######## design 1 ########
File: src/rtl/alu_pkg.sv
// alu_pkg: opcode map and arbiter FSM state encoding shared by alu and alu_arbiter
package alu_pkg;
  localparam logic [2:0] OP_ADD = 3'b000;
  localparam logic [2:0] OP_SUB = 3'b001;
  localparam logic [2:0] OP_AND = 3'b010;
  localparam logic [2:0] OP_OR  = 3'b011;
  localparam logic [2:0] OP_XOR = 3'b100;
  localparam logic [2:0] OP_SLT = 3'b101;
  localparam logic [2:0] OP_SHL = 3'b110;
  localparam logic [2:0] OP_SHR = 3'b111;
  typedef enum logic [1:0] {ST_IDLE = 2'b00, ST_EXEC = 2'b01, ST_RESP = 2'b10} state_t;
endpackage

File: src/rtl/alu.sv
// alu: combinational WIDTH-bit ALU; in a, b, sel; out result, zero, carry (carry = ADD carry-out / SUB borrow)
module alu
  import alu_pkg::*;
#(
  parameter int WIDTH = 8
) (
  input  logic [WIDTH-1:0] a,
  input  logic [WIDTH-1:0] b,
  input  logic [2:0]       sel,
  output logic [WIDTH-1:0] result,
  output logic             zero,
  output logic             carry
);
  logic [WIDTH:0] sum, diff;
  assign sum  = {1'b0, a} + {1'b0, b};
  // top bit of the widened difference is set exactly when a < b (borrow)
  assign diff = {1'b0, a} - {1'b0, b};
  always_comb begin
    result = '0;
    carry  = 1'b0;
    case (sel)
      OP_ADD:  {carry, result} = sum;
      OP_SUB:  {carry, result} = diff;
      OP_AND:  result = a & b;
      OP_OR:   result = a | b;
      OP_XOR:  result = a ^ b;
      OP_SLT:  result = WIDTH'(a < b);
      OP_SHL:  result = a << 1;
      OP_SHR:  result = a >> 1;
      default: result = '0;
    endcase
  end
  assign zero = result == '0;
endmodule

File: src/rtl/alu_arbiter.sv
// alu_arbiter: round-robin share of one ALU by two valid/ready requesters; ports clk, rst, req0/1_{valid,ready,a,b,sel}, rsp0/1_{valid,ready}, rsp_{result,zero,carry}, busy
module alu_arbiter
  import alu_pkg::*;
#(
  parameter int WIDTH = 8
) (
  input  logic             clk,
  input  logic             rst,
  input  logic             req0_valid,
  output logic             req0_ready,
  input  logic [WIDTH-1:0] req0_a,
  input  logic [WIDTH-1:0] req0_b,
  input  logic [2:0]       req0_sel,
  output logic             rsp0_valid,
  input  logic             rsp0_ready,
  input  logic             req1_valid,
  output logic             req1_ready,
  input  logic [WIDTH-1:0] req1_a,
  input  logic [WIDTH-1:0] req1_b,
  input  logic [2:0]       req1_sel,
  output logic             rsp1_valid,
  input  logic             rsp1_ready,
  output logic [WIDTH-1:0] rsp_result,
  output logic             rsp_zero,
  output logic             rsp_carry,
  output logic             busy
);
  state_t state, state_nx;
  logic prio, owner, grant, idle, hs, done;
  logic [WIDTH-1:0] a_q, b_q, alu_result;
  logic [2:0] sel_q;
  logic alu_zero, alu_carry;
  // the unused encoding behaves as IDLE
  assign idle = !(state == ST_EXEC || state == ST_RESP);
  assign grant = (req0_valid && req1_valid) ? prio : req1_valid;
  assign req0_ready = idle && !rst && req0_valid && !grant;
  assign req1_ready = idle && !rst && req1_valid && grant;
  assign hs = req0_ready || req1_ready;
  assign rsp0_valid = state == ST_RESP && !owner;
  assign rsp1_valid = state == ST_RESP && owner;
  assign done = (rsp0_valid && rsp0_ready) || (rsp1_valid && rsp1_ready);
  assign busy = !idle;
  always_comb begin
    state_nx = ST_IDLE;
    state_nx = hs ? ST_EXEC : state == ST_EXEC ? ST_RESP : (state == ST_RESP && !done) ? ST_RESP : ST_IDLE;
  end
  always_ff @(posedge clk) begin
    if (rst) state <= ST_IDLE;
    else state <= state_nx;
  end
  always_ff @(posedge clk) begin
    if (rst) begin
      prio       <= 1'b0;
      owner      <= 1'b0;
      a_q        <= '0;
      b_q        <= '0;
      sel_q      <= OP_ADD;
      rsp_result <= '0;
      rsp_zero   <= 1'b0;
      rsp_carry  <= 1'b0;
    end else begin
      if (hs) begin
        a_q   <= grant ? req1_a : req0_a;
        b_q   <= grant ? req1_b : req0_b;
        sel_q <= grant ? req1_sel : req0_sel;
        owner <= grant;
      end
      if (state == ST_EXEC) begin
        rsp_result <= alu_result;
        rsp_zero   <= alu_zero;
        rsp_carry  <= alu_carry;
      end
      // priority moves only when a response completes
      if (done) prio <= !owner;
    end
  end
  alu #(.WIDTH(WIDTH)) u_alu (
    .a      (a_q),
    .b      (b_q),
    .sel    (sel_q),
    .result (alu_result),
    .zero   (alu_zero),
    .carry  (alu_carry)
  );
endmodule

File: config.mk
export PLATFORM = sky130hd
export DESIGN_NAME = alu_arbiter
export DESIGN_NICKNAME = d
export VERILOG_FILES = /design/src/rtl/alu_pkg.sv /design/src/rtl/alu.sv /design/src/rtl/alu_arbiter.sv
export SDC_FILE = /design/constraint.sdc
export NUM_CORES = 1
export LEC_CHECK = 0
export ABC_CLOCK_PERIOD_IN_PS = 3040
export CAP_MARGIN = 20
export CELL_PAD_IN_SITES_DETAIL_PLACEMENT = 1
export CELL_PAD_IN_SITES_GLOBAL_PLACEMENT = 1
export CORE_MARGIN = 5
export CORE_UTILIZATION = 38
export CTS_CLUSTER_SIZE = 16
export DETAILED_ROUTE_END_ITERATION = 10
export HOLD_SLACK_MARGIN = 0.08
export PLACE_DENSITY_LB_ADDON = 0.1
export SYNTH_ARGS = -nofsm -noshare
export SYNTH_HDL_FRONTEND = slang
export SYNTH_SLANG_ARGS = --single-unit
File: constraint.sdc
create_clock -name clk -period 3.04 [get_ports clk]
set_clock_uncertainty 0.1 [all_clocks]
set_input_delay 0.304 -clock clk [delete_from_list [all_inputs] [get_ports clk]]
set_output_delay 0.304 -clock clk [all_outputs]
set_load 0.02 [all_outputs]
### Signal wires on met1, design 1

Scale bar: 20 um. Cells faint in the background.
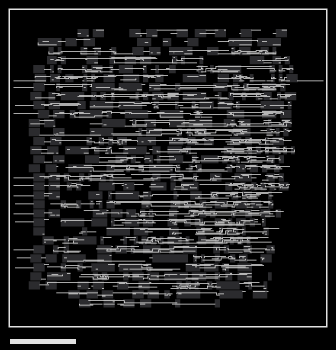
main direction	horizontal
longest straight run	29.0 um
nets with wire on the layer	424

### Metal 2, design 1

Cells faint in the background.
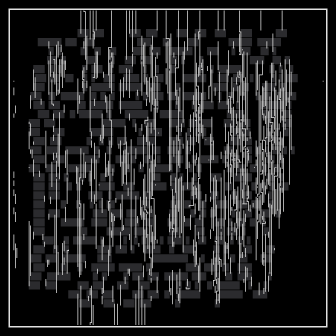
longest straight run	41.1 um
nets with wire on the layer	380
share of all routed wire	48%

==> results.yml <==
# generated from flow reports
synth:
  ys_types: 62
  top_cells_by_count: "33 x dfxtp_1, 32 x inv_1, 30 x mux2i_1, 29 x o21ai_0"
  ys_sh_simple_pct: 18.2
  most_common_cell: "dfxtp_1"
  synth.avg_cell_area_um2: 8.07
  top_cells_by_area: "dfxtp_1 24%, ha_1 12%, mux2i_1 11%, o21ai_0 5.2%, nand3_1 4.7%"
  synthMuxAreaShare_pct: 11.9
  synth_stat.cells: 343
clock_network:
  clock_latency_ps: 280
  cts_max_level: 2
  postCtsSetupBuffers: 0
  clock-sinks: 33
global_routing:
  grt_pass1_wl_um: 13700
  grt.overflow.total: 0
timing:
  drv_slew: 0
  setup_violations: 0
  hold_ws_ps: 356
  timing.final.hold_violations: 0
  tightest_slew_ps: 838
  relSlewSlack_pct: 44.0
  fin_crit_ps: 2740
finish:
  finalNetCount: 468
  area_growth_pct: 28.0
  most-common-layout-cells: "58 x clkdlybuf4s50_1, 33 x dfxtp_1, 32 x inv_1"
  diodes: 0
setup_path:
  required_ps: 3170
  crit_arrival_ps: 2860
  path_buffers: 1
  cp-startpoint: "a_q[4]"
  critPathMaxFanout: 11
drt:
  routed-via-count: 2632
  first_pass_iters: 4
  drt-initial-drc-count: 106
power_and_ir_drop:
  peakVddDrop_v: 0.000221
  pwr_density_cell_nw_per_um2: 537
place:
  place_ws_ps: 159
  hpwl_um: 6660
  dpl_cell_area_um2: 3420
floorplanning:
  rows: 31
  die_width_um: 95.4
hold_path:
  worstHoldStart: "rsp_result[0]"
outcome:
  outcome: "finished, final reports clean"
## worst min-delay path: cells and delay by family, from the launching register on
family,cells,cell delay [ps]
AND-OR/OR-AND,1,50
flip-flops,1,310
AND/OR/NAND/NOR,1,50
## per-layer routing
layer | vias to the layer above | global-route usage, % | part of all wire, %
met5 | - | 0 | 0
met4 | 0 | 3.97 | 1.6
met3 | 14 | 2.92 | 3.3
met2 | 60 | 32.6 | 48
met1 | 1233 | 25.3 | 47
li1 | 1325 | - | -
## power by group
part / internal [mW] / leakage, nW / switching, mW / total (mW)
clock: 0.267 / 0.0585 / 0.164 / 0.431
combinational: 0.395 / 1.13 / 0.504 / 0.899
sequential: 0.493 / 0.272 / 0.0808 / 0.574
## cell type report
class | instances | area [um^2] | share of cell area, %
clock buffer | 7 | 86.3 | 2.44
clock inverter | 1 | 30.0 | 0.847
inverter | 33 | 124 | 3.50
multi-input combinational | 256 | 1870 | 52.8
sequential | 33 | 661 | 18.6
tap | 99 | 124 | 3.50
timing repair buffer | 67 | 648 | 18.3
## flip-flops by register name, summed over array words and instances (netlist names)
name,cells
prio,1
state,2
rsp_result,8
a_q,8
sel_q,3
rsp_carry,1
b_q,8
rsp_zero,1
owner,1

######## design 2 ########
### Metal 2, design 2

Cells faint in the background.
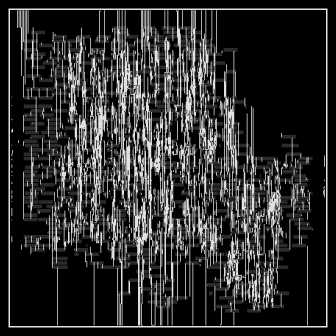
### Signal wires on met3, design 2

Scale bar: 50 um. Cells faint in the background.
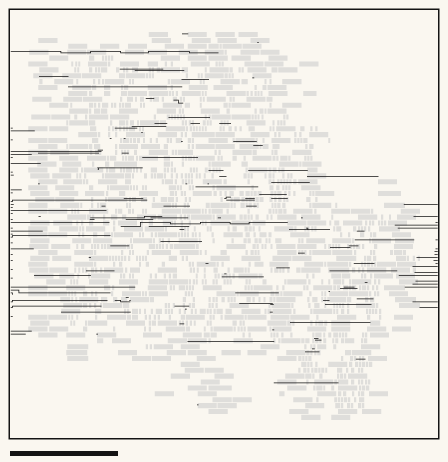
### Flops by top-level scope, design 2

Scale bar: 50 um. Other sequential cells in the stronger grey, the rest of the logic in the fainter grey.
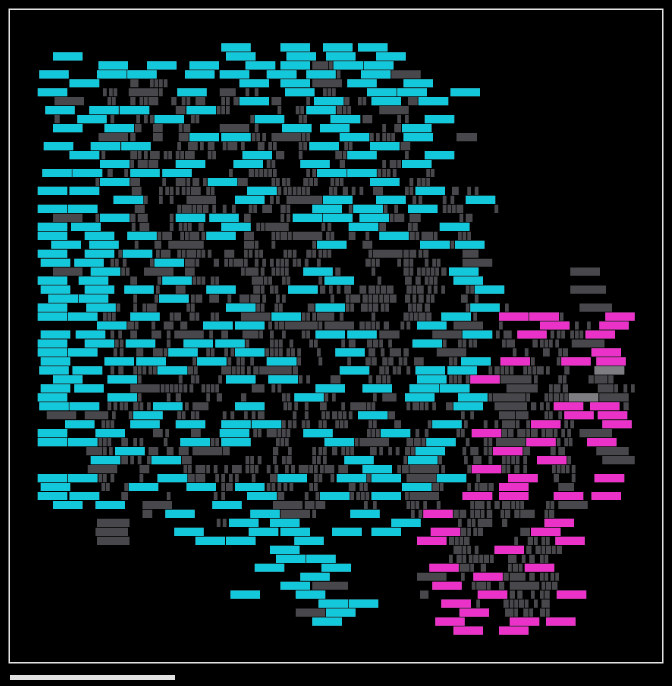
<file path="config.mk">
export PLATFORM = sky130hd
export DESIGN_NAME = user_input_reader
export DESIGN_NICKNAME = d
export VERILOG_FILES = /design/src/rtl/user_input_reader.sv
export SDC_FILE = /design/constraint.sdc
export NUM_CORES = 1
export LEC_CHECK = 0
export ABC_AREA = 1
export CORE_MARGIN = 8
export CORE_UTILIZATION = 40
export CTS_CLUSTER_DIAMETER = 80
export DETAILED_ROUTE_END_ITERATION = 10
export DONT_BUFFER_PORTS = 1
export GPL_TIMING_DRIVEN = 0
export PLACE_DENSITY = 0.61
export REMOVE_ABC_BUFFERS = 1
export SLEW_MARGIN = 20
export SYNTH_ARGS = -nofsm -noshare
export SYNTH_HDL_FRONTEND = slang
export SYNTH_SLANG_ARGS = --single-unit
</file>
<file path="constraint.sdc">
create_clock -name clk -period 5.1 [get_ports clk]
set_clock_uncertainty 0.2 [all_clocks]
set_input_delay 1.02 -clock clk [delete_from_list [all_inputs] [get_ports clk]]
set_output_delay 1.02 -clock clk [all_outputs]
set_load 0.1 [all_outputs]
</file>
<file path="src/rtl/user_input_reader.sv">
// Memory-mapped input peripheral: synchronised, debounced DIP switches and user keys,
// readable over the bridge, with a level interrupt on any debounced key press.

module uir_sync_lane (
    input  logic clk,
    input  logic rst_n,
    input  logic d,
    output logic q
);
    logic meta;

    always_ff @(posedge clk or negedge rst_n) begin
        if (!rst_n) begin
            meta <= 1'b0;
            q    <= 1'b0;
        end else begin
            meta <= d;
            q    <= meta;
        end
    end
endmodule

// One debounce group: a single counter shared by all bits, so any toggle restarts the group.
module uir_debounce #(
    parameter int WIDTH           = 8,
    parameter int DEBOUNCE_CYCLES = 500000,
    parameter int ACTIVE_LOW      = 1
) (
    input  logic             clk,
    input  logic             rst_n,
    input  logic [WIDTH-1:0] raw,
    output logic [WIDTH-1:0] stable,
    output logic [WIDTH-1:0] stable_nxt
);
    localparam int             CW      = $clog2(DEBOUNCE_CYCLES);
    localparam logic [CW-1:0]  CNT_MAX = CW'(DEBOUNCE_CYCLES - 1);

    logic [WIDTH-1:0] sync_q;
    logic [WIDTH-1:0] lvl;
    logic [WIDTH-1:0] cand;
    logic [CW-1:0]    cnt;

    for (genvar i = 0; i < WIDTH; i++) begin : g_lane
        uir_sync_lane u_lane (
            .clk  (clk),
            .rst_n(rst_n),
            .d    (raw[i]),
            .q    (sync_q[i])
        );
    end

    // Polarity is applied after the synchroniser, so flops reset to 0 read as the inverted level.
    assign lvl        = (ACTIVE_LOW != 0) ? ~sync_q : sync_q;
    assign stable_nxt = (lvl == cand && cnt == CNT_MAX) ? cand : stable;

    always_ff @(posedge clk or negedge rst_n) begin
        if (!rst_n) begin
            cand   <= '0;
            cnt    <= '0;
            stable <= '0;
        end else begin
            stable <= stable_nxt;
            if (lvl != cand) begin
                cand <= lvl;
                cnt  <= '0;
            end else if (cnt != CNT_MAX) begin
                cnt <= cnt + 1'b1;
            end
        end
    end
endmodule

module user_input_reader #(
    parameter int DEBOUNCE_CYCLES = 500000,
    parameter int SW_ACTIVE_LOW   = 1,
    parameter int KEY_ACTIVE_LOW  = 1
) (
    input  logic        clk,
    input  logic        reset,
    input  logic [1:0]  Addr,
    input  logic        we,
    input  logic [31:0] Din,
    output logic [31:0] Dout,
    input  logic [63:0] dip_switch,
    input  logic [7:0]  user_key,
    output logic        irq
);
    logic [63:0] sw_stable;
    logic [63:0] sw_nxt;
    logic [7:0]  key_stable;
    logic [7:0]  key_nxt;
    logic        ie;
    logic        pending;
    logic        ctrl_wr;
    logic        press;
    logic        unused_bits;

    uir_debounce #(
        .WIDTH          (64),
        .DEBOUNCE_CYCLES(DEBOUNCE_CYCLES),
        .ACTIVE_LOW     (SW_ACTIVE_LOW)
    ) u_sw (
        .clk       (clk),
        .rst_n     (reset),
        .raw       (dip_switch),
        .stable    (sw_stable),
        .stable_nxt(sw_nxt)
    );

    uir_debounce #(
        .WIDTH          (8),
        .DEBOUNCE_CYCLES(DEBOUNCE_CYCLES),
        .ACTIVE_LOW     (KEY_ACTIVE_LOW)
    ) u_key (
        .clk       (clk),
        .rst_n     (reset),
        .raw       (user_key),
        .stable    (key_stable),
        .stable_nxt(key_nxt)
    );

    assign unused_bits = ^{Din[31:2], sw_nxt};
    assign ctrl_wr     = we && (Addr == 2'd3);
    assign press       = |(key_nxt & ~key_stable);

    // A press on the same edge as a W1C wins, so no event is lost.
    always_ff @(posedge clk or negedge reset) begin
        if (!reset) begin
            ie      <= 1'b0;
            pending <= 1'b0;
        end else begin
            if (ctrl_wr)
                ie <= Din[0];
            pending <= press | (pending & ~(ctrl_wr & Din[1]));
        end
    end

    assign irq = pending & ie;

    always_comb begin
        Dout = '0;
        case (Addr)
            2'd0: Dout = sw_stable[31:0];
            2'd1: Dout = sw_stable[63:32];
            2'd2: Dout = {24'b0, key_stable};
            2'd3: Dout = {30'b0, pending, ie};
            default: Dout = '0;
        endcase
    end
endmodule

</file>
==> results.yml <==
# generated from flow reports
timing:
  relSlewSlack_pct: 24.6
  fmax_ghz: 0.252
  hold_ws_ps: 136
  timing.final.hold_violations: 0
floorplanning:
  ios: 142
  die_h_um: 198
  core_util_floorplan_pct: 40.6
clock_network:
  cts-root-buf: "clkbuf_16"
  cts_resized: 0
  postCtsSetupBuffers: 0
setup_path:
  r2r_end: "u_sw.stable[4]"
  path_cells: "inv_1 -> nor2_4 -> buf_16 -> a22o_1"
  cp-end-kind: "output pin"
  critPathMaxFanout: 17
drt:
  wl_met2_um: 14500
  first_pass_iters: 5
  drc: 0
  avgRoutedWirePerCell_um: 16.4
synth:
  postSynthSeqShare_pct: 62.2
  synth_stat.cells: 1409
  most_common_cell: "nand2_1"
  synth_flops: 328
  async_reset_ff_share_pct: 100
  ys_area_um2: 13200
  synthDominantCellAreaShare_pct: 62.2
place:
  hpwl_um: 20400
  io_buffers: 0
power_and_ir_drop:
  pwr_density_cell_nw_per_um2: 380
  peakVddDrop_v: 0.000327
  swShare_pct: 22.1
global_routing:
  grt.overflow.total: 0
finish:
  area_growth_pct: 15.5
job:
  tool_warnings: 57
outcome:
  outcome: "finished, final reports clean"
About 'Metal 2' of design 2:
longest straight run	68.0 um
wire length on this layer	14,500 um
main direction	vertical

About 'Signal wires on met3' of design 2:
nets with wire on the layer	112
longest straight run	62.1 um
main direction	horizontal
wire length on this layer	1,900 um
share of all routed wire	6.1%

About 'Flops by top-level scope' of design 2:
colour	scope	placed flops
magenta	`u_key`	51
cyan	`u_sw`	275
not coloured	2

-- layout by cell type (no fill, tap or decap), types with 16 or more instances in the layout --
cell type / count
nand2_1: 430
dfrtp_1: 328
inv_1: 189
nor2_1: 128
nand4_1: 58
nand3_1: 53
clkbuf_16: 39
nor3_1: 24
a22o_1: 24
xor2_1: 23
xnor2_1: 19
inv_2: 17
a21oi_1: 16
o21ai_0: 16
-- area by class of cell --
class	count	area, um^2
multi-input cells	840	4040
fillers	3054	17300
repair buffers	14	365
clock buffers	51	1130
inverters	207	777
well taps	442	553
clock inverters	13	180
flip-flops and latches	328	8210
-- cell families after synthesis --
logic type,synth area share [%]
simple gates,23.0
flops,62.2
buf+inv,7.66
compound gates,4.06
xor+xnor,2.79
fa+ha+maj,0.190
mux,0.0853
-- repair_timing --
item / CTS / global route
hold endpoints to repair: 36 / 0
hold buffers: 4 / 0
endpoints found under the setup margin: 0 / 0
-- per-stage QoR --
stage / power [mW] / instance area, um^2 / utilization, %
floorplan: 2.91 / 13000 / -
global placement: 2.97 / 13500 / 41.5
detailed placement: 2.99 / 13800 / 42.5
CTS: 5.88 / 15200 / 46.9
global route: 6.03 / 15200 / 46.9
finish: 5.80 / 15200 / 46.9

######## design 3 ########
**src/rtl/hazard_stall_ctrl_pkg.sv**
```systemverilog
// Shared core definitions: divider occupancy state encoding, stall control bundle,
// and the register-match rule used by both hazard detection and forwarding.
package cpu_pkg;

  localparam int REG_ADDR_W = 5;

  typedef logic [REG_ADDR_W-1:0] reg_addr_t;

  typedef enum logic [1:0] {
    IDLE = 2'd0,
    BUSY = 2'd1,
    DONE = 2'd2
  } div_state_e;

  typedef struct packed {
    logic pc_stall;
    logic if_id_stall;
    logic id_ex_stall;
    logic ex_mem_stall;
    logic id_ex_bubble;
    logic ex_mem_bubble;
    logic mem_wb_bubble;
  } stall_ctl_t;

  // $0 is hardwired to zero, so it never creates a dependency.
  function automatic logic hit(input reg_addr_t r, input logic used, input reg_addr_t addr);
    return used & (r == addr) & (r != '0);
  endfunction

endpackage

```
**src/rtl/hazard_stall_ctrl_if.sv**
```systemverilog
// Pipeline-qualifier inputs and stall/bubble/divider controls of the interlock.
// master = pipeline datapath side, slave = hazard_stall_ctrl.
interface hazard_stall_ctrl_if;
  import cpu_pkg::*;

  logic      flush;
  reg_addr_t r1;
  reg_addr_t r2;
  logic      r1_used;
  logic      r2_used;
  logic      is_ID_EX_valid;
  logic      reg_write_EX;
  logic      is_load_EX;
  reg_addr_t reg_write_addr_EX;
  logic      is_div_EX;
  logic      is_EX_MEM_valid;
  logic      reg_write_MEM;
  logic      is_load_MEM;
  logic      is_mem_access_MEM;
  reg_addr_t reg_write_addr_MEM;
  logic      data_ok;

  logic      pc_stall;
  logic      if_id_stall;
  logic      id_ex_stall;
  logic      ex_mem_stall;
  logic      id_ex_bubble;
  logic      ex_mem_bubble;
  logic      mem_wb_bubble;
  logic      div_start;
  logic      div_cancel;
  logic      div_done;
  logic      load_use;

  modport master (
    output flush, r1, r2, r1_used, r2_used,
    output is_ID_EX_valid, reg_write_EX, is_load_EX, reg_write_addr_EX, is_div_EX,
    output is_EX_MEM_valid, reg_write_MEM, is_load_MEM, is_mem_access_MEM, reg_write_addr_MEM,
    output data_ok,
    input  pc_stall, if_id_stall, id_ex_stall, ex_mem_stall,
    input  id_ex_bubble, ex_mem_bubble, mem_wb_bubble,
    input  div_start, div_cancel, div_done, load_use
  );

  modport slave (
    input  flush, r1, r2, r1_used, r2_used,
    input  is_ID_EX_valid, reg_write_EX, is_load_EX, reg_write_addr_EX, is_div_EX,
    input  is_EX_MEM_valid, reg_write_MEM, is_load_MEM, is_mem_access_MEM, reg_write_addr_MEM,
    input  data_ok,
    output pc_stall, if_id_stall, id_ex_stall, ex_mem_stall,
    output id_ex_bubble, ex_mem_bubble, mem_wb_bubble,
    output div_start, div_cancel, div_done, load_use
  );

endinterface

```
**src/rtl/hazard_stall_ctrl_div_occupancy.sv**
```systemverilog
// Tracks a divide in EX from launch to retirement; start/cancel are same-cycle
// pulses, busy/done decode the state register.
module div_occupancy
  import cpu_pkg::*;
#(
  parameter int DIV_CYCLES = 32,
  parameter int CNT_W      = 6
) (
  input  logic clk,
  input  logic reset,
  input  logic go_i,
  input  logic flush_i,
  input  logic mem_wait_i,
  output logic busy_o,
  output logic done_o,
  output logic start_o,
  output logic cancel_o
);

  localparam logic [CNT_W-1:0] CNT_LOAD = CNT_W'(DIV_CYCLES - 1);

  div_state_e       state_q;
  logic [CNT_W-1:0] cnt_q;

  assign busy_o   = (state_q == BUSY);
  assign done_o   = (state_q == DONE);
  assign start_o  = (state_q == IDLE) & go_i & ~flush_i & ~mem_wait_i;
  assign cancel_o = (state_q != IDLE) & flush_i;

  // The divider free-runs in BUSY; only retirement out of DONE waits on memory.
  always_ff @(posedge clk or posedge reset) begin
    if (reset) begin
      state_q <= IDLE;
      cnt_q   <= '0;
    end else if (flush_i) begin
      state_q <= IDLE;
      cnt_q   <= '0;
    end else begin
      unique case (state_q)
        IDLE: begin
          if (start_o) begin
            state_q <= BUSY;
            cnt_q   <= CNT_LOAD;
          end
        end
        BUSY: begin
          if (cnt_q == '0) begin
            state_q <= DONE;
          end else begin
            cnt_q <= cnt_q - CNT_W'(1);
          end
        end
        DONE: begin
          if (!mem_wait_i) begin
            state_q <= IDLE;
          end
        end
        default: state_q <= IDLE;
      endcase
    end
  end

endmodule

```
**src/rtl/hazard_stall_ctrl.sv**
```systemverilog
// Pipeline interlock: resolves load-use, divider occupancy and data-memory wait
// into per-stage hold/bubble controls, highest-priority hazard wins.
module hazard_stall_ctrl
  import cpu_pkg::*;
#(
  parameter int DIV_CYCLES = 32,
  parameter int CNT_W      = 6
) (
  input  logic               clk,
  input  logic               reset,
  hazard_stall_ctrl_if.slave hz
);

  logic       mem_wait;
  logic       lu_ex;
  logic       lu_mem;
  logic       load_use;
  logic       div_go;
  logic       div_busy;
  logic       div_done;
  logic       div_start;
  logic       div_cancel;
  logic       div_unretired;
  stall_ctl_t ctl;

  assign mem_wait = hz.is_EX_MEM_valid & hz.is_mem_access_MEM & ~hz.data_ok;

  assign lu_ex  = hz.is_ID_EX_valid & hz.reg_write_EX & hz.is_load_EX &
                  (hit(hz.r1, hz.r1_used, hz.reg_write_addr_EX) |
                   hit(hz.r2, hz.r2_used, hz.reg_write_addr_EX));
  // Once data_ok arrives the loaded value is forwarded, so the MEM leg clears.
  assign lu_mem = hz.is_EX_MEM_valid & hz.reg_write_MEM & hz.is_load_MEM & ~hz.data_ok &
                  (hit(hz.r1, hz.r1_used, hz.reg_write_addr_MEM) |
                   hit(hz.r2, hz.r2_used, hz.reg_write_addr_MEM));
  assign load_use = lu_ex | lu_mem;

  assign div_go = hz.is_ID_EX_valid & hz.is_div_EX;

  div_occupancy #(
    .DIV_CYCLES (DIV_CYCLES),
    .CNT_W      (CNT_W)
  ) u_div_occupancy (
    .clk        (clk),
    .reset      (reset),
    .go_i       (div_go),
    .flush_i    (hz.flush),
    .mem_wait_i (mem_wait),
    .busy_o     (div_busy),
    .done_o     (div_done),
    .start_o    (div_start),
    .cancel_o   (div_cancel)
  );

  assign div_unretired = div_start | div_busy | (div_done & mem_wait);

  always_comb begin
    ctl = '0;
    if (hz.flush) begin
      ctl = '0;
    end else if (mem_wait) begin
      ctl.pc_stall      = 1'b1;
      ctl.if_id_stall   = 1'b1;
      ctl.id_ex_stall   = 1'b1;
      ctl.ex_mem_stall  = 1'b1;
      ctl.mem_wb_bubble = 1'b1;
    end else if (div_unretired) begin
      ctl.pc_stall      = 1'b1;
      ctl.if_id_stall   = 1'b1;
      ctl.id_ex_stall   = 1'b1;
      ctl.ex_mem_bubble = 1'b1;
    end else if (load_use) begin
      ctl.pc_stall      = 1'b1;
      ctl.if_id_stall   = 1'b1;
      ctl.id_ex_bubble  = 1'b1;
    end
  end

  assign hz.pc_stall      = ctl.pc_stall;
  assign hz.if_id_stall   = ctl.if_id_stall;
  assign hz.id_ex_stall   = ctl.id_ex_stall;
  assign hz.ex_mem_stall  = ctl.ex_mem_stall;
  assign hz.id_ex_bubble  = ctl.id_ex_bubble;
  assign hz.ex_mem_bubble = ctl.ex_mem_bubble;
  assign hz.mem_wb_bubble = ctl.mem_wb_bubble;
  assign hz.div_start     = div_start;
  assign hz.div_cancel    = div_cancel;
  assign hz.div_done      = div_done;
  assign hz.load_use      = load_use;

endmodule

```
**src/flat_wrapper.sv**
```systemverilog
// flat-port wrapper written by rule: the top's interface ports become plain ports
module hazard_stall_ctrl_flat import cpu_pkg::*;
#(
  parameter int DIV_CYCLES = 32,
  parameter int CNT_W      = 6
)
  (clk, reset, hz_flush, hz_r1, hz_r2, hz_r1_used, hz_r2_used, hz_is_ID_EX_valid, hz_reg_write_EX, hz_is_load_EX, hz_reg_write_addr_EX, hz_is_div_EX, hz_is_EX_MEM_valid, hz_reg_write_MEM, hz_is_load_MEM, hz_is_mem_access_MEM, hz_reg_write_addr_MEM, hz_data_ok, hz_pc_stall, hz_if_id_stall, hz_id_ex_stall, hz_ex_mem_stall, hz_id_ex_bubble, hz_ex_mem_bubble, hz_mem_wb_bubble, hz_div_start, hz_div_cancel, hz_div_done, hz_load_use);
  hazard_stall_ctrl_if hz_i ();
  input  logic clk;
  input  logic reset;
  input wire logic [$bits(hz_i.flush)-1:0] hz_flush;
  input wire logic [$bits(hz_i.r1)-1:0] hz_r1;
  input wire logic [$bits(hz_i.r2)-1:0] hz_r2;
  input wire logic [$bits(hz_i.r1_used)-1:0] hz_r1_used;
  input wire logic [$bits(hz_i.r2_used)-1:0] hz_r2_used;
  input wire logic [$bits(hz_i.is_ID_EX_valid)-1:0] hz_is_ID_EX_valid;
  input wire logic [$bits(hz_i.reg_write_EX)-1:0] hz_reg_write_EX;
  input wire logic [$bits(hz_i.is_load_EX)-1:0] hz_is_load_EX;
  input wire logic [$bits(hz_i.reg_write_addr_EX)-1:0] hz_reg_write_addr_EX;
  input wire logic [$bits(hz_i.is_div_EX)-1:0] hz_is_div_EX;
  input wire logic [$bits(hz_i.is_EX_MEM_valid)-1:0] hz_is_EX_MEM_valid;
  input wire logic [$bits(hz_i.reg_write_MEM)-1:0] hz_reg_write_MEM;
  input wire logic [$bits(hz_i.is_load_MEM)-1:0] hz_is_load_MEM;
  input wire logic [$bits(hz_i.is_mem_access_MEM)-1:0] hz_is_mem_access_MEM;
  input wire logic [$bits(hz_i.reg_write_addr_MEM)-1:0] hz_reg_write_addr_MEM;
  input wire logic [$bits(hz_i.data_ok)-1:0] hz_data_ok;
  output wire logic [$bits(hz_i.pc_stall)-1:0] hz_pc_stall;
  output wire logic [$bits(hz_i.if_id_stall)-1:0] hz_if_id_stall;
  output wire logic [$bits(hz_i.id_ex_stall)-1:0] hz_id_ex_stall;
  output wire logic [$bits(hz_i.ex_mem_stall)-1:0] hz_ex_mem_stall;
  output wire logic [$bits(hz_i.id_ex_bubble)-1:0] hz_id_ex_bubble;
  output wire logic [$bits(hz_i.ex_mem_bubble)-1:0] hz_ex_mem_bubble;
  output wire logic [$bits(hz_i.mem_wb_bubble)-1:0] hz_mem_wb_bubble;
  output wire logic [$bits(hz_i.div_start)-1:0] hz_div_start;
  output wire logic [$bits(hz_i.div_cancel)-1:0] hz_div_cancel;
  output wire logic [$bits(hz_i.div_done)-1:0] hz_div_done;
  output wire logic [$bits(hz_i.load_use)-1:0] hz_load_use;
  assign hz_i.flush = hz_flush;
  assign hz_i.r1 = hz_r1;
  assign hz_i.r2 = hz_r2;
  assign hz_i.r1_used = hz_r1_used;
  assign hz_i.r2_used = hz_r2_used;
  assign hz_i.is_ID_EX_valid = hz_is_ID_EX_valid;
  assign hz_i.reg_write_EX = hz_reg_write_EX;
  assign hz_i.is_load_EX = hz_is_load_EX;
  assign hz_i.reg_write_addr_EX = hz_reg_write_addr_EX;
  assign hz_i.is_div_EX = hz_is_div_EX;
  assign hz_i.is_EX_MEM_valid = hz_is_EX_MEM_valid;
  assign hz_i.reg_write_MEM = hz_reg_write_MEM;
  assign hz_i.is_load_MEM = hz_is_load_MEM;
  assign hz_i.is_mem_access_MEM = hz_is_mem_access_MEM;
  assign hz_i.reg_write_addr_MEM = hz_reg_write_addr_MEM;
  assign hz_i.data_ok = hz_data_ok;
  assign hz_pc_stall = hz_i.pc_stall;
  assign hz_if_id_stall = hz_i.if_id_stall;
  assign hz_id_ex_stall = hz_i.id_ex_stall;
  assign hz_ex_mem_stall = hz_i.ex_mem_stall;
  assign hz_id_ex_bubble = hz_i.id_ex_bubble;
  assign hz_ex_mem_bubble = hz_i.ex_mem_bubble;
  assign hz_mem_wb_bubble = hz_i.mem_wb_bubble;
  assign hz_div_start = hz_i.div_start;
  assign hz_div_cancel = hz_i.div_cancel;
  assign hz_div_done = hz_i.div_done;
  assign hz_load_use = hz_i.load_use;
  hazard_stall_ctrl #(.DIV_CYCLES(DIV_CYCLES), .CNT_W(CNT_W)) u_core (.clk(clk), .reset(reset), .hz(hz_i));
endmodule
```
**config.mk**
```make
export PLATFORM = sky130hd
export DESIGN_NAME = hazard_stall_ctrl_flat
export DESIGN_NICKNAME = d
export VERILOG_FILES = /design/src/rtl/hazard_stall_ctrl_pkg.sv /design/src/rtl/hazard_stall_ctrl_if.sv /design/src/rtl/hazard_stall_ctrl_div_occupancy.sv /design/src/rtl/hazard_stall_ctrl.sv /design/src/flat_wrapper.sv
export SDC_FILE = /design/constraint.sdc
export NUM_CORES = 1
export LEC_CHECK = 0
export ABC_AREA = 1
export CELL_PAD_IN_SITES_DETAIL_PLACEMENT = 0
export CELL_PAD_IN_SITES_GLOBAL_PLACEMENT = 2
export CORE_UTILIZATION = 21
export CTS_BUF_LIST = sky130_fd_sc_hd__clkbuf_4 sky130_fd_sc_hd__clkbuf_8 sky130_fd_sc_hd__clkbuf_16
export DETAILED_ROUTE_END_ITERATION = 8
export GPL_ROUTABILITY_DRIVEN = 0
export PLACE_DENSITY_LB_ADDON = 0.12
export SYNTH_ARGS = -nofsm -noshare
export SYNTH_HDL_FRONTEND = slang
export SYNTH_SLANG_ARGS = --single-unit
```
**constraint.sdc**
```tcl
create_clock -name clk -period 2.3 [get_ports clk]
set_input_delay 0.46 -clock clk [delete_from_list [all_inputs] [get_ports clk]]
set_output_delay 0.46 -clock clk [all_outputs]
set_load 0.005 [all_outputs]
```
### Signal wires on met1, design 3

Scale bar: 20 um. Cells faint in the background.
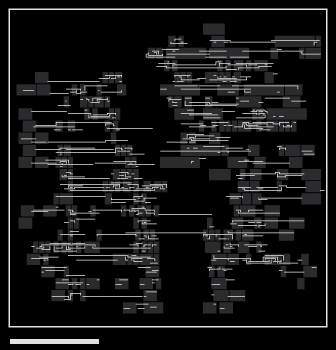
longest straight run	20.2 um
nets with wire on the layer	230
wire length on this layer	1,360 um
main direction	horizontal
share of all routed wire	43%

### Metal 2, design 3

Cells faint in the background.
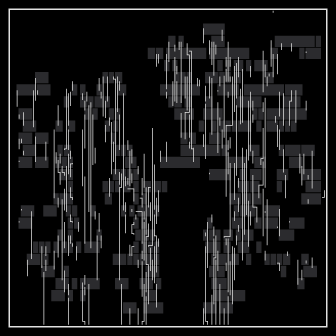
main direction	vertical
share of all routed wire	50%
wire length on this layer	1,590 um
nets with wire on the layer	219
longest straight run	32.6 um

==> results.yml <==
# generated from flow reports
outcome:
  violations: "design-rule violations"
  outcome: "finished with violations"
power_and_ir_drop:
  p_clk_share_pct: 28.7
  comb-power_mw: 0.254
  pwr_density_cell_nw_per_um2: 376
  p_int_mw: 0.386
synth:
  yosys.area_share.xor_xnor_pct: 3.51
  async_reset_ff_share_pct: 100
  synthAdderAreaFrac_pct: 2.51
setup_path:
  path_class: "in -> out"
  path_buffers: 3
  path_cells: "clkdlybuf4s50_1 -> nand2_1 -> nor3_2 -> nor2_2 -> nand2_1 -> nand2_1 -> inv_1 -> dlygate4sd2_1"
  cp-startpoint: "hz_is_ID_EX_valid"
drt:
  drt-initial-drc-count: 42
  wl_met2_um: 1590
  wl_met1_um: 1360
  drc: 3
finish:
  drive_gt1_share_pct: 17.1
global_routing:
  grt_antenna_before_repair: 0
  grtUsageMet3_pct: 1.71
floorplanning:
  rows: 24
  die_area_um2: 5030
  core_util_floorplan_pct: 22.3
timing:
  rsz0062_at_grt: "yes"
  timing.final.hold_violations: 0
  relSlewSlack_pct: 73.6
  tns_ps: 0
  fin_crit_ps: 2190
clock_network:
  hold_buffers: 0
  clock-sinks: 8
  cts_tree: "done"
  clk_pin_slew_worst_paths_ps: 40
sequential cells by signal (all words and copies together) (netlist names):
signal                          cells
u_core.u_div_occupancy.cnt_q        6
u_core.u_div_occupancy.state_q      2
cell families after synthesis:
family / Yosys count
compound gates: 23
xor+xnor: 4
fa+ha+maj: 2
buf+inv: 40
flops: 8
simple gates: 102
cell usage in the layout (no fill, tap or decap), types with 2 or more instances in the layout:
master and instances:
nand3_1 10, dlymetal6s2s_1 4, o21ai_0 9, nor2_2 4, xor2_1 3, buf_4 10
ha_1 2, inv_1 30, nor2_4 2, nor2_1 19, a21oi_2 3, clkbuf_8 3
nand2_1 59, clkdlybuf4s50_1 10, dlygate4sd2_1 26, nor3_1 2, o21ai_1 4, inv_2 8
dfrtp_1 8, buf_2 3, nand4_1 2
cell type report:
type | count | area [um^2]
Sequential cell | 8 | 200
Fill cell | 495 | 2880
Clock buffer | 3 | 41.3
Timing Repair Buffer | 54 | 478
Tap cell | 52 | 65.1
Inverter | 38 | 143
Multi-Input combinational cell | 131 | 663
metrics by stage:
step	util, %	worst slack (ps)
after floorplan	-	583
after global placement	34.8	-488
after detailed placement	34.8	-480
after CTS	35.3	-38.0
after global routing	35.5	1.94
final	35.5	111

######## design 4 ########
### Signal wires on met1, design 4

Scale bar: 20 um. Cells faint in the background.
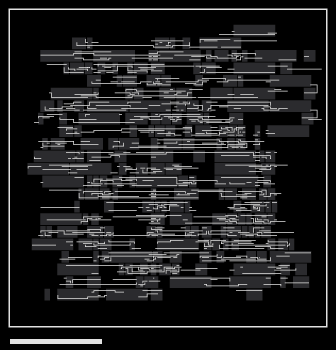
### Metal 2, design 4

Cells faint in the background.
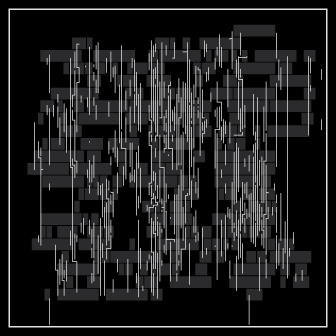
### Signal wires on met3, design 4

Scale bar: 20 um. Cells faint in the background.
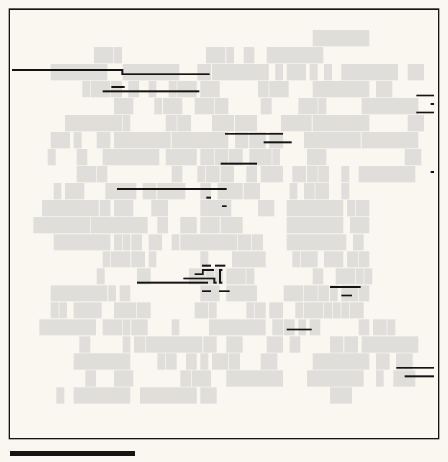
`src/rtl/button_event_decoder.sv`:
```
// -----------------------------------------------------------------------------
// button_event_decoder
//
// Turns the debounced, clock-synchronous button level into single-cycle event
// pulses so that downstream control/UI logic never has to time hold periods
// itself. Every output is registered and is high for exactly one cycle.
//
// Events:
//   o_press   - rising edge of the button level
//   o_release - falling edge of the button level
//   o_long    - button held LONG_TICKS cycles since the press
//   o_short   - single click confirmed: no second press within DOUBLE_TICKS
//               cycles of the release
//   o_double  - second press within DOUBLE_TICKS cycles of the first release
//   o_repeat  - auto-repeat pulse every REPEAT_TICKS cycles while long-held
//
// Optional feature (compile-time macro):
//   AUTO_REPEAT_EN - when defined, the LONG state counts REPEAT_TICKS periods
//                    and pulses o_repeat; when undefined o_repeat stays 0,
//                    the LONG timer is held at 0 and REPEAT_TICKS is ignored.
//
// Parameters:
//   LONG_TICKS   - cycles held (from press) before o_long fires, >= 2
//   DOUBLE_TICKS - max cycles from release to second press for o_double, >= 2
//   REPEAT_TICKS - auto-repeat period in cycles, >= 2
//   TIMER_W      - timer width, must hold max(LONG,DOUBLE,REPEAT)_TICKS-1
//
// Ports:
//   i_clk      in   system clock, rising edge
//   i_rst_n    in   asynchronous, active-low reset
//   i_btn      in   debounced level, synchronous to i_clk, 1 = pressed
//   o_press    out  1-cycle pulse on press edge
//   o_release  out  1-cycle pulse on release edge
//   o_short    out  1-cycle pulse, single click confirmed
//   o_long     out  1-cycle pulse, held LONG_TICKS cycles
//   o_double   out  1-cycle pulse, second press inside the double window
//   o_repeat   out  1-cycle auto-repeat pulse while long-held
// -----------------------------------------------------------------------------
module button_event_decoder #(
  parameter int LONG_TICKS   = 20_000_000,
  parameter int DOUBLE_TICKS = 6_000_000,
  parameter int REPEAT_TICKS = 5_000_000,
  parameter int TIMER_W      = 25
) (
  input  logic i_clk,
  input  logic i_rst_n,
  input  logic i_btn,
  output logic o_press,
  output logic o_release,
  output logic o_short,
  output logic o_long,
  output logic o_double,
  output logic o_repeat
);

  // Elaboration-time sanity checks on the configuration.
  if (LONG_TICKS < 2 || DOUBLE_TICKS < 2 || REPEAT_TICKS < 2) begin : g_bad_ticks
    $error("button_event_decoder: all *_TICKS parameters must be >= 2");
  end

  if ((longint'(LONG_TICKS)   - 1) >= (longint'(1) << TIMER_W) ||
      (longint'(DOUBLE_TICKS) - 1) >= (longint'(1) << TIMER_W) ||
      (longint'(REPEAT_TICKS) - 1) >= (longint'(1) << TIMER_W)) begin : g_bad_timer_w
    $error("button_event_decoder: TIMER_W too narrow for the *_TICKS parameters");
  end

  // Terminal counts: the timer starts at 0 on entry to a counting state, so
  // the N-th edge spent in that state sees timer == N-1.
  localparam logic [TIMER_W-1:0] LONG_LAST   = TIMER_W'(LONG_TICKS - 1);
  localparam logic [TIMER_W-1:0] DOUBLE_LAST = TIMER_W'(DOUBLE_TICKS - 1);
`ifdef AUTO_REPEAT_EN
  localparam logic [TIMER_W-1:0] REPEAT_LAST = TIMER_W'(REPEAT_TICKS - 1);
`endif

  typedef enum logic [2:0] {
    ST_IDLE    = 3'd0,  // released, nothing pending
    ST_PRESSED = 3'd1,  // first press, timing towards a long press
    ST_LONG    = 3'd2,  // long press reported, waiting for release
    ST_WAIT2   = 3'd3,  // released after a short hold, double-click window
    ST_HELD2   = 3'd4   // second press of a double click, waiting for release
  } state_t;

  state_t               state;
  state_t               state_nxt;
  logic [TIMER_W-1:0]   timer;
  logic [TIMER_W-1:0]   timer_nxt;

  // Previous-cycle button sample used for edge detection.
  logic                 btn_p1;
  logic                 rise;
  logic                 fall;

  logic                 short_nxt;
  logic                 long_nxt;
  logic                 double_nxt;
  logic                 repeat_nxt;

  assign rise = i_btn & ~btn_p1;
  assign fall = ~i_btn & btn_p1;

  // ---------------------------------------------------------------------------
  // Next-state, timer and event decode
  // ---------------------------------------------------------------------------
  always_comb begin
    state_nxt  = state;
    timer_nxt  = timer;
    short_nxt  = 1'b0;
    long_nxt   = 1'b0;
    double_nxt = 1'b0;
    repeat_nxt = 1'b0;

    case (state)
      ST_IDLE: begin
        timer_nxt = '0;
        if (rise) begin
          state_nxt = ST_PRESSED;
        end
      end

      ST_PRESSED: begin
        // A release on the terminal edge wins over the long-press report.
        if (fall) begin
          state_nxt = ST_WAIT2;
        end else if (timer == LONG_LAST) begin
          long_nxt  = 1'b1;
          state_nxt = ST_LONG;
        end else begin
          timer_nxt = timer + 1'b1;
        end
      end

      ST_LONG: begin
        if (fall) begin
          state_nxt = ST_IDLE;
        end else begin
`ifdef AUTO_REPEAT_EN
          if (i_btn && (timer == REPEAT_LAST)) begin
            repeat_nxt = 1'b1;
            timer_nxt  = '0;
          end else begin
            timer_nxt  = timer + 1'b1;
          end
`else
          timer_nxt = '0;
`endif
        end
      end

      ST_WAIT2: begin
        // A second press on the terminal edge wins over the short-click report.
        if (rise) begin
          double_nxt = 1'b1;
          state_nxt  = ST_HELD2;
        end else if (timer == DOUBLE_LAST) begin
          short_nxt  = 1'b1;
          state_nxt  = ST_IDLE;
        end else begin
          timer_nxt  = timer + 1'b1;
        end
      end

      ST_HELD2: begin
        timer_nxt = '0;
        if (fall) begin
          state_nxt = ST_IDLE;
        end
      end

      default: begin
        state_nxt = ST_IDLE;
        timer_nxt = '0;
      end
    endcase

    // Every state change restarts the timer from 0.
    if (state_nxt != state) begin
      timer_nxt = '0;
    end
  end

  // ---------------------------------------------------------------------------
  // State, timer, edge register and registered event outputs
  // ---------------------------------------------------------------------------
  always_ff @(posedge i_clk or negedge i_rst_n) begin
    if (!i_rst_n) begin
      state     <= ST_IDLE;
      timer     <= '0;
      btn_p1    <= 1'b0;
      o_press   <= 1'b0;
      o_release <= 1'b0;
      o_short   <= 1'b0;
      o_long    <= 1'b0;
      o_double  <= 1'b0;
      o_repeat  <= 1'b0;
    end else begin
      state     <= state_nxt;
      timer     <= timer_nxt;
      btn_p1    <= i_btn;
      o_press   <= rise;
      o_release <= fall;
      o_short   <= short_nxt;
      o_long    <= long_nxt;
      o_double  <= double_nxt;
      o_repeat  <= repeat_nxt;
    end
  end

endmodule

```
`config.mk`:
```
export PLATFORM = sky130hd
export DESIGN_NAME = button_event_decoder
export DESIGN_NICKNAME = d
export VERILOG_FILES = /design/src/rtl/button_event_decoder.sv
export SDC_FILE = /design/constraint.sdc
export NUM_CORES = 1
export LEC_CHECK = 0
export ABC_AREA = 0
export CAP_MARGIN = 20
export CELL_PAD_IN_SITES_DETAIL_PLACEMENT = 0
export CELL_PAD_IN_SITES_GLOBAL_PLACEMENT = 1
export CORE_MARGIN = 2
export CORE_UTILIZATION = 46
export CTS_CLUSTER_SIZE = 20
export DETAILED_ROUTE_END_ITERATION = 12
export PLACE_DENSITY_LB_ADDON = 0.1
export RECOVER_POWER = 50
export SYNTH_ARGS = -nofsm -noshare
export SYNTH_HDL_FRONTEND = slang
export SYNTH_SLANG_ARGS = --single-unit
```
`constraint.sdc`:
```
create_clock -name i_clk -period 3.11 [get_ports i_clk]
set_clock_uncertainty 0.1 [all_clocks]
set_input_delay 0.622 -clock i_clk [delete_from_list [all_inputs] [get_ports i_clk]]
set_output_delay 0.622 -clock i_clk [all_outputs]
set_load 0.1 [all_outputs]
```
==> results.yml <==
# generated from flow reports
power_and_ir_drop:
  combinationalPowerShare_pct: 28.0
  clk-power_mw: 0.317
  swShare_pct: 37.9
floorplanning:
  die_h_um: 68.4
  die_width_um: 68.4
  core_um2: 4000
  die_area_um2: 4680
synth:
  ys_types: 47
  synthAdderAreaFrac_pct: 0.656
  edf_count: 0
  syn-num-nets: 211
  yosys.area_share.xor_xnor_pct: 8.26
  synth_cells: 207
finish:
  seqCellArea_um2: 851
  final_common_cell: "dfrtp_1"
  drive_gt1_share_pct: 11.9
  diodes: 0
  most-common-layout-cells: "34 x dfrtp_1, 28 x nor2_1, 16 x nand3_1"
  final_util_pct: 52.4
place:
  place_congestion: 0.826
  place_ws_ps: 286
timing:
  hold_ws_ps: 403
  relSlewSlack_pct: -21.5
  rsz0062_at_grt: "no"
  timing.final.hold_violations: 0
  drv_slew: 35
  setup_violations: 0
outcome:
  violations: "max-capacitance violations, max-slew violations"
  outcome: "finished with violations"
job:
  cap_violations: 1
setup_path:
  max_stage_delay_ps: 700
  critPathLaunchType: "flop"
  r2r_end: "timer[11]"
  cp.depth: 8
  cp-startpoint: "timer[0]"
drt:
  vias_per_cell: 5.86
  wl_met3_um: 138
  avgRoutedWirePerCell_um: 15.7
clock_network:
  cts_buffers: 5
  cts.path.max_buffers: 2
global_routing:
  grtUsageMet3_pct: 3.95
hold_path:
  hp-class: "reg -> reg"
## Picture notes: 'Signal wires on met1' of design 4
wire length on this layer	2,030 um
share of all routed wire	48%

## Picture notes: 'Metal 2' of design 4
wire length on this layer	1,980 um
share of all routed wire	47%
longest straight run	47.9 um

## Picture notes: 'Signal wires on met3' of design 4
nets with wire on the layer	20
longest straight run	17.5 um
share of all routed wire	3.3%
wire length on this layer	138 um
main direction	horizontal

## cell type report
class,instances,area share (%)
Clock buffer,6,3.46
Clock inverter,2,0.657
Inverter,6,1.08
Multi-Input combinational cell,158,46.8
Sequential cell,34,40.6
Tap cell,50,2.99
Timing Repair Buffer,12,4.36
## cell usage after synthesis, types with 2 or more instances
library cell | number | share of area [%]
dfrtp_1 | 34 | 45
nor2_1 | 28 | 5.5
nand3_1 | 16 | 4.2
nand2_1 | 15 | 3.0
xor2_1 | 13 | 6.0
a21oi_1 | 12 | 3.1
nand4_1 | 8 | 2.6
and3_1 | 6 | 2.0
inv_1 | 6 | 1.2
clkbuf_1 | 5 | 0.98
nor3_1 | 5 | 1.3
xnor2_1 | 5 | 2.3
o21ai_0 | 4 | 1.0
and2_1 | 3 | 0.98
nor2b_1 | 3 | 0.98
nor4bb_1 | 3 | 1.6
or3_1 | 3 | 0.98
or4_1 | 3 | 1.2
a211oi_1 | 2 | 0.79
and4_1 | 2 | 0.92
buf_6 | 2 | 1.2
nand2b_1 | 2 | 0.66
o22ai_1 | 2 | 0.66
o31ai_1 | 2 | 0.79

######## design 5 ########
### Signal wires on met1, design 5

Scale bar: 20 um. Cells faint in the background.
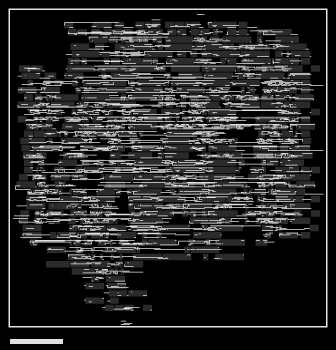
### Metal 2, design 5

Cells faint in the background.
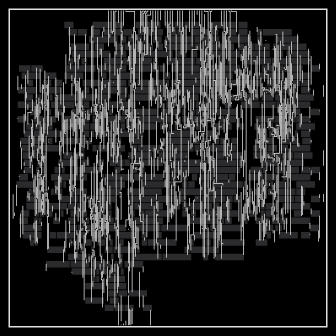
[src/rtl/search_scheduler_pkg.sv]
// search_scheduler_pkg
// Shared constants for the search scheduler slice.
//   DEFAULT_CODE_W : default width of codes and result lengths
//   MAX_N          : largest accepted code length in bits
//   S_*            : scheduler FSM state encodings
//   last_code_for  : highest code of an n-bit run, in 9-bit arithmetic
package search_scheduler_pkg;

  localparam int DEFAULT_CODE_W = 8;
  localparam logic [3:0] MAX_N = 4'd8;

  localparam logic [1:0] S_IDLE     = 2'd0;
  localparam logic [1:0] S_DISPATCH = 2'd1;
  localparam logic [1:0] S_DRAIN    = 2'd2;
  localparam logic [1:0] S_FINISH   = 2'd3;

  // Nine bits so that n=8 gives 255 without overflowing the shift.
  function automatic logic [8:0] last_code_for(input logic [3:0] n);
    return (9'd1 << n) - 9'd1;
  endfunction

endpackage

[src/rtl/rr_pick.sv]
// rr_pick
// Combinational round-robin selector: finds the first idle worker at or
// after the pointer rr, wrapping around to the lowest idle index.
//   busy  : per-worker busy flags
//   rr    : round-robin start index
//   valid : at least one worker is idle
//   idx   : index of the chosen idle worker (meaningful when valid)
module rr_pick
  import search_scheduler_pkg::*;
#(
  parameter int NUM_WORKERS = 4,
  parameter int IDX_W       = 2
) (
  input  logic [NUM_WORKERS-1:0] busy,
  input  logic [IDX_W-1:0]       rr,
  output logic                   valid,
  output logic [IDX_W-1:0]       idx
);

  logic             wrap_valid;
  logic             ahead_valid;
  logic [IDX_W-1:0] wrap_idx;
  logic [IDX_W-1:0] ahead_idx;

  // Scanning downwards leaves the lowest matching index in each candidate:
  // "ahead" only considers indices >= rr, "wrap" considers all of them and
  // is used when nothing at or after the pointer is free.
  always_comb begin
    wrap_valid  = 1'b0;
    wrap_idx    = '0;
    ahead_valid = 1'b0;
    ahead_idx   = '0;
    for (int i = NUM_WORKERS - 1; i >= 0; i--) begin
      if (!busy[i]) begin
        wrap_valid = 1'b1;
        wrap_idx   = IDX_W'(i);
        if (i >= int'(rr)) begin
          ahead_valid = 1'b1;
          ahead_idx   = IDX_W'(i);
        end
      end
    end
  end

  assign valid = wrap_valid;
  assign idx   = ahead_valid ? ahead_idx : wrap_idx;

endmodule

[src/rtl/search_scheduler.sv]
// search_scheduler
// Hands out the codes 0 .. 2^n-1 to a pool of search workers, collects
// their result lengths and keeps the best (longest, lowest code on ties).
//   clock, reset    : clock and synchronous active-high reset
//   go, n           : start pulse and code length (1..8 valid)
//   busy, done      : run in progress / one-cycle end-of-run pulse
//   worker_start    : one-hot start pulse to a worker
//   worker_code     : code handed out with worker_start
//   worker_complete : per-worker completion pulses
//   worker_result   : per-worker result lengths, CODE_W bits each
//   best_code       : code that produced the best result
//   best_len        : best result length
module search_scheduler
  import search_scheduler_pkg::*;
#(
  parameter int NUM_WORKERS = 4,
  parameter int CODE_W      = DEFAULT_CODE_W
) (
  input  logic                          clock,
  input  logic                          reset,
  input  logic                          go,
  input  logic [3:0]                    n,
  output logic                          busy,
  output logic                          done,
  output logic [NUM_WORKERS-1:0]        worker_start,
  output logic [CODE_W-1:0]             worker_code,
  input  logic [NUM_WORKERS-1:0]        worker_complete,
  input  logic [NUM_WORKERS*CODE_W-1:0] worker_result,
  output logic [CODE_W-1:0]             best_code,
  output logic [CODE_W-1:0]             best_len
);

  localparam int IDX_W = (NUM_WORKERS > 1) ? $clog2(NUM_WORKERS) : 1;

  logic [1:0]             state;
  logic [8:0]             next_code;
  logic [8:0]             last_code;
  logic [IDX_W-1:0]       rr;
  logic [NUM_WORKERS-1:0] worker_busy;
  logic [NUM_WORKERS-1:0] worker_pending;
  logic [CODE_W-1:0]      code_store   [NUM_WORKERS];
  logic [CODE_W-1:0]      result_store [NUM_WORKERS];

  logic                   pick_valid;
  logic [IDX_W-1:0]       pick_idx;
  logic                   cons_valid;
  logic [IDX_W-1:0]       cons_idx;
  logic [CODE_W-1:0]      cons_result;
  logic [CODE_W-1:0]      cons_code;
  logic                   take_result;

  rr_pick #(
    .NUM_WORKERS(NUM_WORKERS),
    .IDX_W      (IDX_W)
  ) u_rr_pick (
    .busy (worker_busy),
    .rr   (rr),
    .valid(pick_valid),
    .idx  (pick_idx)
  );

  // Lowest-index pending result is consumed first, one per cycle.
  always_comb begin
    cons_valid = 1'b0;
    cons_idx   = '0;
    for (int i = NUM_WORKERS - 1; i >= 0; i--) begin
      if (worker_pending[i]) begin
        cons_valid = 1'b1;
        cons_idx   = IDX_W'(i);
      end
    end
  end

  assign cons_result = result_store[cons_idx];
  assign cons_code   = code_store[cons_idx];
  assign take_result = cons_valid &&
                       ((cons_result > best_len) ||
                        ((cons_result == best_len) && (cons_code < best_code)));

  // Run control, dispatch, result capture and best tracking. Dispatch only
  // targets non-busy workers and consumption only frees busy ones, so the
  // two never touch the same worker flag in one cycle.
  always_ff @(posedge clock) begin
    if (reset) begin
      state          <= S_IDLE;
      busy           <= 1'b0;
      done           <= 1'b0;
      worker_start   <= '0;
      worker_code    <= '0;
      best_code      <= '0;
      best_len       <= '0;
      next_code      <= '0;
      last_code      <= '0;
      rr             <= '0;
      worker_busy    <= '0;
      worker_pending <= '0;
      for (int i = 0; i < NUM_WORKERS; i++) begin
        code_store[i]   <= '0;
        result_store[i] <= '0;
      end
    end else begin
      worker_start <= '0;
      done         <= 1'b0;

      case (state)
        S_IDLE: begin
          if (go) begin
            best_code <= '0;
            best_len  <= '0;
            if ((n != 4'd0) && (n <= MAX_N)) begin
              state     <= S_DISPATCH;
              busy      <= 1'b1;
              next_code <= '0;
              last_code <= last_code_for(n);
            end else begin
              state <= S_FINISH;
            end
          end
        end
        S_DISPATCH: begin
          if (pick_valid) begin
            worker_start[pick_idx] <= 1'b1;
            worker_busy[pick_idx]  <= 1'b1;
            worker_code            <= CODE_W'(next_code);
            code_store[pick_idx]   <= CODE_W'(next_code);
            next_code              <= next_code + 9'd1;
            rr <= (pick_idx == IDX_W'(NUM_WORKERS - 1)) ? '0 : pick_idx + 1'b1;
            if (next_code == last_code) begin
              state <= S_DRAIN;
            end
          end
        end
        S_DRAIN: begin
          if ((worker_busy == '0) && (worker_pending == '0)) begin
            state <= S_FINISH;
          end
        end
        default: begin
          done  <= 1'b1;
          busy  <= 1'b0;
          state <= S_IDLE;
        end
      endcase

      for (int i = 0; i < NUM_WORKERS; i++) begin
        if (worker_complete[i] && worker_busy[i] && !worker_pending[i]) begin
          worker_pending[i] <= 1'b1;
          result_store[i]   <= worker_result[i*CODE_W +: CODE_W];
        end
      end

      if (cons_valid) begin
        worker_pending[cons_idx] <= 1'b0;
        worker_busy[cons_idx]    <= 1'b0;
        if (take_result) begin
          best_len  <= cons_result;
          best_code <= cons_code;
        end
      end
    end
  end

endmodule

[config.mk]
export PLATFORM = sky130hd
export DESIGN_NAME = search_scheduler
export DESIGN_NICKNAME = d
export VERILOG_FILES = /design/src/rtl/search_scheduler_pkg.sv /design/src/rtl/rr_pick.sv /design/src/rtl/search_scheduler.sv
export SDC_FILE = /design/constraint.sdc
export NUM_CORES = 1
export LEC_CHECK = 0
export CAP_MARGIN = 20
export CORE_MARGIN = 2
export CORE_UTILIZATION = 45
export DETAILED_ROUTE_END_ITERATION = 10
export PLACE_DENSITY = 0.75
export SETUP_SLACK_MARGIN = 0.02
export SLEW_MARGIN = 40
export SYNTH_ARGS = -nofsm -noshare
export SYNTH_HDL_FRONTEND = slang
export SYNTH_HIERARCHICAL = 1
export SYNTH_SLANG_ARGS = --single-unit
[constraint.sdc]
create_clock -name clock -period 3.5 [get_ports clock]
set_input_delay 0.35 -clock clock [delete_from_list [all_inputs] [get_ports clock]]
set_output_delay 0.35 -clock clock [all_outputs]
set_load 0.02 [all_outputs]
==> results.yml <==
# generated from flow reports
outcome:
  outcome: "finished, final reports clean"
synth:
  synth_cells: 569
  aoi_share_pct: 14.8
  ys_types: 59
  yosys_warnings: 6
power_and_ir_drop:
  p_int_mw: 3.24
  sequentialPowerShare_pct: 38.4
  top_power_group: "registers"
finish:
  inverters: 27
  diodes: 0
  final_cells: 824
  final_common_cell: "clkdlybuf4s50_1"
global_routing:
  grtUsageMet3_pct: 6.76
setup_path:
  cp.depth: 12
  critPathLaunchType: "flop"
  reg2regPathDepth: 12
  crit_family: "AND-OR/OR-AND gates"
timing:
  setup_violations: 0
  tns_ps: 0
  timing.final.hold_violations: 0
  skew_ps: 5.80
place:
  io_buffers: 72
floorplanning:
  rows: 41
  core_util_floorplan_pct: 46.4
drt:
  wl_met3_um: 913
  drt_wl_total_um: 13900
Notes on 'Signal wires on met1' of design 5 above:
wire length on this layer	5,970 um
nets with wire on the layer	648
share of all routed wire	43%
main direction	horizontal

Notes on 'Metal 2' of design 5 above:
nets with wire on the layer	604
wire length on this layer	6,760 um

-- cell usage after synthesis, types with 3 or more instances --
| cell type | count | area share (%) |
|---|---|---|
| edfxtp_1 | 64 | 33 |
| dfxtp_1 | 60 | 20 |
| and2_1 | 56 | 5.9 |
| nor2_1 | 43 | 2.7 |
| nand2_1 | 42 | 2.7 |
| a21oi_1 | 31 | 2.6 |
| inv_1 | 27 | 1.7 |
| ha_1 | 26 | 5.5 |
| clkbuf_1 | 24 | 1.5 |
| o21ai_0 | 24 | 2.0 |
| a22o_1 | 15 | 2.2 |
| and3_1 | 14 | 1.5 |
| o22ai_1 | 14 | 1.5 |
| nor3_1 | 12 | 1.0 |
| xor2_1 | 12 | 1.8 |
| a21o_1 | 11 | 1.4 |
| nand4_1 | 7 | 0.74 |
| nor4_1 | 7 | 0.74 |
| xnor2_1 | 6 | 0.89 |
| a211oi_1 | 5 | 0.64 |
| nand3_1 | 5 | 0.42 |
| o21a_1 | 5 | 0.64 |
| nor2b_1 | 4 | 0.42 |
| or2_2 | 4 | 0.42 |
| buf_6 | 3 | 0.57 |
| nand3b_1 | 3 | 0.38 |
| nor4_2 | 3 | 0.64 |
| o211ai_1 | 3 | 0.38 |

######## design 6 ########
### Signal wires on met1, design 6

Scale bar: 20 um. Cells faint in the background.
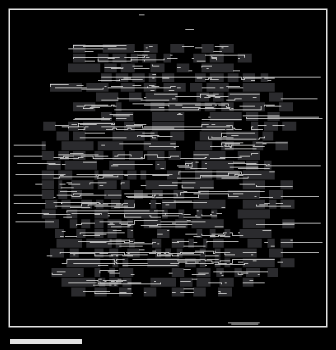
### Metal 2, design 6

Cells faint in the background.
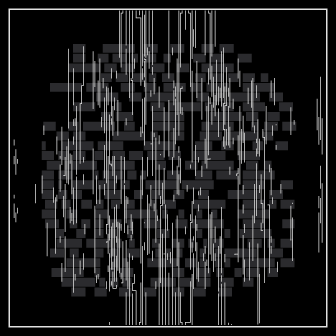
[src/rtl/core_pipe_pkg.sv]
// ---------------------------------------------------------------------------
// core_pipe_pkg
// Shared constants and types for the core's inter-stage pipeline registers.
//   INST_NOP      : canonical NOP instruction (addi x0, x0, 0).
//   CNT_W         : width of the stage occupancy count.
//   IDEX_*        : bit offsets used to pack/unpack the ID->EX payload.
//   id_ex_t       : packed view of the ID->EX payload, laid out to match
//                   the IDEX_* offsets (inst in the LSBs).
//   id_ex_pack / id_ex_unpack : helpers between fields and the flat payload.
// ---------------------------------------------------------------------------
package core_pipe_pkg;

    localparam logic [31:0] INST_NOP = 32'h0000_0013;
    localparam int          CNT_W    = 2;

    localparam int XLEN   = 32;
    localparam int REG_AW = 5;

    // ID->EX payload layout, LSB first.
    localparam int IDEX_INST_LSB = 0;
    localparam int IDEX_ADDR_LSB = IDEX_INST_LSB + XLEN;
    localparam int IDEX_OPA_LSB  = IDEX_ADDR_LSB + XLEN;
    localparam int IDEX_OPB_LSB  = IDEX_OPA_LSB + XLEN;
    localparam int IDEX_RD_LSB   = IDEX_OPB_LSB + XLEN;
    localparam int IDEX_WEN_BIT  = IDEX_RD_LSB + REG_AW;
    localparam int IDEX_WIDTH    = IDEX_WEN_BIT + 1;

    typedef struct packed {
        logic              reg_wen;
        logic [REG_AW-1:0] rd_addr;
        logic [XLEN-1:0]   op_b;
        logic [XLEN-1:0]   op_a;
        logic [XLEN-1:0]   inst_addr;
        logic [XLEN-1:0]   inst;
    } id_ex_t;

    function automatic logic [IDEX_WIDTH-1:0] id_ex_pack(input id_ex_t f);
        return f;
    endfunction

    function automatic id_ex_t id_ex_unpack(input logic [IDEX_WIDTH-1:0] p);
        return p;
    endfunction

endpackage

[src/rtl/pipe_stage_hs_if.sv]
// ---------------------------------------------------------------------------
// pipe_stage_hs_if
// Signal bundle around one pipeline stage register.
//   valid_i/data_i/ready_o : upstream handshake (into the stage)
//   valid_o/data_o/ready_i : downstream handshake (out of the stage)
//   stall_i/flush_i        : controls from ctrl
//   count_o                : entries currently held
// Modports:
//   slave  : the stage itself
//   master : the environment around it (upstream, downstream and ctrl)
// ---------------------------------------------------------------------------
interface pipe_stage_hs_if
    import core_pipe_pkg::*;
#(
    parameter int WIDTH = 32
);

    logic             valid_i;
    logic             ready_o;
    logic [WIDTH-1:0] data_i;
    logic             valid_o;
    logic             ready_i;
    logic [WIDTH-1:0] data_o;
    logic             stall_i;
    logic             flush_i;
    logic [CNT_W-1:0] count_o;

    modport slave (
        input  valid_i, data_i, ready_i, stall_i, flush_i,
        output ready_o, valid_o, data_o, count_o
    );

    modport master (
        output valid_i, data_i, ready_i, stall_i, flush_i,
        input  ready_o, valid_o, data_o, count_o
    );

endinterface

[src/rtl/pipe_entry.sv]
// ---------------------------------------------------------------------------
// pipe_entry
// One pipeline slot: WIDTH-bit data register plus valid bit.
//   clk, rst_n : clock, asynchronous active-low reset (to RST_VALUE, invalid)
//   load_i     : capture data_i and mark the slot valid
//   clear_i    : synchronous clear to RST_VALUE/invalid; wins over load_i
//   data_i     : payload to capture
//   valid_o    : slot holds a payload
//   data_o     : held payload (RST_VALUE when cleared)
// ---------------------------------------------------------------------------
module pipe_entry #(
    parameter int               WIDTH     = 32,
    parameter logic [WIDTH-1:0] RST_VALUE = '0
) (
    input  logic             clk,
    input  logic             rst_n,
    input  logic             load_i,
    input  logic             clear_i,
    input  logic [WIDTH-1:0] data_i,
    output logic             valid_o,
    output logic [WIDTH-1:0] data_o
);

    logic             valid_d, valid_q;
    logic [WIDTH-1:0] data_d,  data_q;

    always_comb begin
        // NOTE: every output of a combinational block gets a default first,
        // so no path leaves it unassigned and no latch is inferred.
        valid_d = valid_q;
        data_d  = data_q;
        if (clear_i) begin
            valid_d = 1'b0;
            data_d  = RST_VALUE;
        end else if (load_i) begin
            valid_d = 1'b1;
            data_d  = data_i;
        end
    end

    // NOTE: state is updated with non-blocking assignments only, so every
    // flop samples pre-edge values regardless of block ordering.
    always_ff @(posedge clk or negedge rst_n) begin
        if (!rst_n) begin
            valid_q <= 1'b0;
            data_q  <= RST_VALUE;
        end else begin
            valid_q <= valid_d;
            data_q  <= data_d;
        end
    end

    assign valid_o = valid_q;
    assign data_o  = data_q;

endmodule

[src/rtl/pipe_stage_hs.sv]
// ---------------------------------------------------------------------------
// pipe_stage_hs
// Handshaked pipeline register between core stages (IF->ID, ID->EX, EX->MEM).
// Carries one WIDTH-bit payload with valid/ready flow control, plus stall and
// flush controls from ctrl. An empty or flushed stage shows NOP_VALUE.
//   clk, rst_n : clock, asynchronous active-low reset
//   bus        : pipe_stage_hs_if.slave
//                valid_i/data_i/ready_o  upstream handshake
//                valid_o/data_o/ready_i  downstream handshake
//                stall_i                 freeze stage contents
//                flush_i                 discard everything held (beats stall)
//                count_o                 entries held (0..2)
// Configuration macro: PIPE_STAGE_SKID_EN
//   defined   : adds a skid entry; ready_o depends only on state and stall_i.
//   undefined : single entry; ready_o combinationally follows ready_i.
// ---------------------------------------------------------------------------
module pipe_stage_hs
    import core_pipe_pkg::*;
#(
    parameter int               WIDTH     = 32,
    parameter logic [WIDTH-1:0] NOP_VALUE = WIDTH'(INST_NOP)
) (
    input  logic             clk,
    input  logic             rst_n,
    pipe_stage_hs_if.slave   bus
);

    logic             m_valid;
    logic [WIDTH-1:0] m_data;
    logic             m_load;
    logic             m_clear;
    logic [WIDTH-1:0] m_load_data;
    logic             s_valid;

    logic             ready;
    logic             in_xfer;
    logic             out_xfer;
    logic             valid_out;

    // Outputs seen by both neighbours.
    assign valid_out = m_valid & ~bus.stall_i;
    assign in_xfer   = bus.valid_i & ready;
    assign out_xfer  = valid_out & bus.ready_i;

    pipe_entry #(
        .WIDTH     (WIDTH),
        .RST_VALUE (NOP_VALUE)
    ) u_main (
        .clk     (clk),
        .rst_n   (rst_n),
        .load_i  (m_load),
        .clear_i (m_clear),
        .data_i  (m_load_data),
        .valid_o (m_valid),
        .data_o  (m_data)
    );

`ifdef PIPE_STAGE_SKID_EN

    logic             s_load;
    logic             s_clear;
    logic [WIDTH-1:0] s_data;
    logic             main_free;

    pipe_entry #(
        .WIDTH     (WIDTH),
        .RST_VALUE (NOP_VALUE)
    ) u_skid (
        .clk     (clk),
        .rst_n   (rst_n),
        .load_i  (s_load),
        .clear_i (s_clear),
        .data_i  (bus.data_i),
        .valid_o (s_valid),
        .data_o  (s_data)
    );

    // Ready comes from registered state only: while the skid is empty there
    // is always room for one more beat, even if downstream stops this cycle.
    assign ready = ~s_valid & ~bus.stall_i;

    always_comb begin
        main_free   = ~m_valid | out_xfer;
        m_load      = 1'b0;
        m_clear     = 1'b0;
        m_load_data = bus.data_i;
        s_load      = 1'b0;
        s_clear     = 1'b0;
        if (bus.flush_i) begin
            m_clear = 1'b1;
            s_clear = 1'b1;
        end else if (!bus.stall_i) begin
            if (main_free) begin
                // The skid holds the older beat, so it drains first.
                if (s_valid) begin
                    m_load      = 1'b1;
                    m_load_data = s_data;
                    s_clear     = 1'b1;
                end else if (in_xfer) begin
                    m_load = 1'b1;
                end else begin
                    m_clear = 1'b1;
                end
            end else if (in_xfer) begin
                s_load = 1'b1;
            end
        end
    end

`else

    assign s_valid = 1'b0;

    // Downstream acceptance frees the main entry in the same cycle, so ready
    // has a combinational path from ready_i.
    assign ready = (~m_valid | bus.ready_i) & ~bus.stall_i;

    always_comb begin
        m_load      = 1'b0;
        m_clear     = 1'b0;
        m_load_data = bus.data_i;
        if (bus.flush_i) begin
            m_clear = 1'b1;
        end else if (in_xfer) begin
            m_load = 1'b1;
        end else if (out_xfer) begin
            m_clear = 1'b1;
        end
    end

`endif

    assign bus.ready_o = ready;
    assign bus.valid_o = valid_out;
    assign bus.data_o  = m_valid ? m_data : NOP_VALUE;
    assign bus.count_o = CNT_W'(m_valid) + CNT_W'(s_valid);

    // The skid may only hold a payload behind an occupied main entry.
    a_skid_behind_main : assert property (
        @(posedge clk) disable iff (!rst_n) s_valid |-> m_valid
    ) else $error("pipe_stage_hs: skid entry valid while main entry empty");

endmodule

[src/flat_wrapper.sv]
// flat-port wrapper written by rule: the top's interface ports become plain ports
module pipe_stage_hs_flat import core_pipe_pkg::*;
#(
    parameter int               WIDTH     = 32,
    parameter logic [WIDTH-1:0] NOP_VALUE = WIDTH'(INST_NOP)
)
  (clk, rst_n, bus_valid_i, bus_data_i, bus_ready_i, bus_stall_i, bus_flush_i, bus_ready_o, bus_valid_o, bus_data_o, bus_count_o);
  pipe_stage_hs_if #(.WIDTH(WIDTH)) bus_i ();
  input  logic clk;
  input  logic rst_n;
  input wire logic [$bits(bus_i.valid_i)-1:0] bus_valid_i;
  input wire logic [$bits(bus_i.data_i)-1:0] bus_data_i;
  input wire logic [$bits(bus_i.ready_i)-1:0] bus_ready_i;
  input wire logic [$bits(bus_i.stall_i)-1:0] bus_stall_i;
  input wire logic [$bits(bus_i.flush_i)-1:0] bus_flush_i;
  output wire logic [$bits(bus_i.ready_o)-1:0] bus_ready_o;
  output wire logic [$bits(bus_i.valid_o)-1:0] bus_valid_o;
  output wire logic [$bits(bus_i.data_o)-1:0] bus_data_o;
  output wire logic [$bits(bus_i.count_o)-1:0] bus_count_o;
  assign bus_i.valid_i = bus_valid_i;
  assign bus_i.data_i = bus_data_i;
  assign bus_i.ready_i = bus_ready_i;
  assign bus_i.stall_i = bus_stall_i;
  assign bus_i.flush_i = bus_flush_i;
  assign bus_ready_o = bus_i.ready_o;
  assign bus_valid_o = bus_i.valid_o;
  assign bus_data_o = bus_i.data_o;
  assign bus_count_o = bus_i.count_o;
  pipe_stage_hs #(.WIDTH(WIDTH), .NOP_VALUE(NOP_VALUE)) u_core (.clk(clk), .rst_n(rst_n), .bus(bus_i));
endmodule
[config.mk]
export PLATFORM = sky130hd
export DESIGN_NAME = pipe_stage_hs_flat
export DESIGN_NICKNAME = d
export VERILOG_FILES = /design/src/rtl/core_pipe_pkg.sv /design/src/rtl/pipe_stage_hs_if.sv /design/src/rtl/pipe_entry.sv /design/src/rtl/pipe_stage_hs.sv /design/src/flat_wrapper.sv
export SDC_FILE = /design/constraint.sdc
export NUM_CORES = 1
export LEC_CHECK = 0
export CELL_PAD_IN_SITES_DETAIL_PLACEMENT = 1
export CELL_PAD_IN_SITES_GLOBAL_PLACEMENT = 1
export CORE_MARGIN = 8
export CORE_UTILIZATION = 31
export CTS_CLUSTER_SIZE = 12
export DETAILED_ROUTE_END_ITERATION = 8
export GPL_ROUTABILITY_DRIVEN = 1
export HOLD_SLACK_MARGIN = 0.15
export PLACE_DENSITY = 0.77
export SETUP_SLACK_MARGIN = 0.02
export SLEW_MARGIN = 20
export SYNTH_ARGS = -nofsm -noshare
export SYNTH_HDL_FRONTEND = slang
export SYNTH_SLANG_ARGS = --single-unit
[constraint.sdc]
create_clock -name clk -period 1.4 [get_ports clk]
set_input_delay 0.14 -clock clk [delete_from_list [all_inputs] [get_ports clk]]
set_output_delay 0.14 -clock clk [all_outputs]
set_load 0.03 [all_outputs]
==> results.yml <==
# generated from flow reports
outcome:
  outcome: "finished with violations"
  violations: "negative setup slack"
place:
  place_inst: 287
timing:
  fin_ws_ps: -65.5
  drv_slew: 0
  setup_violations: 52
  fmax_ghz: 0.682
  finalCritPeriodShare_pct: 105
  timing.final.hold_violations: 0
clock_network:
  hold_buffers: 0
  clock-sinks: 33
  cts_tree: "done"
  cts-root-buf: "clkbuf_8"
drt:
  first_pass_iters: 4
  drt-initial-drc-count: 50
  drc: 0
  routed-via-count: 1438
finish:
  final_cells: 304
  area_growth_pct: 79.1
synth:
  yosys.area.top_type: "dfrtp_1"
  syn-num-nets: 182
  ff_type: "dfrtp_1"
  synth_cells: 144
  edf_count: 0
  synth_flops: 33
hold_path:
  hp-class: "in -> async"
floorplanning:
  die_width_um: 88.2
## Picture notes: 'Signal wires on met1' of design 6
longest straight run	39.1 um
main direction	horizontal
wire length on this layer	2,340 um
share of all routed wire	43%
nets with wire on the layer	237

## Picture notes: 'Metal 2' of design 6
share of all routed wire	52%
wire length on this layer	2,820 um
longest straight run	40.6 um

## per-layer routing
| layer | vias up | track usage [%] |
|---|---|---|
| li1 | 677 | - |
| met1 | 717 | 16.6 |
| met2 | 39 | 24.7 |
| met3 | 5 | 1.95 |
| met4 | 0 | 4.61 |
| met5 | - | 0 |
## area by class of cell
cell class / instances / area [um^2] / area share (%)
timing repair buffer: 96 / 1050 / 36.1
multi-input combinational: 95 / 843 / 29.1
sequential: 33 / 830 / 28.6
tap: 70 / 87.6 / 3.02
clock buffer: 6 / 72.6 / 2.50
clock inverter: 2 / 10.0 / 0.345
inverter: 2 / 7.51 / 0.259
## critical path, cell delays in order, from the launching register on
cell	delay (ps)
dfrtp_1	410
buf_6	140
mux2_4	300
a21oi_4	150
buf_12	140
clkbuf_16	140
a22o_4	120
## cells by family after synthesis
group	share of synthesized area (%)
AOI/OAI and AO/OA	21.1
buffers and inverters	7.04
DFF	51.3
muxes	0.928
other	0.232
and+or+nand+nor	19.4
## power by group
| part | internal, mW | leakage, nW | switching, mW |
|---|---|---|---|
| logic | 0.322 | 0.887 | 0.245 |
| clock network | 0.344 | 0.0450 | 0.343 |
| registers | 1.01 | 0.440 | 0.0327 |

######## design 7 ########
$ cat config.mk
export PLATFORM = sky130hd
export DESIGN_NAME = mbist_march
export DESIGN_NICKNAME = d
export VERILOG_FILES = /design/src/rtl/mbist_march.sv
export SDC_FILE = /design/constraint.sdc
export NUM_CORES = 1
export LEC_CHECK = 0
export ABC_AREA = 1
export ABC_CLOCK_PERIOD_IN_PS = 4200
export CORE_MARGIN = 1.5
export CORE_UTILIZATION = 52
export DETAILED_ROUTE_END_ITERATION = 6
export PLACE_DENSITY = 0.9
export SLEW_MARGIN = 10
export SYNTH_ARGS = -nofsm -noshare
export SYNTH_HDL_FRONTEND = slang
export SYNTH_SLANG_ARGS = --single-unit
$ cat constraint.sdc
create_clock -name clk -period 4.2 [get_ports clk]
set_input_delay 0.84 -clock clk [delete_from_list [all_inputs] [get_ports clk]]
set_output_delay 0.84 -clock clk [all_outputs]
set_load 0.02 [all_outputs]
$ cat src/rtl/mbist_march.sv
// March C- memory BIST controller with a data-background parameter.
// Passes the system port straight to the SRAM whenever no test is running.
module mbist_march #(
  parameter int                SIZE         = 6,
  parameter int                LENGTH       = 8,
  parameter logic [LENGTH-1:0] BACKGROUND   = {LENGTH{1'b0}},
  parameter bit                STOP_ON_FAIL = 1'b0,
  parameter int                FCNT_W       = 8
) (
  input  logic              clk,
  input  logic              rst,
  input  logic              start,
  input  logic              csin,
  input  logic              rwbarin,
  input  logic [SIZE-1:0]   address,
  input  logic [LENGTH-1:0] datain,
  output logic              ram_cs,
  output logic              ram_rwbar,
  output logic [SIZE-1:0]   ram_addr,
  output logic [LENGTH-1:0] ram_din,
  input  logic [LENGTH-1:0] ram_dout,
  output logic [LENGTH-1:0] dataout,
  output logic              busy,
  output logic              done,
  output logic              fail,
  output logic [SIZE-1:0]   fail_addr,
  output logic [2:0]        fail_elem,
  output logic [FCNT_W-1:0] fail_count
);

  typedef enum logic [1:0] {IDLE, RUN, DRAIN, DONE} state_e;

  localparam logic [SIZE-1:0]   ADDR_MAX = {SIZE{1'b1}};
  localparam logic [SIZE-1:0]   ADDR_ONE = {{(SIZE-1){1'b0}}, 1'b1};
  localparam logic [FCNT_W-1:0] FCNT_ONE = {{(FCNT_W-1){1'b0}}, 1'b1};

  state_e              state_q, state_d;
  logic [2:0]          elem_q, elem_d;
  logic [SIZE-1:0]     addr_q, addr_d;
  logic                phase_q, phase_d;
  logic                done_q, done_d;
  logic                fail_q, fail_d;
  logic [SIZE-1:0]     fail_addr_q, fail_addr_d;
  logic [2:0]          fail_elem_q, fail_elem_d;
  logic [FCNT_W-1:0]   fcnt_q, fcnt_d;
  logic                cmp_vld_q, cmp_vld_d;
  logic [LENGTH-1:0]   cmp_exp_q, cmp_exp_d;
  logic [SIZE-1:0]     cmp_addr_q, cmp_addr_d;
  logic [2:0]          cmp_elem_q, cmp_elem_d;

  logic                two_op, down, op_rd, op_one, addr_last, last_op, mismatch;
  logic [LENGTH-1:0]   op_data;
  logic                ctl_rwbar;

  // Current op decoded from (element, phase); phase 1 is the write of a r/w pair.
  always_comb begin
    two_op    = (elem_q >= 3'd1) && (elem_q <= 3'd4);
    down      = (elem_q == 3'd3) || (elem_q == 3'd4);
    op_rd     = (elem_q != 3'd0) && !phase_q;
    op_one    = phase_q ? ((elem_q == 3'd1) || (elem_q == 3'd3))
                        : ((elem_q == 3'd2) || (elem_q == 3'd4));
    op_data   = op_one ? ~BACKGROUND : BACKGROUND;
    addr_last = down ? (addr_q == '0) : (addr_q == ADDR_MAX);
    last_op   = (elem_q == 3'd5) && (addr_q == ADDR_MAX);
    mismatch  = cmp_vld_q && (ram_dout != cmp_exp_q);
  end

  always_comb begin
    state_d     = state_q;
    elem_d      = elem_q;
    addr_d      = addr_q;
    phase_d     = phase_q;
    done_d      = done_q;
    fail_d      = fail_q;
    fail_addr_d = fail_addr_q;
    fail_elem_d = fail_elem_q;
    fcnt_d      = fcnt_q;
    cmp_vld_d   = 1'b0;
    cmp_exp_d   = cmp_exp_q;
    cmp_addr_d  = cmp_addr_q;
    cmp_elem_d  = cmp_elem_q;
    ctl_rwbar   = 1'b1;

    if (mismatch) begin
      fail_d = 1'b1;
      if (fcnt_q != {FCNT_W{1'b1}}) fcnt_d = fcnt_q + FCNT_ONE;
      if (!fail_q) begin
        fail_addr_d = cmp_addr_q;
        fail_elem_d = cmp_elem_q;
      end
    end

    unique case (state_q)
      IDLE: begin
        if (start) begin
          state_d     = RUN;
          done_d      = 1'b0;
          fail_d      = 1'b0;
          fail_addr_d = '0;
          fail_elem_d = '0;
          fcnt_d      = '0;
          elem_d      = '0;
          addr_d      = '0;
          phase_d     = 1'b0;
        end
      end
      RUN: begin
        // On an early stop the op slot degrades to a read with no compare.
        if (STOP_ON_FAIL && mismatch) begin
          state_d = DRAIN;
        end else begin
          ctl_rwbar = op_rd;
          if (op_rd) begin
            cmp_vld_d  = 1'b1;
            cmp_exp_d  = op_data;
            cmp_addr_d = addr_q;
            cmp_elem_d = elem_q;
          end
          if (last_op) begin
            state_d = DRAIN;
          end else if (two_op && !phase_q) begin
            phase_d = 1'b1;
          end else begin
            phase_d = 1'b0;
            if (addr_last) begin
              elem_d = elem_q + 3'd1;
              addr_d = ((elem_q == 3'd2) || (elem_q == 3'd3)) ? ADDR_MAX : '0;
            end else begin
              addr_d = down ? (addr_q - ADDR_ONE) : (addr_q + ADDR_ONE);
            end
          end
        end
      end
      DRAIN: begin
        state_d = DONE;
        done_d  = 1'b1;
      end
      DONE:    state_d = IDLE;
      default: state_d = IDLE;
    endcase
  end

  always_ff @(posedge clk) begin
    if (rst) begin
      state_q     <= IDLE;
      elem_q      <= '0;
      addr_q      <= '0;
      phase_q     <= 1'b0;
      done_q      <= 1'b0;
      fail_q      <= 1'b0;
      fail_addr_q <= '0;
      fail_elem_q <= '0;
      fcnt_q      <= '0;
      cmp_vld_q   <= 1'b0;
      cmp_exp_q   <= '0;
      cmp_addr_q  <= '0;
      cmp_elem_q  <= '0;
    end else begin
      state_q     <= state_d;
      elem_q      <= elem_d;
      addr_q      <= addr_d;
      phase_q     <= phase_d;
      done_q      <= done_d;
      fail_q      <= fail_d;
      fail_addr_q <= fail_addr_d;
      fail_elem_q <= fail_elem_d;
      fcnt_q      <= fcnt_d;
      cmp_vld_q   <= cmp_vld_d;
      cmp_exp_q   <= cmp_exp_d;
      cmp_addr_q  <= cmp_addr_d;
      cmp_elem_q  <= cmp_elem_d;
    end
  end

  assign busy       = (state_q == RUN) || (state_q == DRAIN);
  assign ram_cs     = busy ? 1'b1      : csin;
  assign ram_rwbar  = busy ? ctl_rwbar : rwbarin;
  assign ram_addr   = busy ? addr_q    : address;
  assign ram_din    = busy ? op_data   : datain;
  assign dataout    = ram_dout;
  assign done       = done_q;
  assign fail       = fail_q;
  assign fail_addr  = fail_addr_q;
  assign fail_elem  = fail_elem_q;
  assign fail_count = fcnt_q;

endmodule

### Sequential cells grouped by signal name, design 7

Other sequential cells in the stronger grey, the rest of the logic in the fainter grey.
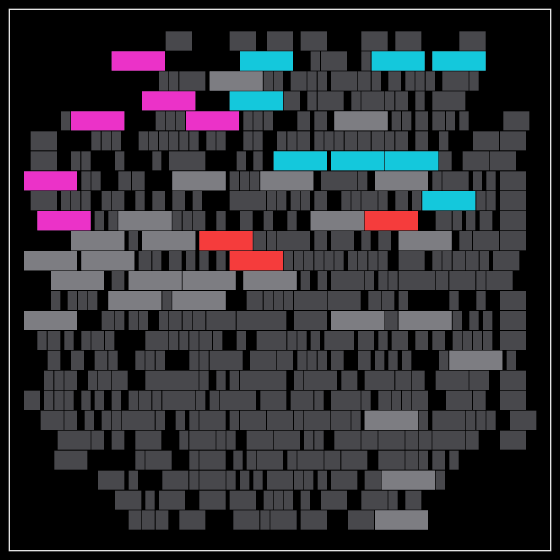
colour	name in the netlist	placed flops
red	`cmp_elem_q`	3
cyan	`fail_count`	8
magenta	`fail_addr`	6
not coloured	25

==> results.yml <==
# generated from flow reports
synth:
  yosys_warnings: 0
  synth.avg_cell_area_um2: 6.53
  edf_count: 0
timing:
  relSlewSlack_pct: 63.2
  hold_ws_ps: 478
  fin_ws_ps: 583
  tightest_slew_ps: 551
power_and_ir_drop:
  p_leak_nw: 1.60
  swShare_pct: 46.6
outcome:
  outcome: "finished, final reports clean"
setup_path:
  reg2regPathDepth: 11
  crit_arrival_ps: 2780
  worst_path_max_delay_cell: "clkdlybuf4s50_1"
  path_cells: "inv_1 -> ha_1 -> clkinv_1 -> or2_1 -> nand2_1 -> clkdlybuf4s50_1"
  path_buffers: 3
clock_network:
  cts_buffers: 5
  clock-sinks: 42
  cts_tree: "done"
finish:
  most-common-layout-cells: "114 x nand2_1, 70 x clkdlybuf4s50_1, 59 x nor2_1"
  final_common_cell: "nand2_1"
floorplanning:
  core_um2: 4750
  rows: 25
global_routing:
  grtUsageMet3_pct: 5.08
drt:
  first_pass_iters: 4
  vias_per_cell: 4.88
  postRouteAntennaNets: 0
### Signal wires on met1, design 7

Scale bar: 20 um. Cells faint in the background.
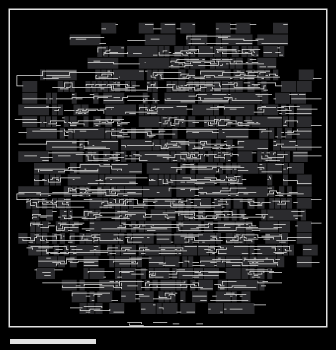
longest straight run	22.5 um
wire length on this layer	2,770 um
main direction	horizontal
nets with wire on the layer	461

==> logic make-up (layout without fill, tap and decap cells) <==
| family | after synthesis | count (layout) | synth area share [%] |
|---|---|---|---|
| buf+inv | 71 | 133 | 12.1 |
| compound gates | 45 | 45 | 10.1 |
| simple gates | 222 | 222 | 37.3 |
| xor+xnor | 3 | 3 | 1.01 |
| fa+ha+maj | 14 | 14 | 7.05 |
| flops | 42 | 42 | 32.4 |
==> power by group through the flow <==
stage / combinational [mW] / sequential [mW] / clock [mW]
finish: 1.15 / 0.542 / 0.265
global route: 1.27 / 0.551 / 0.283
CTS: 1.14 / 0.541 / 0.267
detailed placement: 1.14 / 0.550 / 0
global placement: 1.10 / 0.544 / 0
floorplan: 0.751 / 0.551 / 0
==> worst register-to-register path, cell delays in order, from the launching register on <==
cell	delay [ps]
dfxtp_1	410
inv_1	140
ha_1	260
nand2_2	110
nand2_4	100
ha_1	380
nand2_1	70
o21ai_0	280
and2_1	200
o21ai_2	50
nand3_1	80
nand2_1	50
==> area by class of cell <==
cell class	instances	share of cell area [%]
clock buffers	5	2.05
clock inverters	3	0.558
inverters	54	6.10
multi-input cells	284	42.7
flip-flops and latches	42	25.0
well taps	67	2.49
repair buffers	71	21.1

######## design 8 ########
File: src/rtl/loader_pkg.sv
// Shared types and helpers for the stream-to-RAM loader.
package loader_pkg;

    typedef enum logic [2:0] {
        ST_IDLE,
        ST_GATHER,
        ST_WRITE,
        ST_VERIFY_RD,
        ST_DONE,
        ST_ERR
    } state_t;

    // Widest word the packer supports; callers cast to and from their own width.
    localparam int MAX_DATA_W = 512;

    function automatic logic [MAX_DATA_W-1:0] insert_byte(
        input logic [MAX_DATA_W-1:0] word,
        input int                    idx,
        input logic [7:0]            byte_val,
        input logic                  big_endian,
        input int                    bpw
    );
        logic [MAX_DATA_W-1:0] w;
        int lane;
        w    = word;
        lane = big_endian ? (bpw - 1 - idx) : idx;
        w[lane*8 +: 8] = byte_val;
        return w;
    endfunction

endpackage

File: src/rtl/ram_access_seq.sv
// One handshaked RAM access: holds cs/we/oe until mem_done or timeout,
// then reports completion one cycle later while cs is already low.
module ram_access_seq #(
    parameter int DATA_W  = 32,
    parameter int ADDR_W  = 32,
    parameter int TIMEOUT = 255
) (
    input  logic              clk,
    input  logic              rst_n,
    input  logic              req,
    input  logic              wr,
    input  logic [ADDR_W-1:0] req_addr,
    input  logic [DATA_W-1:0] req_data,
    input  logic              mem_done,
    input  logic [DATA_W-1:0] data_output,
    output logic              cs,
    output logic              we,
    output logic              oe,
    output logic [ADDR_W-1:0] address,
    output logic [DATA_W-1:0] data_input,
    output logic              done,
    output logic              timeout,
    output logic [DATA_W-1:0] rdata
);
    localparam int TMR_W = $clog2(TIMEOUT + 1);

    logic [TMR_W-1:0] timer;

    always_ff @(posedge clk or negedge rst_n) begin
        if (!rst_n) begin
            cs         <= 1'b0;
            we         <= 1'b0;
            oe         <= 1'b0;
            address    <= '0;
            data_input <= '0;
            done       <= 1'b0;
            timeout    <= 1'b0;
            rdata      <= '0;
            timer      <= '0;
        end else begin
            done    <= 1'b0;
            timeout <= 1'b0;
            if (cs) begin
                if (mem_done) begin
                    cs    <= 1'b0;
                    we    <= 1'b0;
                    oe    <= 1'b0;
                    done  <= 1'b1;
                    rdata <= data_output;
                end else if (timer == TMR_W'(1)) begin
                    cs      <= 1'b0;
                    we      <= 1'b0;
                    oe      <= 1'b0;
                    timeout <= 1'b1;
                end else begin
                    timer <= timer - TMR_W'(1);
                end
            end else if (req) begin
                cs      <= 1'b1;
                we      <= wr;
                oe      <= !wr;
                address <= req_addr;
                timer   <= TMR_W'(TIMEOUT);
                if (wr) data_input <= req_data;
            end
        end
    end

endmodule

File: src/rtl/stream_ram_loader.sv
// Packs a byte stream into words, writes them to consecutive RAM addresses,
// optionally re-reads the image and compares checksums.
module stream_ram_loader
    import loader_pkg::*;
#(
    parameter int DATA_W     = 32,
    parameter int ADDR_W     = 32,
    parameter int BIG_ENDIAN = 1,
    parameter int VERIFY     = 1,
    parameter int TIMEOUT    = 255
) (
    input  logic              clk,
    input  logic              rst_n,
    input  logic              start,
    input  logic [ADDR_W-1:0] base_addr,
    input  logic [ADDR_W-1:0] word_count,
    input  logic              s_valid,
    input  logic              s_last,
    input  logic [7:0]        s_data,
    output logic              s_ready,
    output logic [ADDR_W-1:0] address,
    output logic [DATA_W-1:0] data_input,
    input  logic [DATA_W-1:0] data_output,
    output logic              cs,
    output logic              we,
    output logic              oe,
    input  logic              mem_done,
    output logic              busy,
    output logic              finished,
    output logic              error,
    output logic [ADDR_W-1:0] words_written,
    output logic [DATA_W-1:0] checksum
);
    localparam int BPW   = DATA_W / 8;
    localparam int IDX_W = (BPW > 1) ? $clog2(BPW) : 1;

    state_t            state;
    logic [ADDR_W-1:0] base_q, count_q, rd_idx, seq_addr;
    logic [DATA_W-1:0] pack_q, next_word, rd_sum, seq_rdata;
    logic [IDX_W-1:0]  idx;
    logic              last_seen, rd_active;
    logic              accept, word_full, load_end, rd_last;
    logic              seq_req, seq_wr, seq_done, seq_timeout;

    always_comb begin
        next_word = DATA_W'(insert_byte(MAX_DATA_W'(pack_q), int'(idx), s_data,
                                        BIG_ENDIAN != 0, BPW));
        accept    = s_valid && s_ready;
        word_full = accept && (s_last || idx == IDX_W'(BPW - 1));
        // Write request fires in the cycle the word completes so cs rises on the next edge.
        seq_req   = word_full || (state == ST_VERIFY_RD && !rd_active);
        seq_wr    = (state == ST_GATHER);
        seq_addr  = base_q + (seq_wr ? words_written : rd_idx);
        load_end  = last_seen || (count_q != '0 && words_written + ADDR_W'(1) == count_q);
        rd_last   = (rd_idx + ADDR_W'(1) == words_written);
    end

    ram_access_seq #(.DATA_W(DATA_W), .ADDR_W(ADDR_W), .TIMEOUT(TIMEOUT)) u_seq (
        .clk         (clk),
        .rst_n       (rst_n),
        .req         (seq_req),
        .wr          (seq_wr),
        .req_addr    (seq_addr),
        .req_data    (next_word),
        .mem_done    (mem_done),
        .data_output (data_output),
        .cs          (cs),
        .we          (we),
        .oe          (oe),
        .address     (address),
        .data_input  (data_input),
        .done        (seq_done),
        .timeout     (seq_timeout),
        .rdata       (seq_rdata)
    );

    always_ff @(posedge clk or negedge rst_n) begin
        if (!rst_n) begin
            state         <= ST_IDLE;
            base_q        <= '0;
            count_q       <= '0;
            rd_idx        <= '0;
            pack_q        <= '0;
            rd_sum        <= '0;
            idx           <= '0;
            last_seen     <= 1'b0;
            rd_active     <= 1'b0;
            s_ready       <= 1'b0;
            busy          <= 1'b0;
            finished      <= 1'b0;
            error         <= 1'b0;
            words_written <= '0;
            checksum      <= '0;
        end else if (start && (state == ST_IDLE || state == ST_DONE || state == ST_ERR)) begin
            state         <= ST_GATHER;
            base_q        <= base_addr;
            count_q       <= word_count;
            pack_q        <= '0;
            idx           <= '0;
            last_seen     <= 1'b0;
            s_ready       <= 1'b1;
            busy          <= 1'b1;
            finished      <= 1'b0;
            error         <= 1'b0;
            words_written <= '0;
            checksum      <= '0;
        end else begin
            case (state)
                ST_GATHER: begin
                    if (word_full) begin
                        pack_q    <= '0;
                        idx       <= '0;
                        last_seen <= s_last;
                        s_ready   <= 1'b0;
                        state     <= ST_WRITE;
                    end else if (accept) begin
                        pack_q <= next_word;
                        idx    <= idx + IDX_W'(1);
                    end
                end
                ST_WRITE: begin
                    if (seq_timeout) begin
                        busy     <= 1'b0;
                        finished <= 1'b1;
                        error    <= 1'b1;
                        state    <= ST_ERR;
                    end else if (seq_done) begin
                        words_written <= words_written + ADDR_W'(1);
                        checksum      <= checksum + data_input;
                        if (!load_end) begin
                            s_ready <= 1'b1;
                            state   <= ST_GATHER;
                        end else if (VERIFY != 0) begin
                            rd_idx    <= '0;
                            rd_sum    <= '0;
                            rd_active <= 1'b0;
                            state     <= ST_VERIFY_RD;
                        end else begin
                            busy     <= 1'b0;
                            finished <= 1'b1;
                            state    <= ST_DONE;
                        end
                    end
                end
                ST_VERIFY_RD: begin
                    if (seq_req) rd_active <= 1'b1;
                    if (seq_timeout) begin
                        busy     <= 1'b0;
                        finished <= 1'b1;
                        error    <= 1'b1;
                        state    <= ST_ERR;
                    end else if (seq_done) begin
                        rd_active <= 1'b0;
                        rd_sum    <= rd_sum + seq_rdata;
                        rd_idx    <= rd_idx + ADDR_W'(1);
                        if (rd_last) begin
                            busy     <= 1'b0;
                            finished <= 1'b1;
                            if (rd_sum + seq_rdata == checksum) begin
                                state <= ST_DONE;
                            end else begin
                                error <= 1'b1;
                                state <= ST_ERR;
                            end
                        end
                    end
                end
                ST_IDLE, ST_DONE, ST_ERR: ;
                default: state <= ST_IDLE;
            endcase
        end
    end

endmodule

File: config.mk
export PLATFORM = sky130hd
export DESIGN_NAME = stream_ram_loader
export DESIGN_NICKNAME = d
export VERILOG_FILES = /design/src/rtl/loader_pkg.sv /design/src/rtl/ram_access_seq.sv /design/src/rtl/stream_ram_loader.sv
export SDC_FILE = /design/constraint.sdc
export NUM_CORES = 1
export LEC_CHECK = 0
export CAP_MARGIN = 10
export CORE_MARGIN = 5
export CORE_UTILIZATION = 53
export CTS_CLUSTER_DIAMETER = 60
export DETAILED_ROUTE_END_ITERATION = 10
export HOLD_SLACK_MARGIN = 0.02
export MAX_ROUTING_LAYER = met4
export PLACE_DENSITY = 0.78
export REMOVE_ABC_BUFFERS = 1
export SLEW_MARGIN = 20
export SYNTH_ARGS = -nofsm -noshare
export SYNTH_HDL_FRONTEND = slang
export SYNTH_HIERARCHICAL = 1
export SYNTH_SLANG_ARGS = --single-unit
File: constraint.sdc
create_clock -name clk -period 4.2 [get_ports clk]
set_clock_uncertainty 0.05 [all_clocks]
set_input_delay 1.05 -clock clk [delete_from_list [all_inputs] [get_ports clk]]
set_output_delay 1.05 -clock clk [all_outputs]
set_load 0.05 [all_outputs]
### Signal wires on met1, design 8

Scale bar: 50 um. Cells faint in the background.
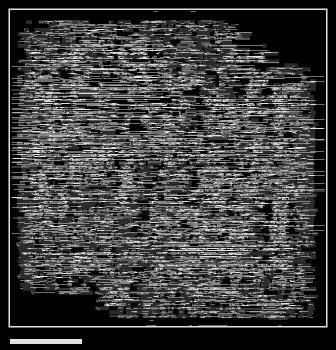
nets with wire on the layer	2,985
main direction	horizontal
longest straight run	65.8 um

### Metal 2, design 8

Cells faint in the background.
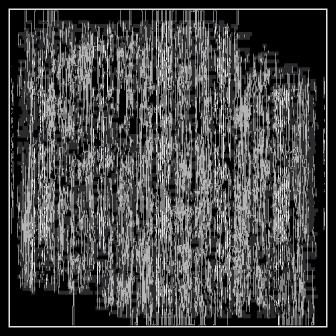
nets with wire on the layer	2,701
share of all routed wire	47%
longest straight run	78.2 um
wire length on this layer	35.4 mm
main direction	vertical

==> state kept, by name, indices dropped and copies added, names as in the netlist, 2 cells and up <==
register	flops
base_q	32
checksum	32
count_q	32
idx	2
pack_q	32
rd_idx	32
rd_sum	32
state	3
u_seq/address	32
u_seq/data_input	32
u_seq/rdata	32
u_seq/timer	8
words_written	32
==> cell families (layout without fill, tap and decap cells) <==
logic type,after synthesis,in the layout,share of synthesized area [%]
and+or+nand+nor,1032,1032,21.1
AOI/OAI and AO/OA,655,655,17.8
DFF,344,344,37.1
buffers and inverters,298,572,5.18
xor gates and xnor gates,191,191,7.68
muxes,107,107,5.28
adders and majority gates,106,106,5.80
other,0,1,0
==> per-stage QoR <==
stage	area, um^2	hold slack, ps	cells	util [%]	setup slack (ps)
global placement	26600	403	3510	61.6	-45.7
floorplan	22500	389	2578	-	-3020
global route	28200	439	3593	65.3	-47.8
CTS	28100	425	3588	65.0	7.82
finish	28200	423	3593	65.3	38.6
detailed placement	26600	412	3510	61.6	-113
==> worst max-delay path: cells and delay by family, from the launching register on <==
family / cells / cell delay (ps)
AOI/OAI and AO/OA: 8 / 2120
and+or+nand+nor: 4 / 550
adders and majority gates: 2 / 530
DFF: 1 / 420
muxes: 1 / 370
==> results.yml <==
# generated from flow reports
outcome:
  outcome: "finished, final reports clean"
power_and_ir_drop:
  sequentialPowerShare_pct: 25.7
  pwr_density_cell_nw_per_um2: 825
  comb-power_mw: 13.5
  swShare_pct: 47.9
floorplanning:
  ios: 245
  die_width_um: 219
clock_network:
  cts_tree: "done"
  clock-sinks: 344
  cts_buffers: 43
finish:
  nClkBuffers: 63
  inverters: 143
  comb_area_um2: 13500
  clockNetworkAreaShare_pct: 5.10
  n_all_buffers: 351
setup_path:
  critPathLaunchType: "flop"
  critPathMaxFanout: 3
  r2r_start: "state[2]"
  r2r_end: "u_seq/address[30]"
timing:
  fin_crit_ps: 4160
  fmax_ghz: 0.240
  setup_violations: 0
  finalCritPeriodShare_pct: 99.1
place:
  io_buffers: 244
drt:
  top_layer: "met4"
synth:
  synth.avg_cell_area_um2: 8.49
global_routing:
  grt_antenna_before_repair: 1
  grt_pass1_wl_um: 119000
hold_path:
  hold_depth: 1
  hp-class: "reg -> reg"
  hold_path_end: "busy"

######## design 9 ########
`config.mk`:
```
export PLATFORM = sky130hd
export DESIGN_NAME = uart_tx_arbiter
export DESIGN_NICKNAME = d
export VERILOG_FILES = /design/src/rtl/pcore_uart_pkg.sv /design/src/rtl/uart_arb_outreg.sv /design/src/rtl/uart_tx_arbiter.sv
export SDC_FILE = /design/constraint.sdc
export NUM_CORES = 1
export LEC_CHECK = 0
export ABC_CLOCK_PERIOD_IN_PS = 2370
export CORE_UTILIZATION = 55
export CTS_BUF_LIST = sky130_fd_sc_hd__clkbuf_2 sky130_fd_sc_hd__clkbuf_4 sky130_fd_sc_hd__clkbuf_8
export DETAILED_ROUTE_END_ITERATION = 8
export DONT_BUFFER_PORTS = 1
export PLACE_DENSITY = 0.78
export SLEW_MARGIN = 20
export SYNTH_ARGS = -nofsm -noshare
export SYNTH_HDL_FRONTEND = slang
export SYNTH_HIERARCHICAL = 1
export SYNTH_SLANG_ARGS = --single-unit
```
`constraint.sdc`:
```
create_clock -name clk -period 2.37 [get_ports clk]
set_input_delay 0.711 -clock clk [delete_from_list [all_inputs] [get_ports clk]]
set_output_delay 0.711 -clock clk [all_outputs]
set_load 0.1 [all_outputs]
```
`src/rtl/pcore_uart_pkg.sv`:
```
// Shared pcore UART definitions: arbiter state encoding, line-lock defaults
// and small helpers used by the UART transmit arbiter.
package pcore_uart_pkg;

    // State encoding doubles as the one-hot grant vector.
    typedef enum logic [1:0] {
        IDLE   = 2'b00,
        GRANT0 = 2'b01,
        GRANT1 = 2'b10
    } arb_state_e;

    localparam logic [7:0] UART_EOL_CHAR_DEFAULT     = 8'h0A;
    localparam int         UART_LOCK_TIMEOUT_DEFAULT = 1024;

    function automatic logic [1:0] arb_grant(input arb_state_e state);
        case (state)
            GRANT0:  return 2'b01;
            GRANT1:  return 2'b10;
            default: return 2'b00;
        endcase
    endfunction

    function automatic arb_state_e arb_other(input arb_state_e state);
        return (state == GRANT0) ? GRANT1 : GRANT0;
    endfunction

endpackage

```
`src/rtl/uart_arb_outreg.sv`:
```
// Single-entry valid/ready output register feeding the shared UART
// transmitter; accepts a new byte in the same cycle the old one drains.
module uart_arb_outreg (
    input  logic       clk,
    input  logic       rst_n,
    input  logic       i_load,
    input  logic [7:0] i_data,
    input  logic       i_tx_ready,
    output logic       o_free,
    output logic [7:0] o_tx_data,
    output logic       o_tx_valid
);

    logic       r_valid;
    logic [7:0] r_data;

    assign o_free     = !r_valid || i_tx_ready;
    assign o_tx_data  = r_data;
    assign o_tx_valid = r_valid;

    // NOTE: sequential state uses non-blocking assignments so every flop
    // samples pre-edge values regardless of statement order.
    always_ff @(posedge clk or negedge rst_n) begin
        if (!rst_n) begin
            r_valid <= 1'b0;
            r_data  <= 8'h00;
        end else if (i_load) begin
            r_valid <= 1'b1;
            r_data  <= i_data;
        end else if (i_tx_ready) begin
            r_valid <= 1'b0;
        end
    end

endmodule

```
`src/rtl/uart_tx_arbiter.sv`:
```
// Two-requester arbiter in front of one UART transmitter. Define
// UART_ARB_LINE_LOCK_EN to hold the grant until EOL_CHAR (or timeout).
module uart_tx_arbiter
    import pcore_uart_pkg::*;
#(
    parameter logic [7:0] EOL_CHAR     = UART_EOL_CHAR_DEFAULT,
    parameter int         LOCK_TIMEOUT = UART_LOCK_TIMEOUT_DEFAULT
) (
    input  logic       clk,
    input  logic       rst_n,
    input  logic [7:0] req0_data_i,
    input  logic       req0_valid_i,
    output logic       req0_ready_o,
    input  logic [7:0] req1_data_i,
    input  logic       req1_valid_i,
    output logic       req1_ready_o,
    output logic [7:0] tx_data_o,
    output logic       tx_valid_o,
    input  logic       tx_ready_i,
    output logic [1:0] grant_o
);

    localparam int               CNT_W    = (LOCK_TIMEOUT > 1) ? $clog2(LOCK_TIMEOUT) : 1;
    localparam logic [CNT_W-1:0] CNT_LAST = CNT_W'(LOCK_TIMEOUT - 1);

    arb_state_e       r_state;
    logic             r_last_served;
    logic [CNT_W-1:0] r_idle_cnt;

    logic       w_free;
    logic       w_own_valid;
    logic       w_oth_valid;
    logic [7:0] w_own_data;
    logic       w_accept;
    logic       w_byte_release;
    logic       w_timeout;
    logic       w_release;

    // NOTE: every always_comb output gets a default first so no path
    // through the block leaves a variable unassigned (no latch).
    always_comb begin
        w_own_valid = 1'b0;
        w_oth_valid = 1'b0;
        w_own_data  = 8'h00;
        case (r_state)
            GRANT0: begin
                w_own_valid = req0_valid_i;
                w_oth_valid = req1_valid_i;
                w_own_data  = req0_data_i;
            end
            GRANT1: begin
                w_own_valid = req1_valid_i;
                w_oth_valid = req0_valid_i;
                w_own_data  = req1_data_i;
            end
            default: ;
        endcase
    end

    assign req0_ready_o = (r_state == GRANT0) && w_free;
    assign req1_ready_o = (r_state == GRANT1) && w_free;
    assign w_accept     = w_own_valid && w_free;
    assign grant_o      = arb_grant(r_state);

`ifdef UART_ARB_LINE_LOCK_EN
    assign w_byte_release = w_accept && (w_own_data == EOL_CHAR);
`else
    assign w_byte_release = w_accept;
`endif

    assign w_timeout = (r_state != IDLE) && !w_own_valid && (r_idle_cnt == CNT_LAST);
    assign w_release = w_byte_release || w_timeout;

    always_ff @(posedge clk or negedge rst_n) begin
        if (!rst_n) begin
            r_state       <= IDLE;
            r_last_served <= 1'b1;
            r_idle_cnt    <= '0;
        end else begin
            case (r_state)
                IDLE: begin
                    r_idle_cnt <= '0;
                    if (req0_valid_i && req1_valid_i) begin
                        r_state <= r_last_served ? GRANT0 : GRANT1;
                    end else if (req0_valid_i) begin
                        r_state <= GRANT0;
                    end else if (req1_valid_i) begin
                        r_state <= GRANT1;
                    end
                end
                default: begin
                    if (w_release) begin
                        // Hand over directly when the other side is waiting.
                        r_last_served <= (r_state == GRANT1);
                        r_state       <= w_oth_valid ? arb_other(r_state) : IDLE;
                        r_idle_cnt    <= '0;
                    end else if (w_own_valid) begin
                        r_idle_cnt <= '0;
                    end else begin
                        r_idle_cnt <= r_idle_cnt + CNT_W'(1);
                    end
                end
            endcase
        end
    end

    uart_arb_outreg u_outreg (
        .clk        (clk),
        .rst_n      (rst_n),
        .i_load     (w_accept),
        .i_data     (w_own_data),
        .i_tx_ready (tx_ready_i),
        .o_free     (w_free),
        .o_tx_data  (tx_data_o),
        .o_tx_valid (tx_valid_o)
    );

endmodule

```
==> results.yml <==
# generated from flow reports
timing:
  finalCritPeriodShare_pct: 96.7
setup_path:
  critPathMaxFanout: 9
  required_ps: 1660
drt:
  vias_per_cell: 5.74
  wl_met1_um: 1030
  first_pass_iters: 4
floorplanning:
  die_width_um: 49.7
  die_area_um2: 2470
  core_um2: 2040
synth:
  most_common_cell: "dfrtp_1"
  yosys.area_share.xor_xnor_pct: 5.61
  top_cells_by_area: "dfrtp_1 42%, mux2_4 9.6%, ha_1 6.0%, a22oi_1 5.4%, nor2b_1 4.0%"
  synthMuxAreaShare_pct: 12.2
  synth.avg_cell_area_um2: 11.0
global_routing:
  grt_pass1_vias: 870
  globalRouteMet2Util_pct: 31.8
  grt_usage_pct: 20.9
  grt-busiest-layer: "met2"
clock_network:
  clk_pin_slew_worst_paths_ps: 130
  cts.path.max_buffers: 2
  hold_buffers: 0
place:
  io_buffers: 0
finish:
  drive_gt1_share_pct: 24.0
  fillCellCount: 161
outcome:
  outcome: "finished, final reports clean"
placed cells by master (no fill, tap or decap), drive strengths merged, types with 2 or more instances in the layout:
cell,n
dfrtp,21
nor2,11
mux2,10
a22oi,9
nor2b,8
buf,8
inv,7
ha,6
xnor2,4
xor2,4
nand2,3
clkbuf,3
nand3,3
a22o,2
and3,2
nor3,2
and2,2
o2bb2ai,2
nand2b,2
area by class of cell:
class	count	area [um^2]	share of cell area [%]
tap	27	33.8	2.46
clock inverter	1	30.0	2.18
sequential	22	552	40.1
inverter	7	26.3	1.91
timing repair buffer	8	60.1	4.37
multi-input combinational	80	651	47.3
clock buffer	3	22.5	1.64
worst register-to-register path, stage by stage (launching register included):
cell and delay (ps):
dfrtp_1 400, ha_1 210, nand3_2 130, or4_4 560
o22ai_2 210, mux2_1 350
per-stage QoR:
step           area, um^2  util, %  TNS, ps
6_report             1380     67.3        0
5_1_grt              1380     67.3   -0.457
4_1_cts              1370     67.2        0
3_5_place_dp         1320     64.5        0
3_3_place_gp         1320     64.5        0
2_1_floorplan        1250        -        0
### Signal wires on met1, design 9

Scale bar: 10 um. Cells faint in the background.
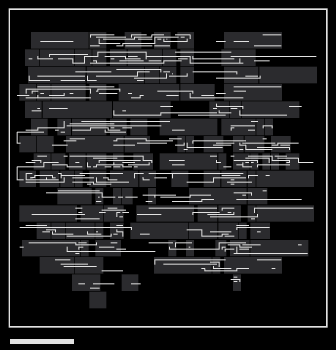
wire length on this layer	1,030 um
share of all routed wire	46%
main direction	horizontal

### Metal 2, design 9

Cells faint in the background.
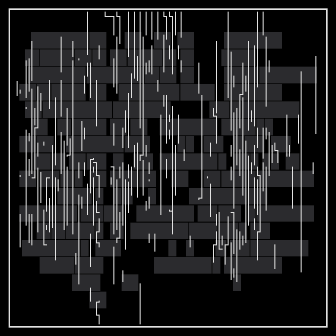
nets with wire on the layer	129
main direction	vertical
longest straight run	31.5 um


######## design 10 ########
### Signal wires on met1, design 10

Scale bar: 20 um. Cells faint in the background.
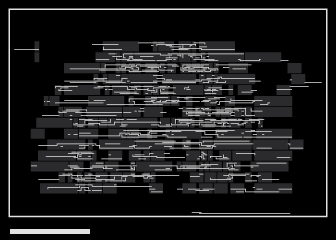
### Metal 2, design 10

Cells faint in the background.
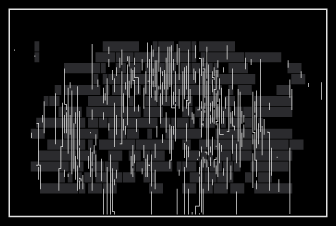
## src/rtl/uart_pkg.sv

```systemverilog
`default_nettype none
// ============================================================================
// Module      : uart_pkg
// Description : Shared UART TX state encoding and line-mux select constants.
// Revision    : 1.0
// ============================================================================
package uart_pkg;

    typedef enum logic [2:0] {
        ST_IDLE   = 3'd0,
        ST_START  = 3'd1,
        ST_DATA   = 3'd2,
        ST_PARITY = 3'd3,
        ST_STOP   = 3'd4
    } tx_state_t;

    localparam logic [1:0] SEL_START  = 2'b00;
    localparam logic [1:0] SEL_DATA   = 2'b01;
    localparam logic [1:0] SEL_PARITY = 2'b10;
    localparam logic [1:0] SEL_STOP   = 2'b11;

    // IDLE shares the stop select so the line rests high between frames.
    function automatic logic [1:0] sel_for_state(input tx_state_t s);
        case (s)
            ST_START:  return SEL_START;
            ST_DATA:   return SEL_DATA;
            ST_PARITY: return SEL_PARITY;
            default:   return SEL_STOP;
        endcase
    endfunction

endpackage
`default_nettype wire

```

## src/rtl/uart_baud_counter.sv

```systemverilog
`default_nettype none
// ============================================================================
// Module      : uart_baud_counter
// Description : Bit-period timer; tick marks the final cycle of each bit.
// Revision    : 1.0
// ============================================================================
module uart_baud_counter #(
    parameter int CLKS_PER_BIT = 868
) (
    input  logic clk,
    input  logic rst,
    input  logic clear,
    output logic tick,
    output logic tick_next
);

    localparam int CNT_W = (CLKS_PER_BIT > 1) ? $clog2(CLKS_PER_BIT) : 1;
    localparam logic [CNT_W-1:0] c_CNT_LAST = CNT_W'(CLKS_PER_BIT - 1);
    localparam logic [CNT_W-1:0] c_CNT_PRE  = CNT_W'(CLKS_PER_BIT - 2);

    logic [CNT_W-1:0] r_cnt;

    always_ff @(posedge clk or posedge rst) begin
        if (rst) begin
            r_cnt <= '0;
        end else if (clear || (r_cnt == c_CNT_LAST)) begin
            r_cnt <= '0;
        end else begin
            r_cnt <= r_cnt + CNT_W'(1);
        end
    end

    // tick_next lets the owner register a pulse that lands on the final cycle.
    assign tick      = (r_cnt == c_CNT_LAST);
    assign tick_next = (r_cnt == c_CNT_PRE);

endmodule
`default_nettype wire

```

## src/rtl/uart_tx_controller.sv

```systemverilog
`default_nettype none
// ============================================================================
// Module      : uart_tx_controller
// Description : UART transmit sequencer driving an external TX line mux.
// Revision    : 1.0
// ============================================================================
module uart_tx_controller
    import uart_pkg::*;
#(
    parameter int CLKS_PER_BIT = 868,
    parameter int DATA_BITS    = 8,
    parameter int PARITY_EN    = 1,
    parameter int PARITY_ODD   = 0,
    parameter int STOP_BITS    = 1
) (
    input  logic       clk,
    input  logic       rst,
    input  logic       tx_valid,
    input  logic [7:0] tx_data,
    output logic       tx_ready,
    output logic [1:0] sel,
    output logic       startbit,
    output logic       databit,
    output logic       paritybit,
    output logic       stopbit,
    output logic       busy,
    output logic       done
);

    localparam logic [2:0] c_LAST_BIT  = 3'(DATA_BITS - 1);
    localparam logic       c_LAST_STOP = 1'(STOP_BITS - 1);
    localparam logic [7:0] c_DATA_MASK = 8'((1 << DATA_BITS) - 1);

    tx_state_t  r_state;
    tx_state_t  w_state_next;
    logic       w_handshake;
    logic       w_clear;
    logic       w_tick;
    logic       w_tick_next;
    logic       w_last_data;
    logic       w_last_stop;
    logic [2:0] r_bit_idx;
    logic       r_stop_idx;
    logic [7:0] r_shift;
    logic       r_parity;
    logic       r_ready;
    logic       r_busy;
    logic       r_done;
    logic [1:0] r_sel;

    assign w_handshake = tx_valid & r_ready;
    assign w_clear     = (r_state == ST_IDLE);
    assign w_last_data = w_tick && (r_bit_idx == c_LAST_BIT);
    assign w_last_stop = (r_stop_idx == c_LAST_STOP);

    uart_baud_counter #(
        .CLKS_PER_BIT (CLKS_PER_BIT)
    ) u_baud (
        .clk       (clk),
        .rst       (rst),
        .clear     (w_clear),
        .tick      (w_tick),
        .tick_next (w_tick_next)
    );

    always_ff @(posedge clk or posedge rst) begin
        if (rst) begin
            r_state <= ST_IDLE;
        end else begin
            r_state <= w_state_next;
        end
    end

    always_comb begin
        w_state_next = r_state;
        case (r_state)
            ST_IDLE:   if (w_handshake) w_state_next = ST_START;
            ST_START:  if (w_tick) w_state_next = ST_DATA;
            ST_DATA:   if (w_last_data) w_state_next = (PARITY_EN != 0) ? ST_PARITY : ST_STOP;
            ST_PARITY: if (w_tick) w_state_next = ST_STOP;
            ST_STOP:   if (w_tick && w_last_stop) w_state_next = ST_IDLE;
            default:   w_state_next = ST_IDLE;
        endcase
    end

    always_ff @(posedge clk or posedge rst) begin
        if (rst) begin
            r_bit_idx  <= '0;
            r_stop_idx <= 1'b0;
        end else if (w_handshake) begin
            r_bit_idx  <= '0;
            r_stop_idx <= 1'b0;
        end else begin
            if ((r_state == ST_DATA) && w_tick) begin
                r_bit_idx <= w_last_data ? 3'd0 : r_bit_idx + 3'd1;
            end
            if ((r_state == ST_STOP) && w_tick) begin
                r_stop_idx <= w_last_stop ? 1'b0 : 1'b1;
            end
        end
    end

    // Unused upper bits are loaded as 1s so databit idles high after a frame.
    always_ff @(posedge clk or posedge rst) begin
        if (rst) begin
            r_shift  <= 8'hFF;
            r_parity <= 1'b0;
        end else if (w_handshake) begin
            r_shift  <= tx_data | ~c_DATA_MASK;
            r_parity <= (^(tx_data & c_DATA_MASK)) ^ (PARITY_ODD != 0);
        end else if ((r_state == ST_DATA) && w_tick) begin
            r_shift  <= {1'b1, r_shift[7:1]};
        end
    end

    // Status outputs follow the next state so they change on the same edge.
    always_ff @(posedge clk or posedge rst) begin
        if (rst) begin
            r_sel   <= SEL_STOP;
            r_ready <= 1'b1;
            r_busy  <= 1'b0;
            r_done  <= 1'b0;
        end else begin
            r_sel   <= sel_for_state(w_state_next);
            r_ready <= (w_state_next == ST_IDLE);
            r_busy  <= (w_state_next != ST_IDLE);
            r_done  <= (r_state == ST_STOP) && w_last_stop && w_tick_next;
        end
    end

    assign tx_ready  = r_ready;
    assign sel       = r_sel;
    assign startbit  = 1'b0;
    assign databit   = r_shift[0];
    assign paritybit = r_parity;
    assign stopbit   = 1'b1;
    assign busy      = r_busy;
    assign done      = r_done;

endmodule
`default_nettype wire

```

## config.mk

```make
export PLATFORM = sky130hd
export DESIGN_NAME = uart_tx_controller
export DESIGN_NICKNAME = d
export VERILOG_FILES = /design/src/rtl/uart_pkg.sv /design/src/rtl/uart_baud_counter.sv /design/src/rtl/uart_tx_controller.sv
export SDC_FILE = /design/constraint.sdc
export NUM_CORES = 1
export LEC_CHECK = 0
export CAP_MARGIN = 20
export CORE_ASPECT_RATIO = 0.6
export CORE_MARGIN = 5
export CORE_UTILIZATION = 54
export DETAILED_ROUTE_END_ITERATION = 7
export HOLD_SLACK_MARGIN = 0.15
export PLACE_DENSITY = 0.78
export REMOVE_ABC_BUFFERS = 1
export SYNTH_ARGS = -nofsm -noshare
export SYNTH_HDL_FRONTEND = slang
export SYNTH_SLANG_ARGS = --single-unit
```

## constraint.sdc

```tcl
create_clock -name clk -period 1.85 [get_ports clk]
set_input_delay 0.185 -clock clk [delete_from_list [all_inputs] [get_ports clk]]
set_output_delay 0.185 -clock clk [all_outputs]
set_load 0.01 [all_outputs]
```

==> results.yml <==
# generated from flow reports
outcome:
  outcome: "finished, final reports clean"
clock_network:
  cts_tree: "done"
  cts_resized: 0
  clock-sinks: 30
  clock_latency_ps: 290
  hold_buffers: 0
  cts_buffers: 5
synth:
  edf_count: 0
  yosys_warnings: 0
  synth_cells: 144
  synth.avg_cell_area_um2: 10.6
  aoi_share_pct: 7.29
  top_cells_by_area: "dfrtp_1 31%, dfstp_2 19%, nor2_1 6.4%, xnor2_1 5.7%, mux2i_1 5.2%"
finish:
  comb_share_pct: 38.2
  final_util_pct: 69.0
  clockNetworkAreaShare_pct: 4.45
  finalNetCount: 182
  inverters: 4
  logic_gate_count: 103
  fillCellCount: 199
job:
  tool_warnings: 26
  cap_violations: 0
floorplanning:
  die_width_um: 78.7
  die_h_um: 51.2
  rows: 14
  core_util_floorplan_pct: 58.5
drt:
  drt-initial-drc-count: 92
  avgRoutedWirePerCell_um: 14.7
  drt_wl_total_um: 2950
power_and_ir_drop:
  p_clk_share_pct: 27.0
  finalPower_mw: 1.83
global_routing:
  grt.overflow.total: 0
  grt_pass1_vias: 1097
setup_path:
  crit_arrival_ps: 1920
  reg2regPathDepth: 4
timing:
  tightest_slew_ps: 600
  rsz0062_at_grt: "no"
place:
  dpl_cell_area_um2: 1720
Notes on 'Signal wires on met1' of design 10 above:
share of all routed wire	49%
main direction	horizontal

Notes on 'Metal 2' of design 10 above:
main direction	vertical
wire length on this layer	1,300 um
longest straight run	22.4 um
share of all routed wire	44%
nets with wire on the layer	149

[worst max-delay path, stage by stage (launching register included)]
cell and delay [ps]:
dfrtp_1 470, nor4b_4 440, and3_2 300, a311oi_1 110, or3_1 320
[cell usage in the layout (no fill, tap or decap), types with 2 or more instances in the layout]
cell type,n
ha_1,4
o21bai_1,2
dfstp_2,11
xnor2_1,10
nor2_1,26
dfrtp_1,19
buf_4,5
conb_1,2
or3_1,2
nand2_1,7
mux2i_1,8
a21oi_1,10
clkbuf_8,5
xor2_1,6
and3_1,2
inv_1,4
nand4_1,3
and2_1,2
clkdlybuf4s50_1,17
clkbuf_1,3
nand3_1,5
[power by group through the flow]
stage,registers [mW],logic (mW),clock network [mW]
after floorplan,0.947,0.239,0
after global placement,0.951,0.367,0
after detailed placement,0.966,0.386,0
after CTS,0.954,0.387,0.497
after global routing,0.974,0.425,0.552
final,0.954,0.381,0.494
[sequential cells by signal (all words and copies together) (netlist names)]
register and flops:
busy 1, tx_ready 1, u_baud.r_cnt 10, r_state 3, sel 2, r_bit_idx 3
paritybit 1, r_shift 8, done 1


## Gallery

Signal wires on met3.
shot_01.png
Scale bar: 20 um. Cells faint in the background.
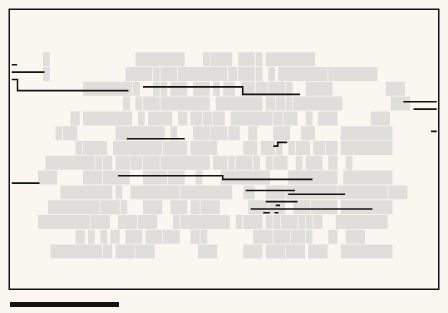
shot_02.png
Scale bar: 20 um. Cells faint in the background.
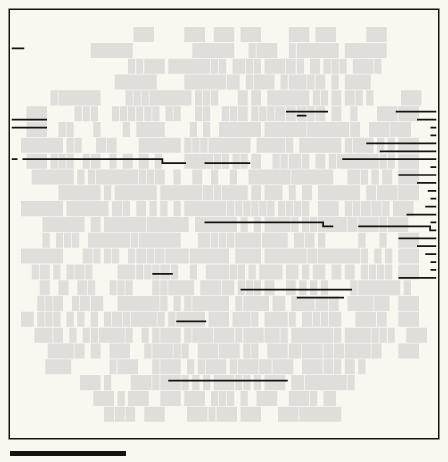
shot_03.png
Scale bar: 20 um. Cells faint in the background.
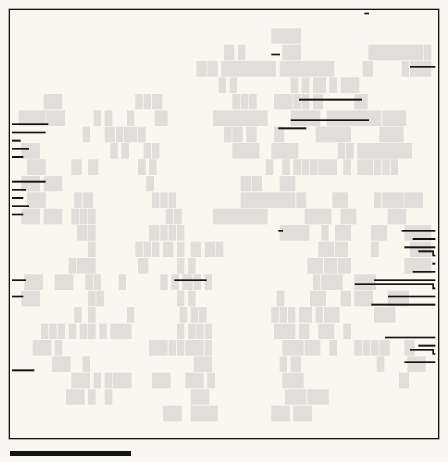
shot_04.png
Scale bar: 50 um. Cells faint in the background.
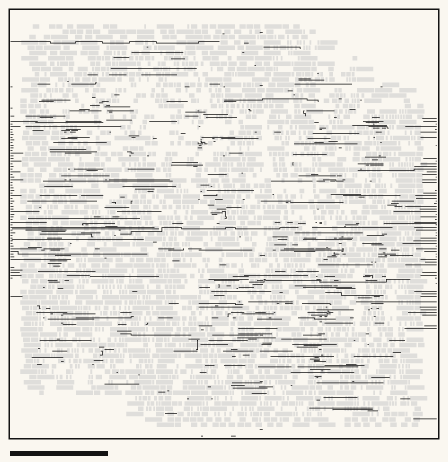
shot_05.png
Scale bar: 20 um. Cells faint in the background.
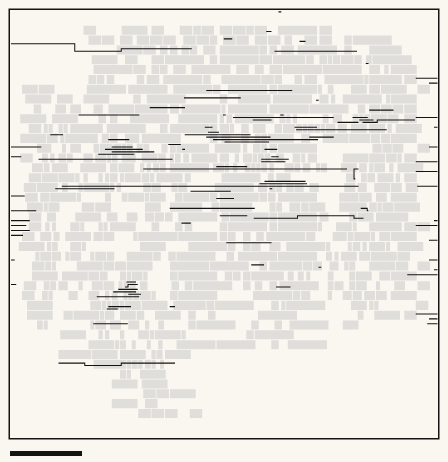
shot_06.png
Scale bar: 10 um. Cells faint in the background.
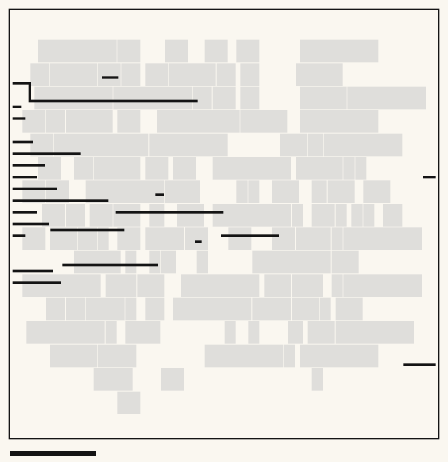
- smallest die: shot_06.png
- largest die: shot_04.png
- shot_01.png = design 10
- shot_06.png = design 9
- shot_02.png = design 7
- shot_03.png = design 3
- shot_05.png = design 5
- shot_04.png = design 8

Key to shot_01.png:
longest straight run	22.1 um
share of all routed wire	5.8%
wire length on this layer	172 um


==> screenshots <==
Sequential cells grouped by signal name.
picture 1
Other sequential cells in the stronger grey, the rest of the logic in the fainter grey.
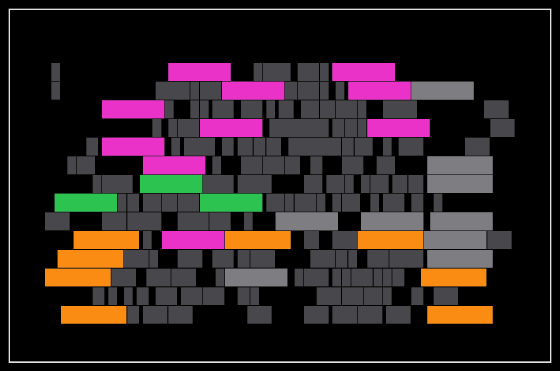
picture 2
Other sequential cells in the stronger grey, the rest of the logic in the fainter grey.
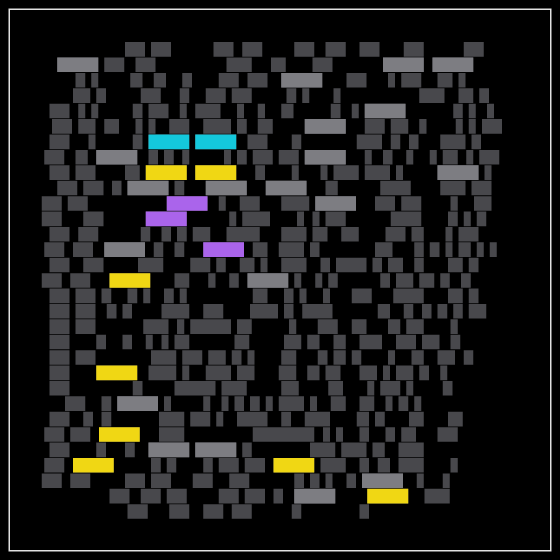
picture 3
Other sequential cells in the stronger grey, the rest of the logic in the fainter grey.
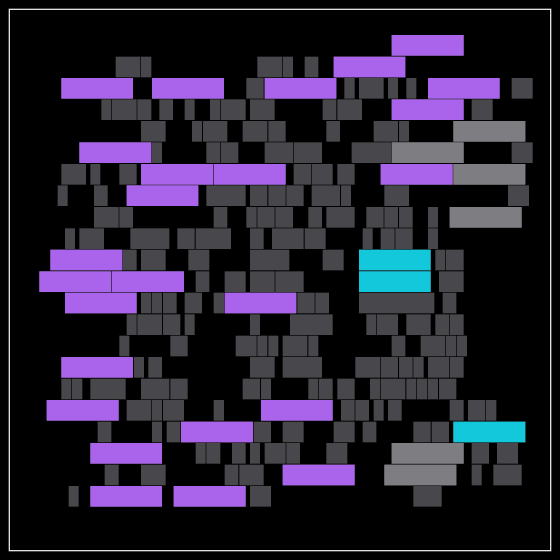
picture 4
Other sequential cells in the stronger grey, the rest of the logic in the fainter grey.
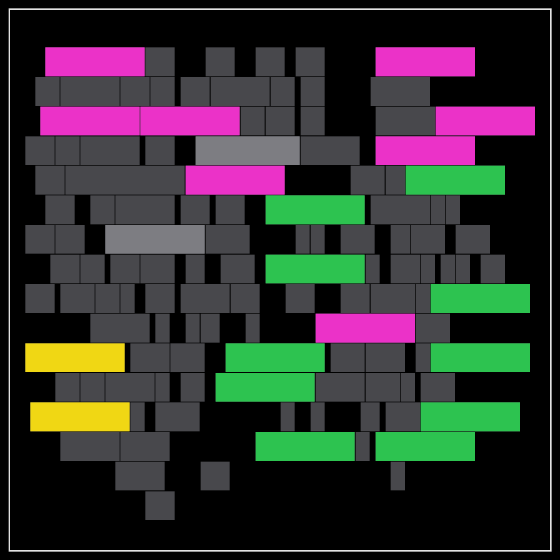
picture 5
Other cells in grey.
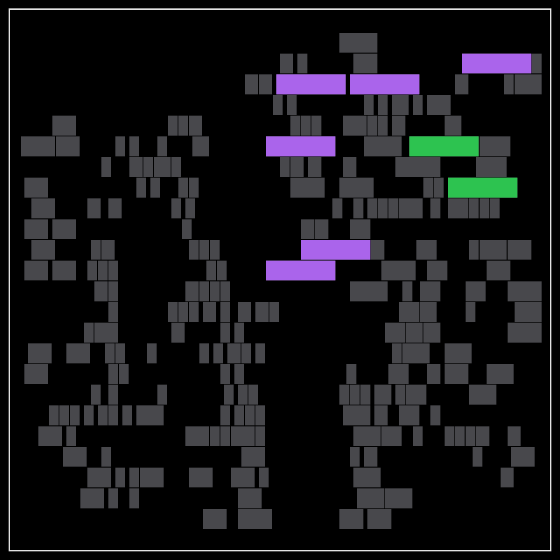
picture 6
Other sequential cells in the stronger grey, the rest of the logic in the fainter grey.
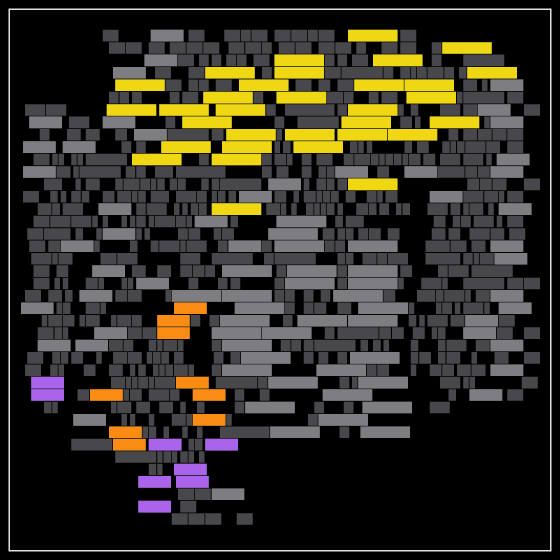
Of these, fewest cells: picture 4
Of these, most sequential cells: picture 6
- picture 5 = design 3
- picture 6 = design 5
- picture 2 = design 1
- picture 4 = design 9
- picture 3 = design 4
- picture 1 = design 10

Key to picture 4:
colour	name in the netlist	placed flops
green	`r_idle_cnt`	10
yellow	`r_state`	2
magenta	`u_outreg/o_tx_data`	8

No activity file was given, so power comes from the tool's default toggle rates.
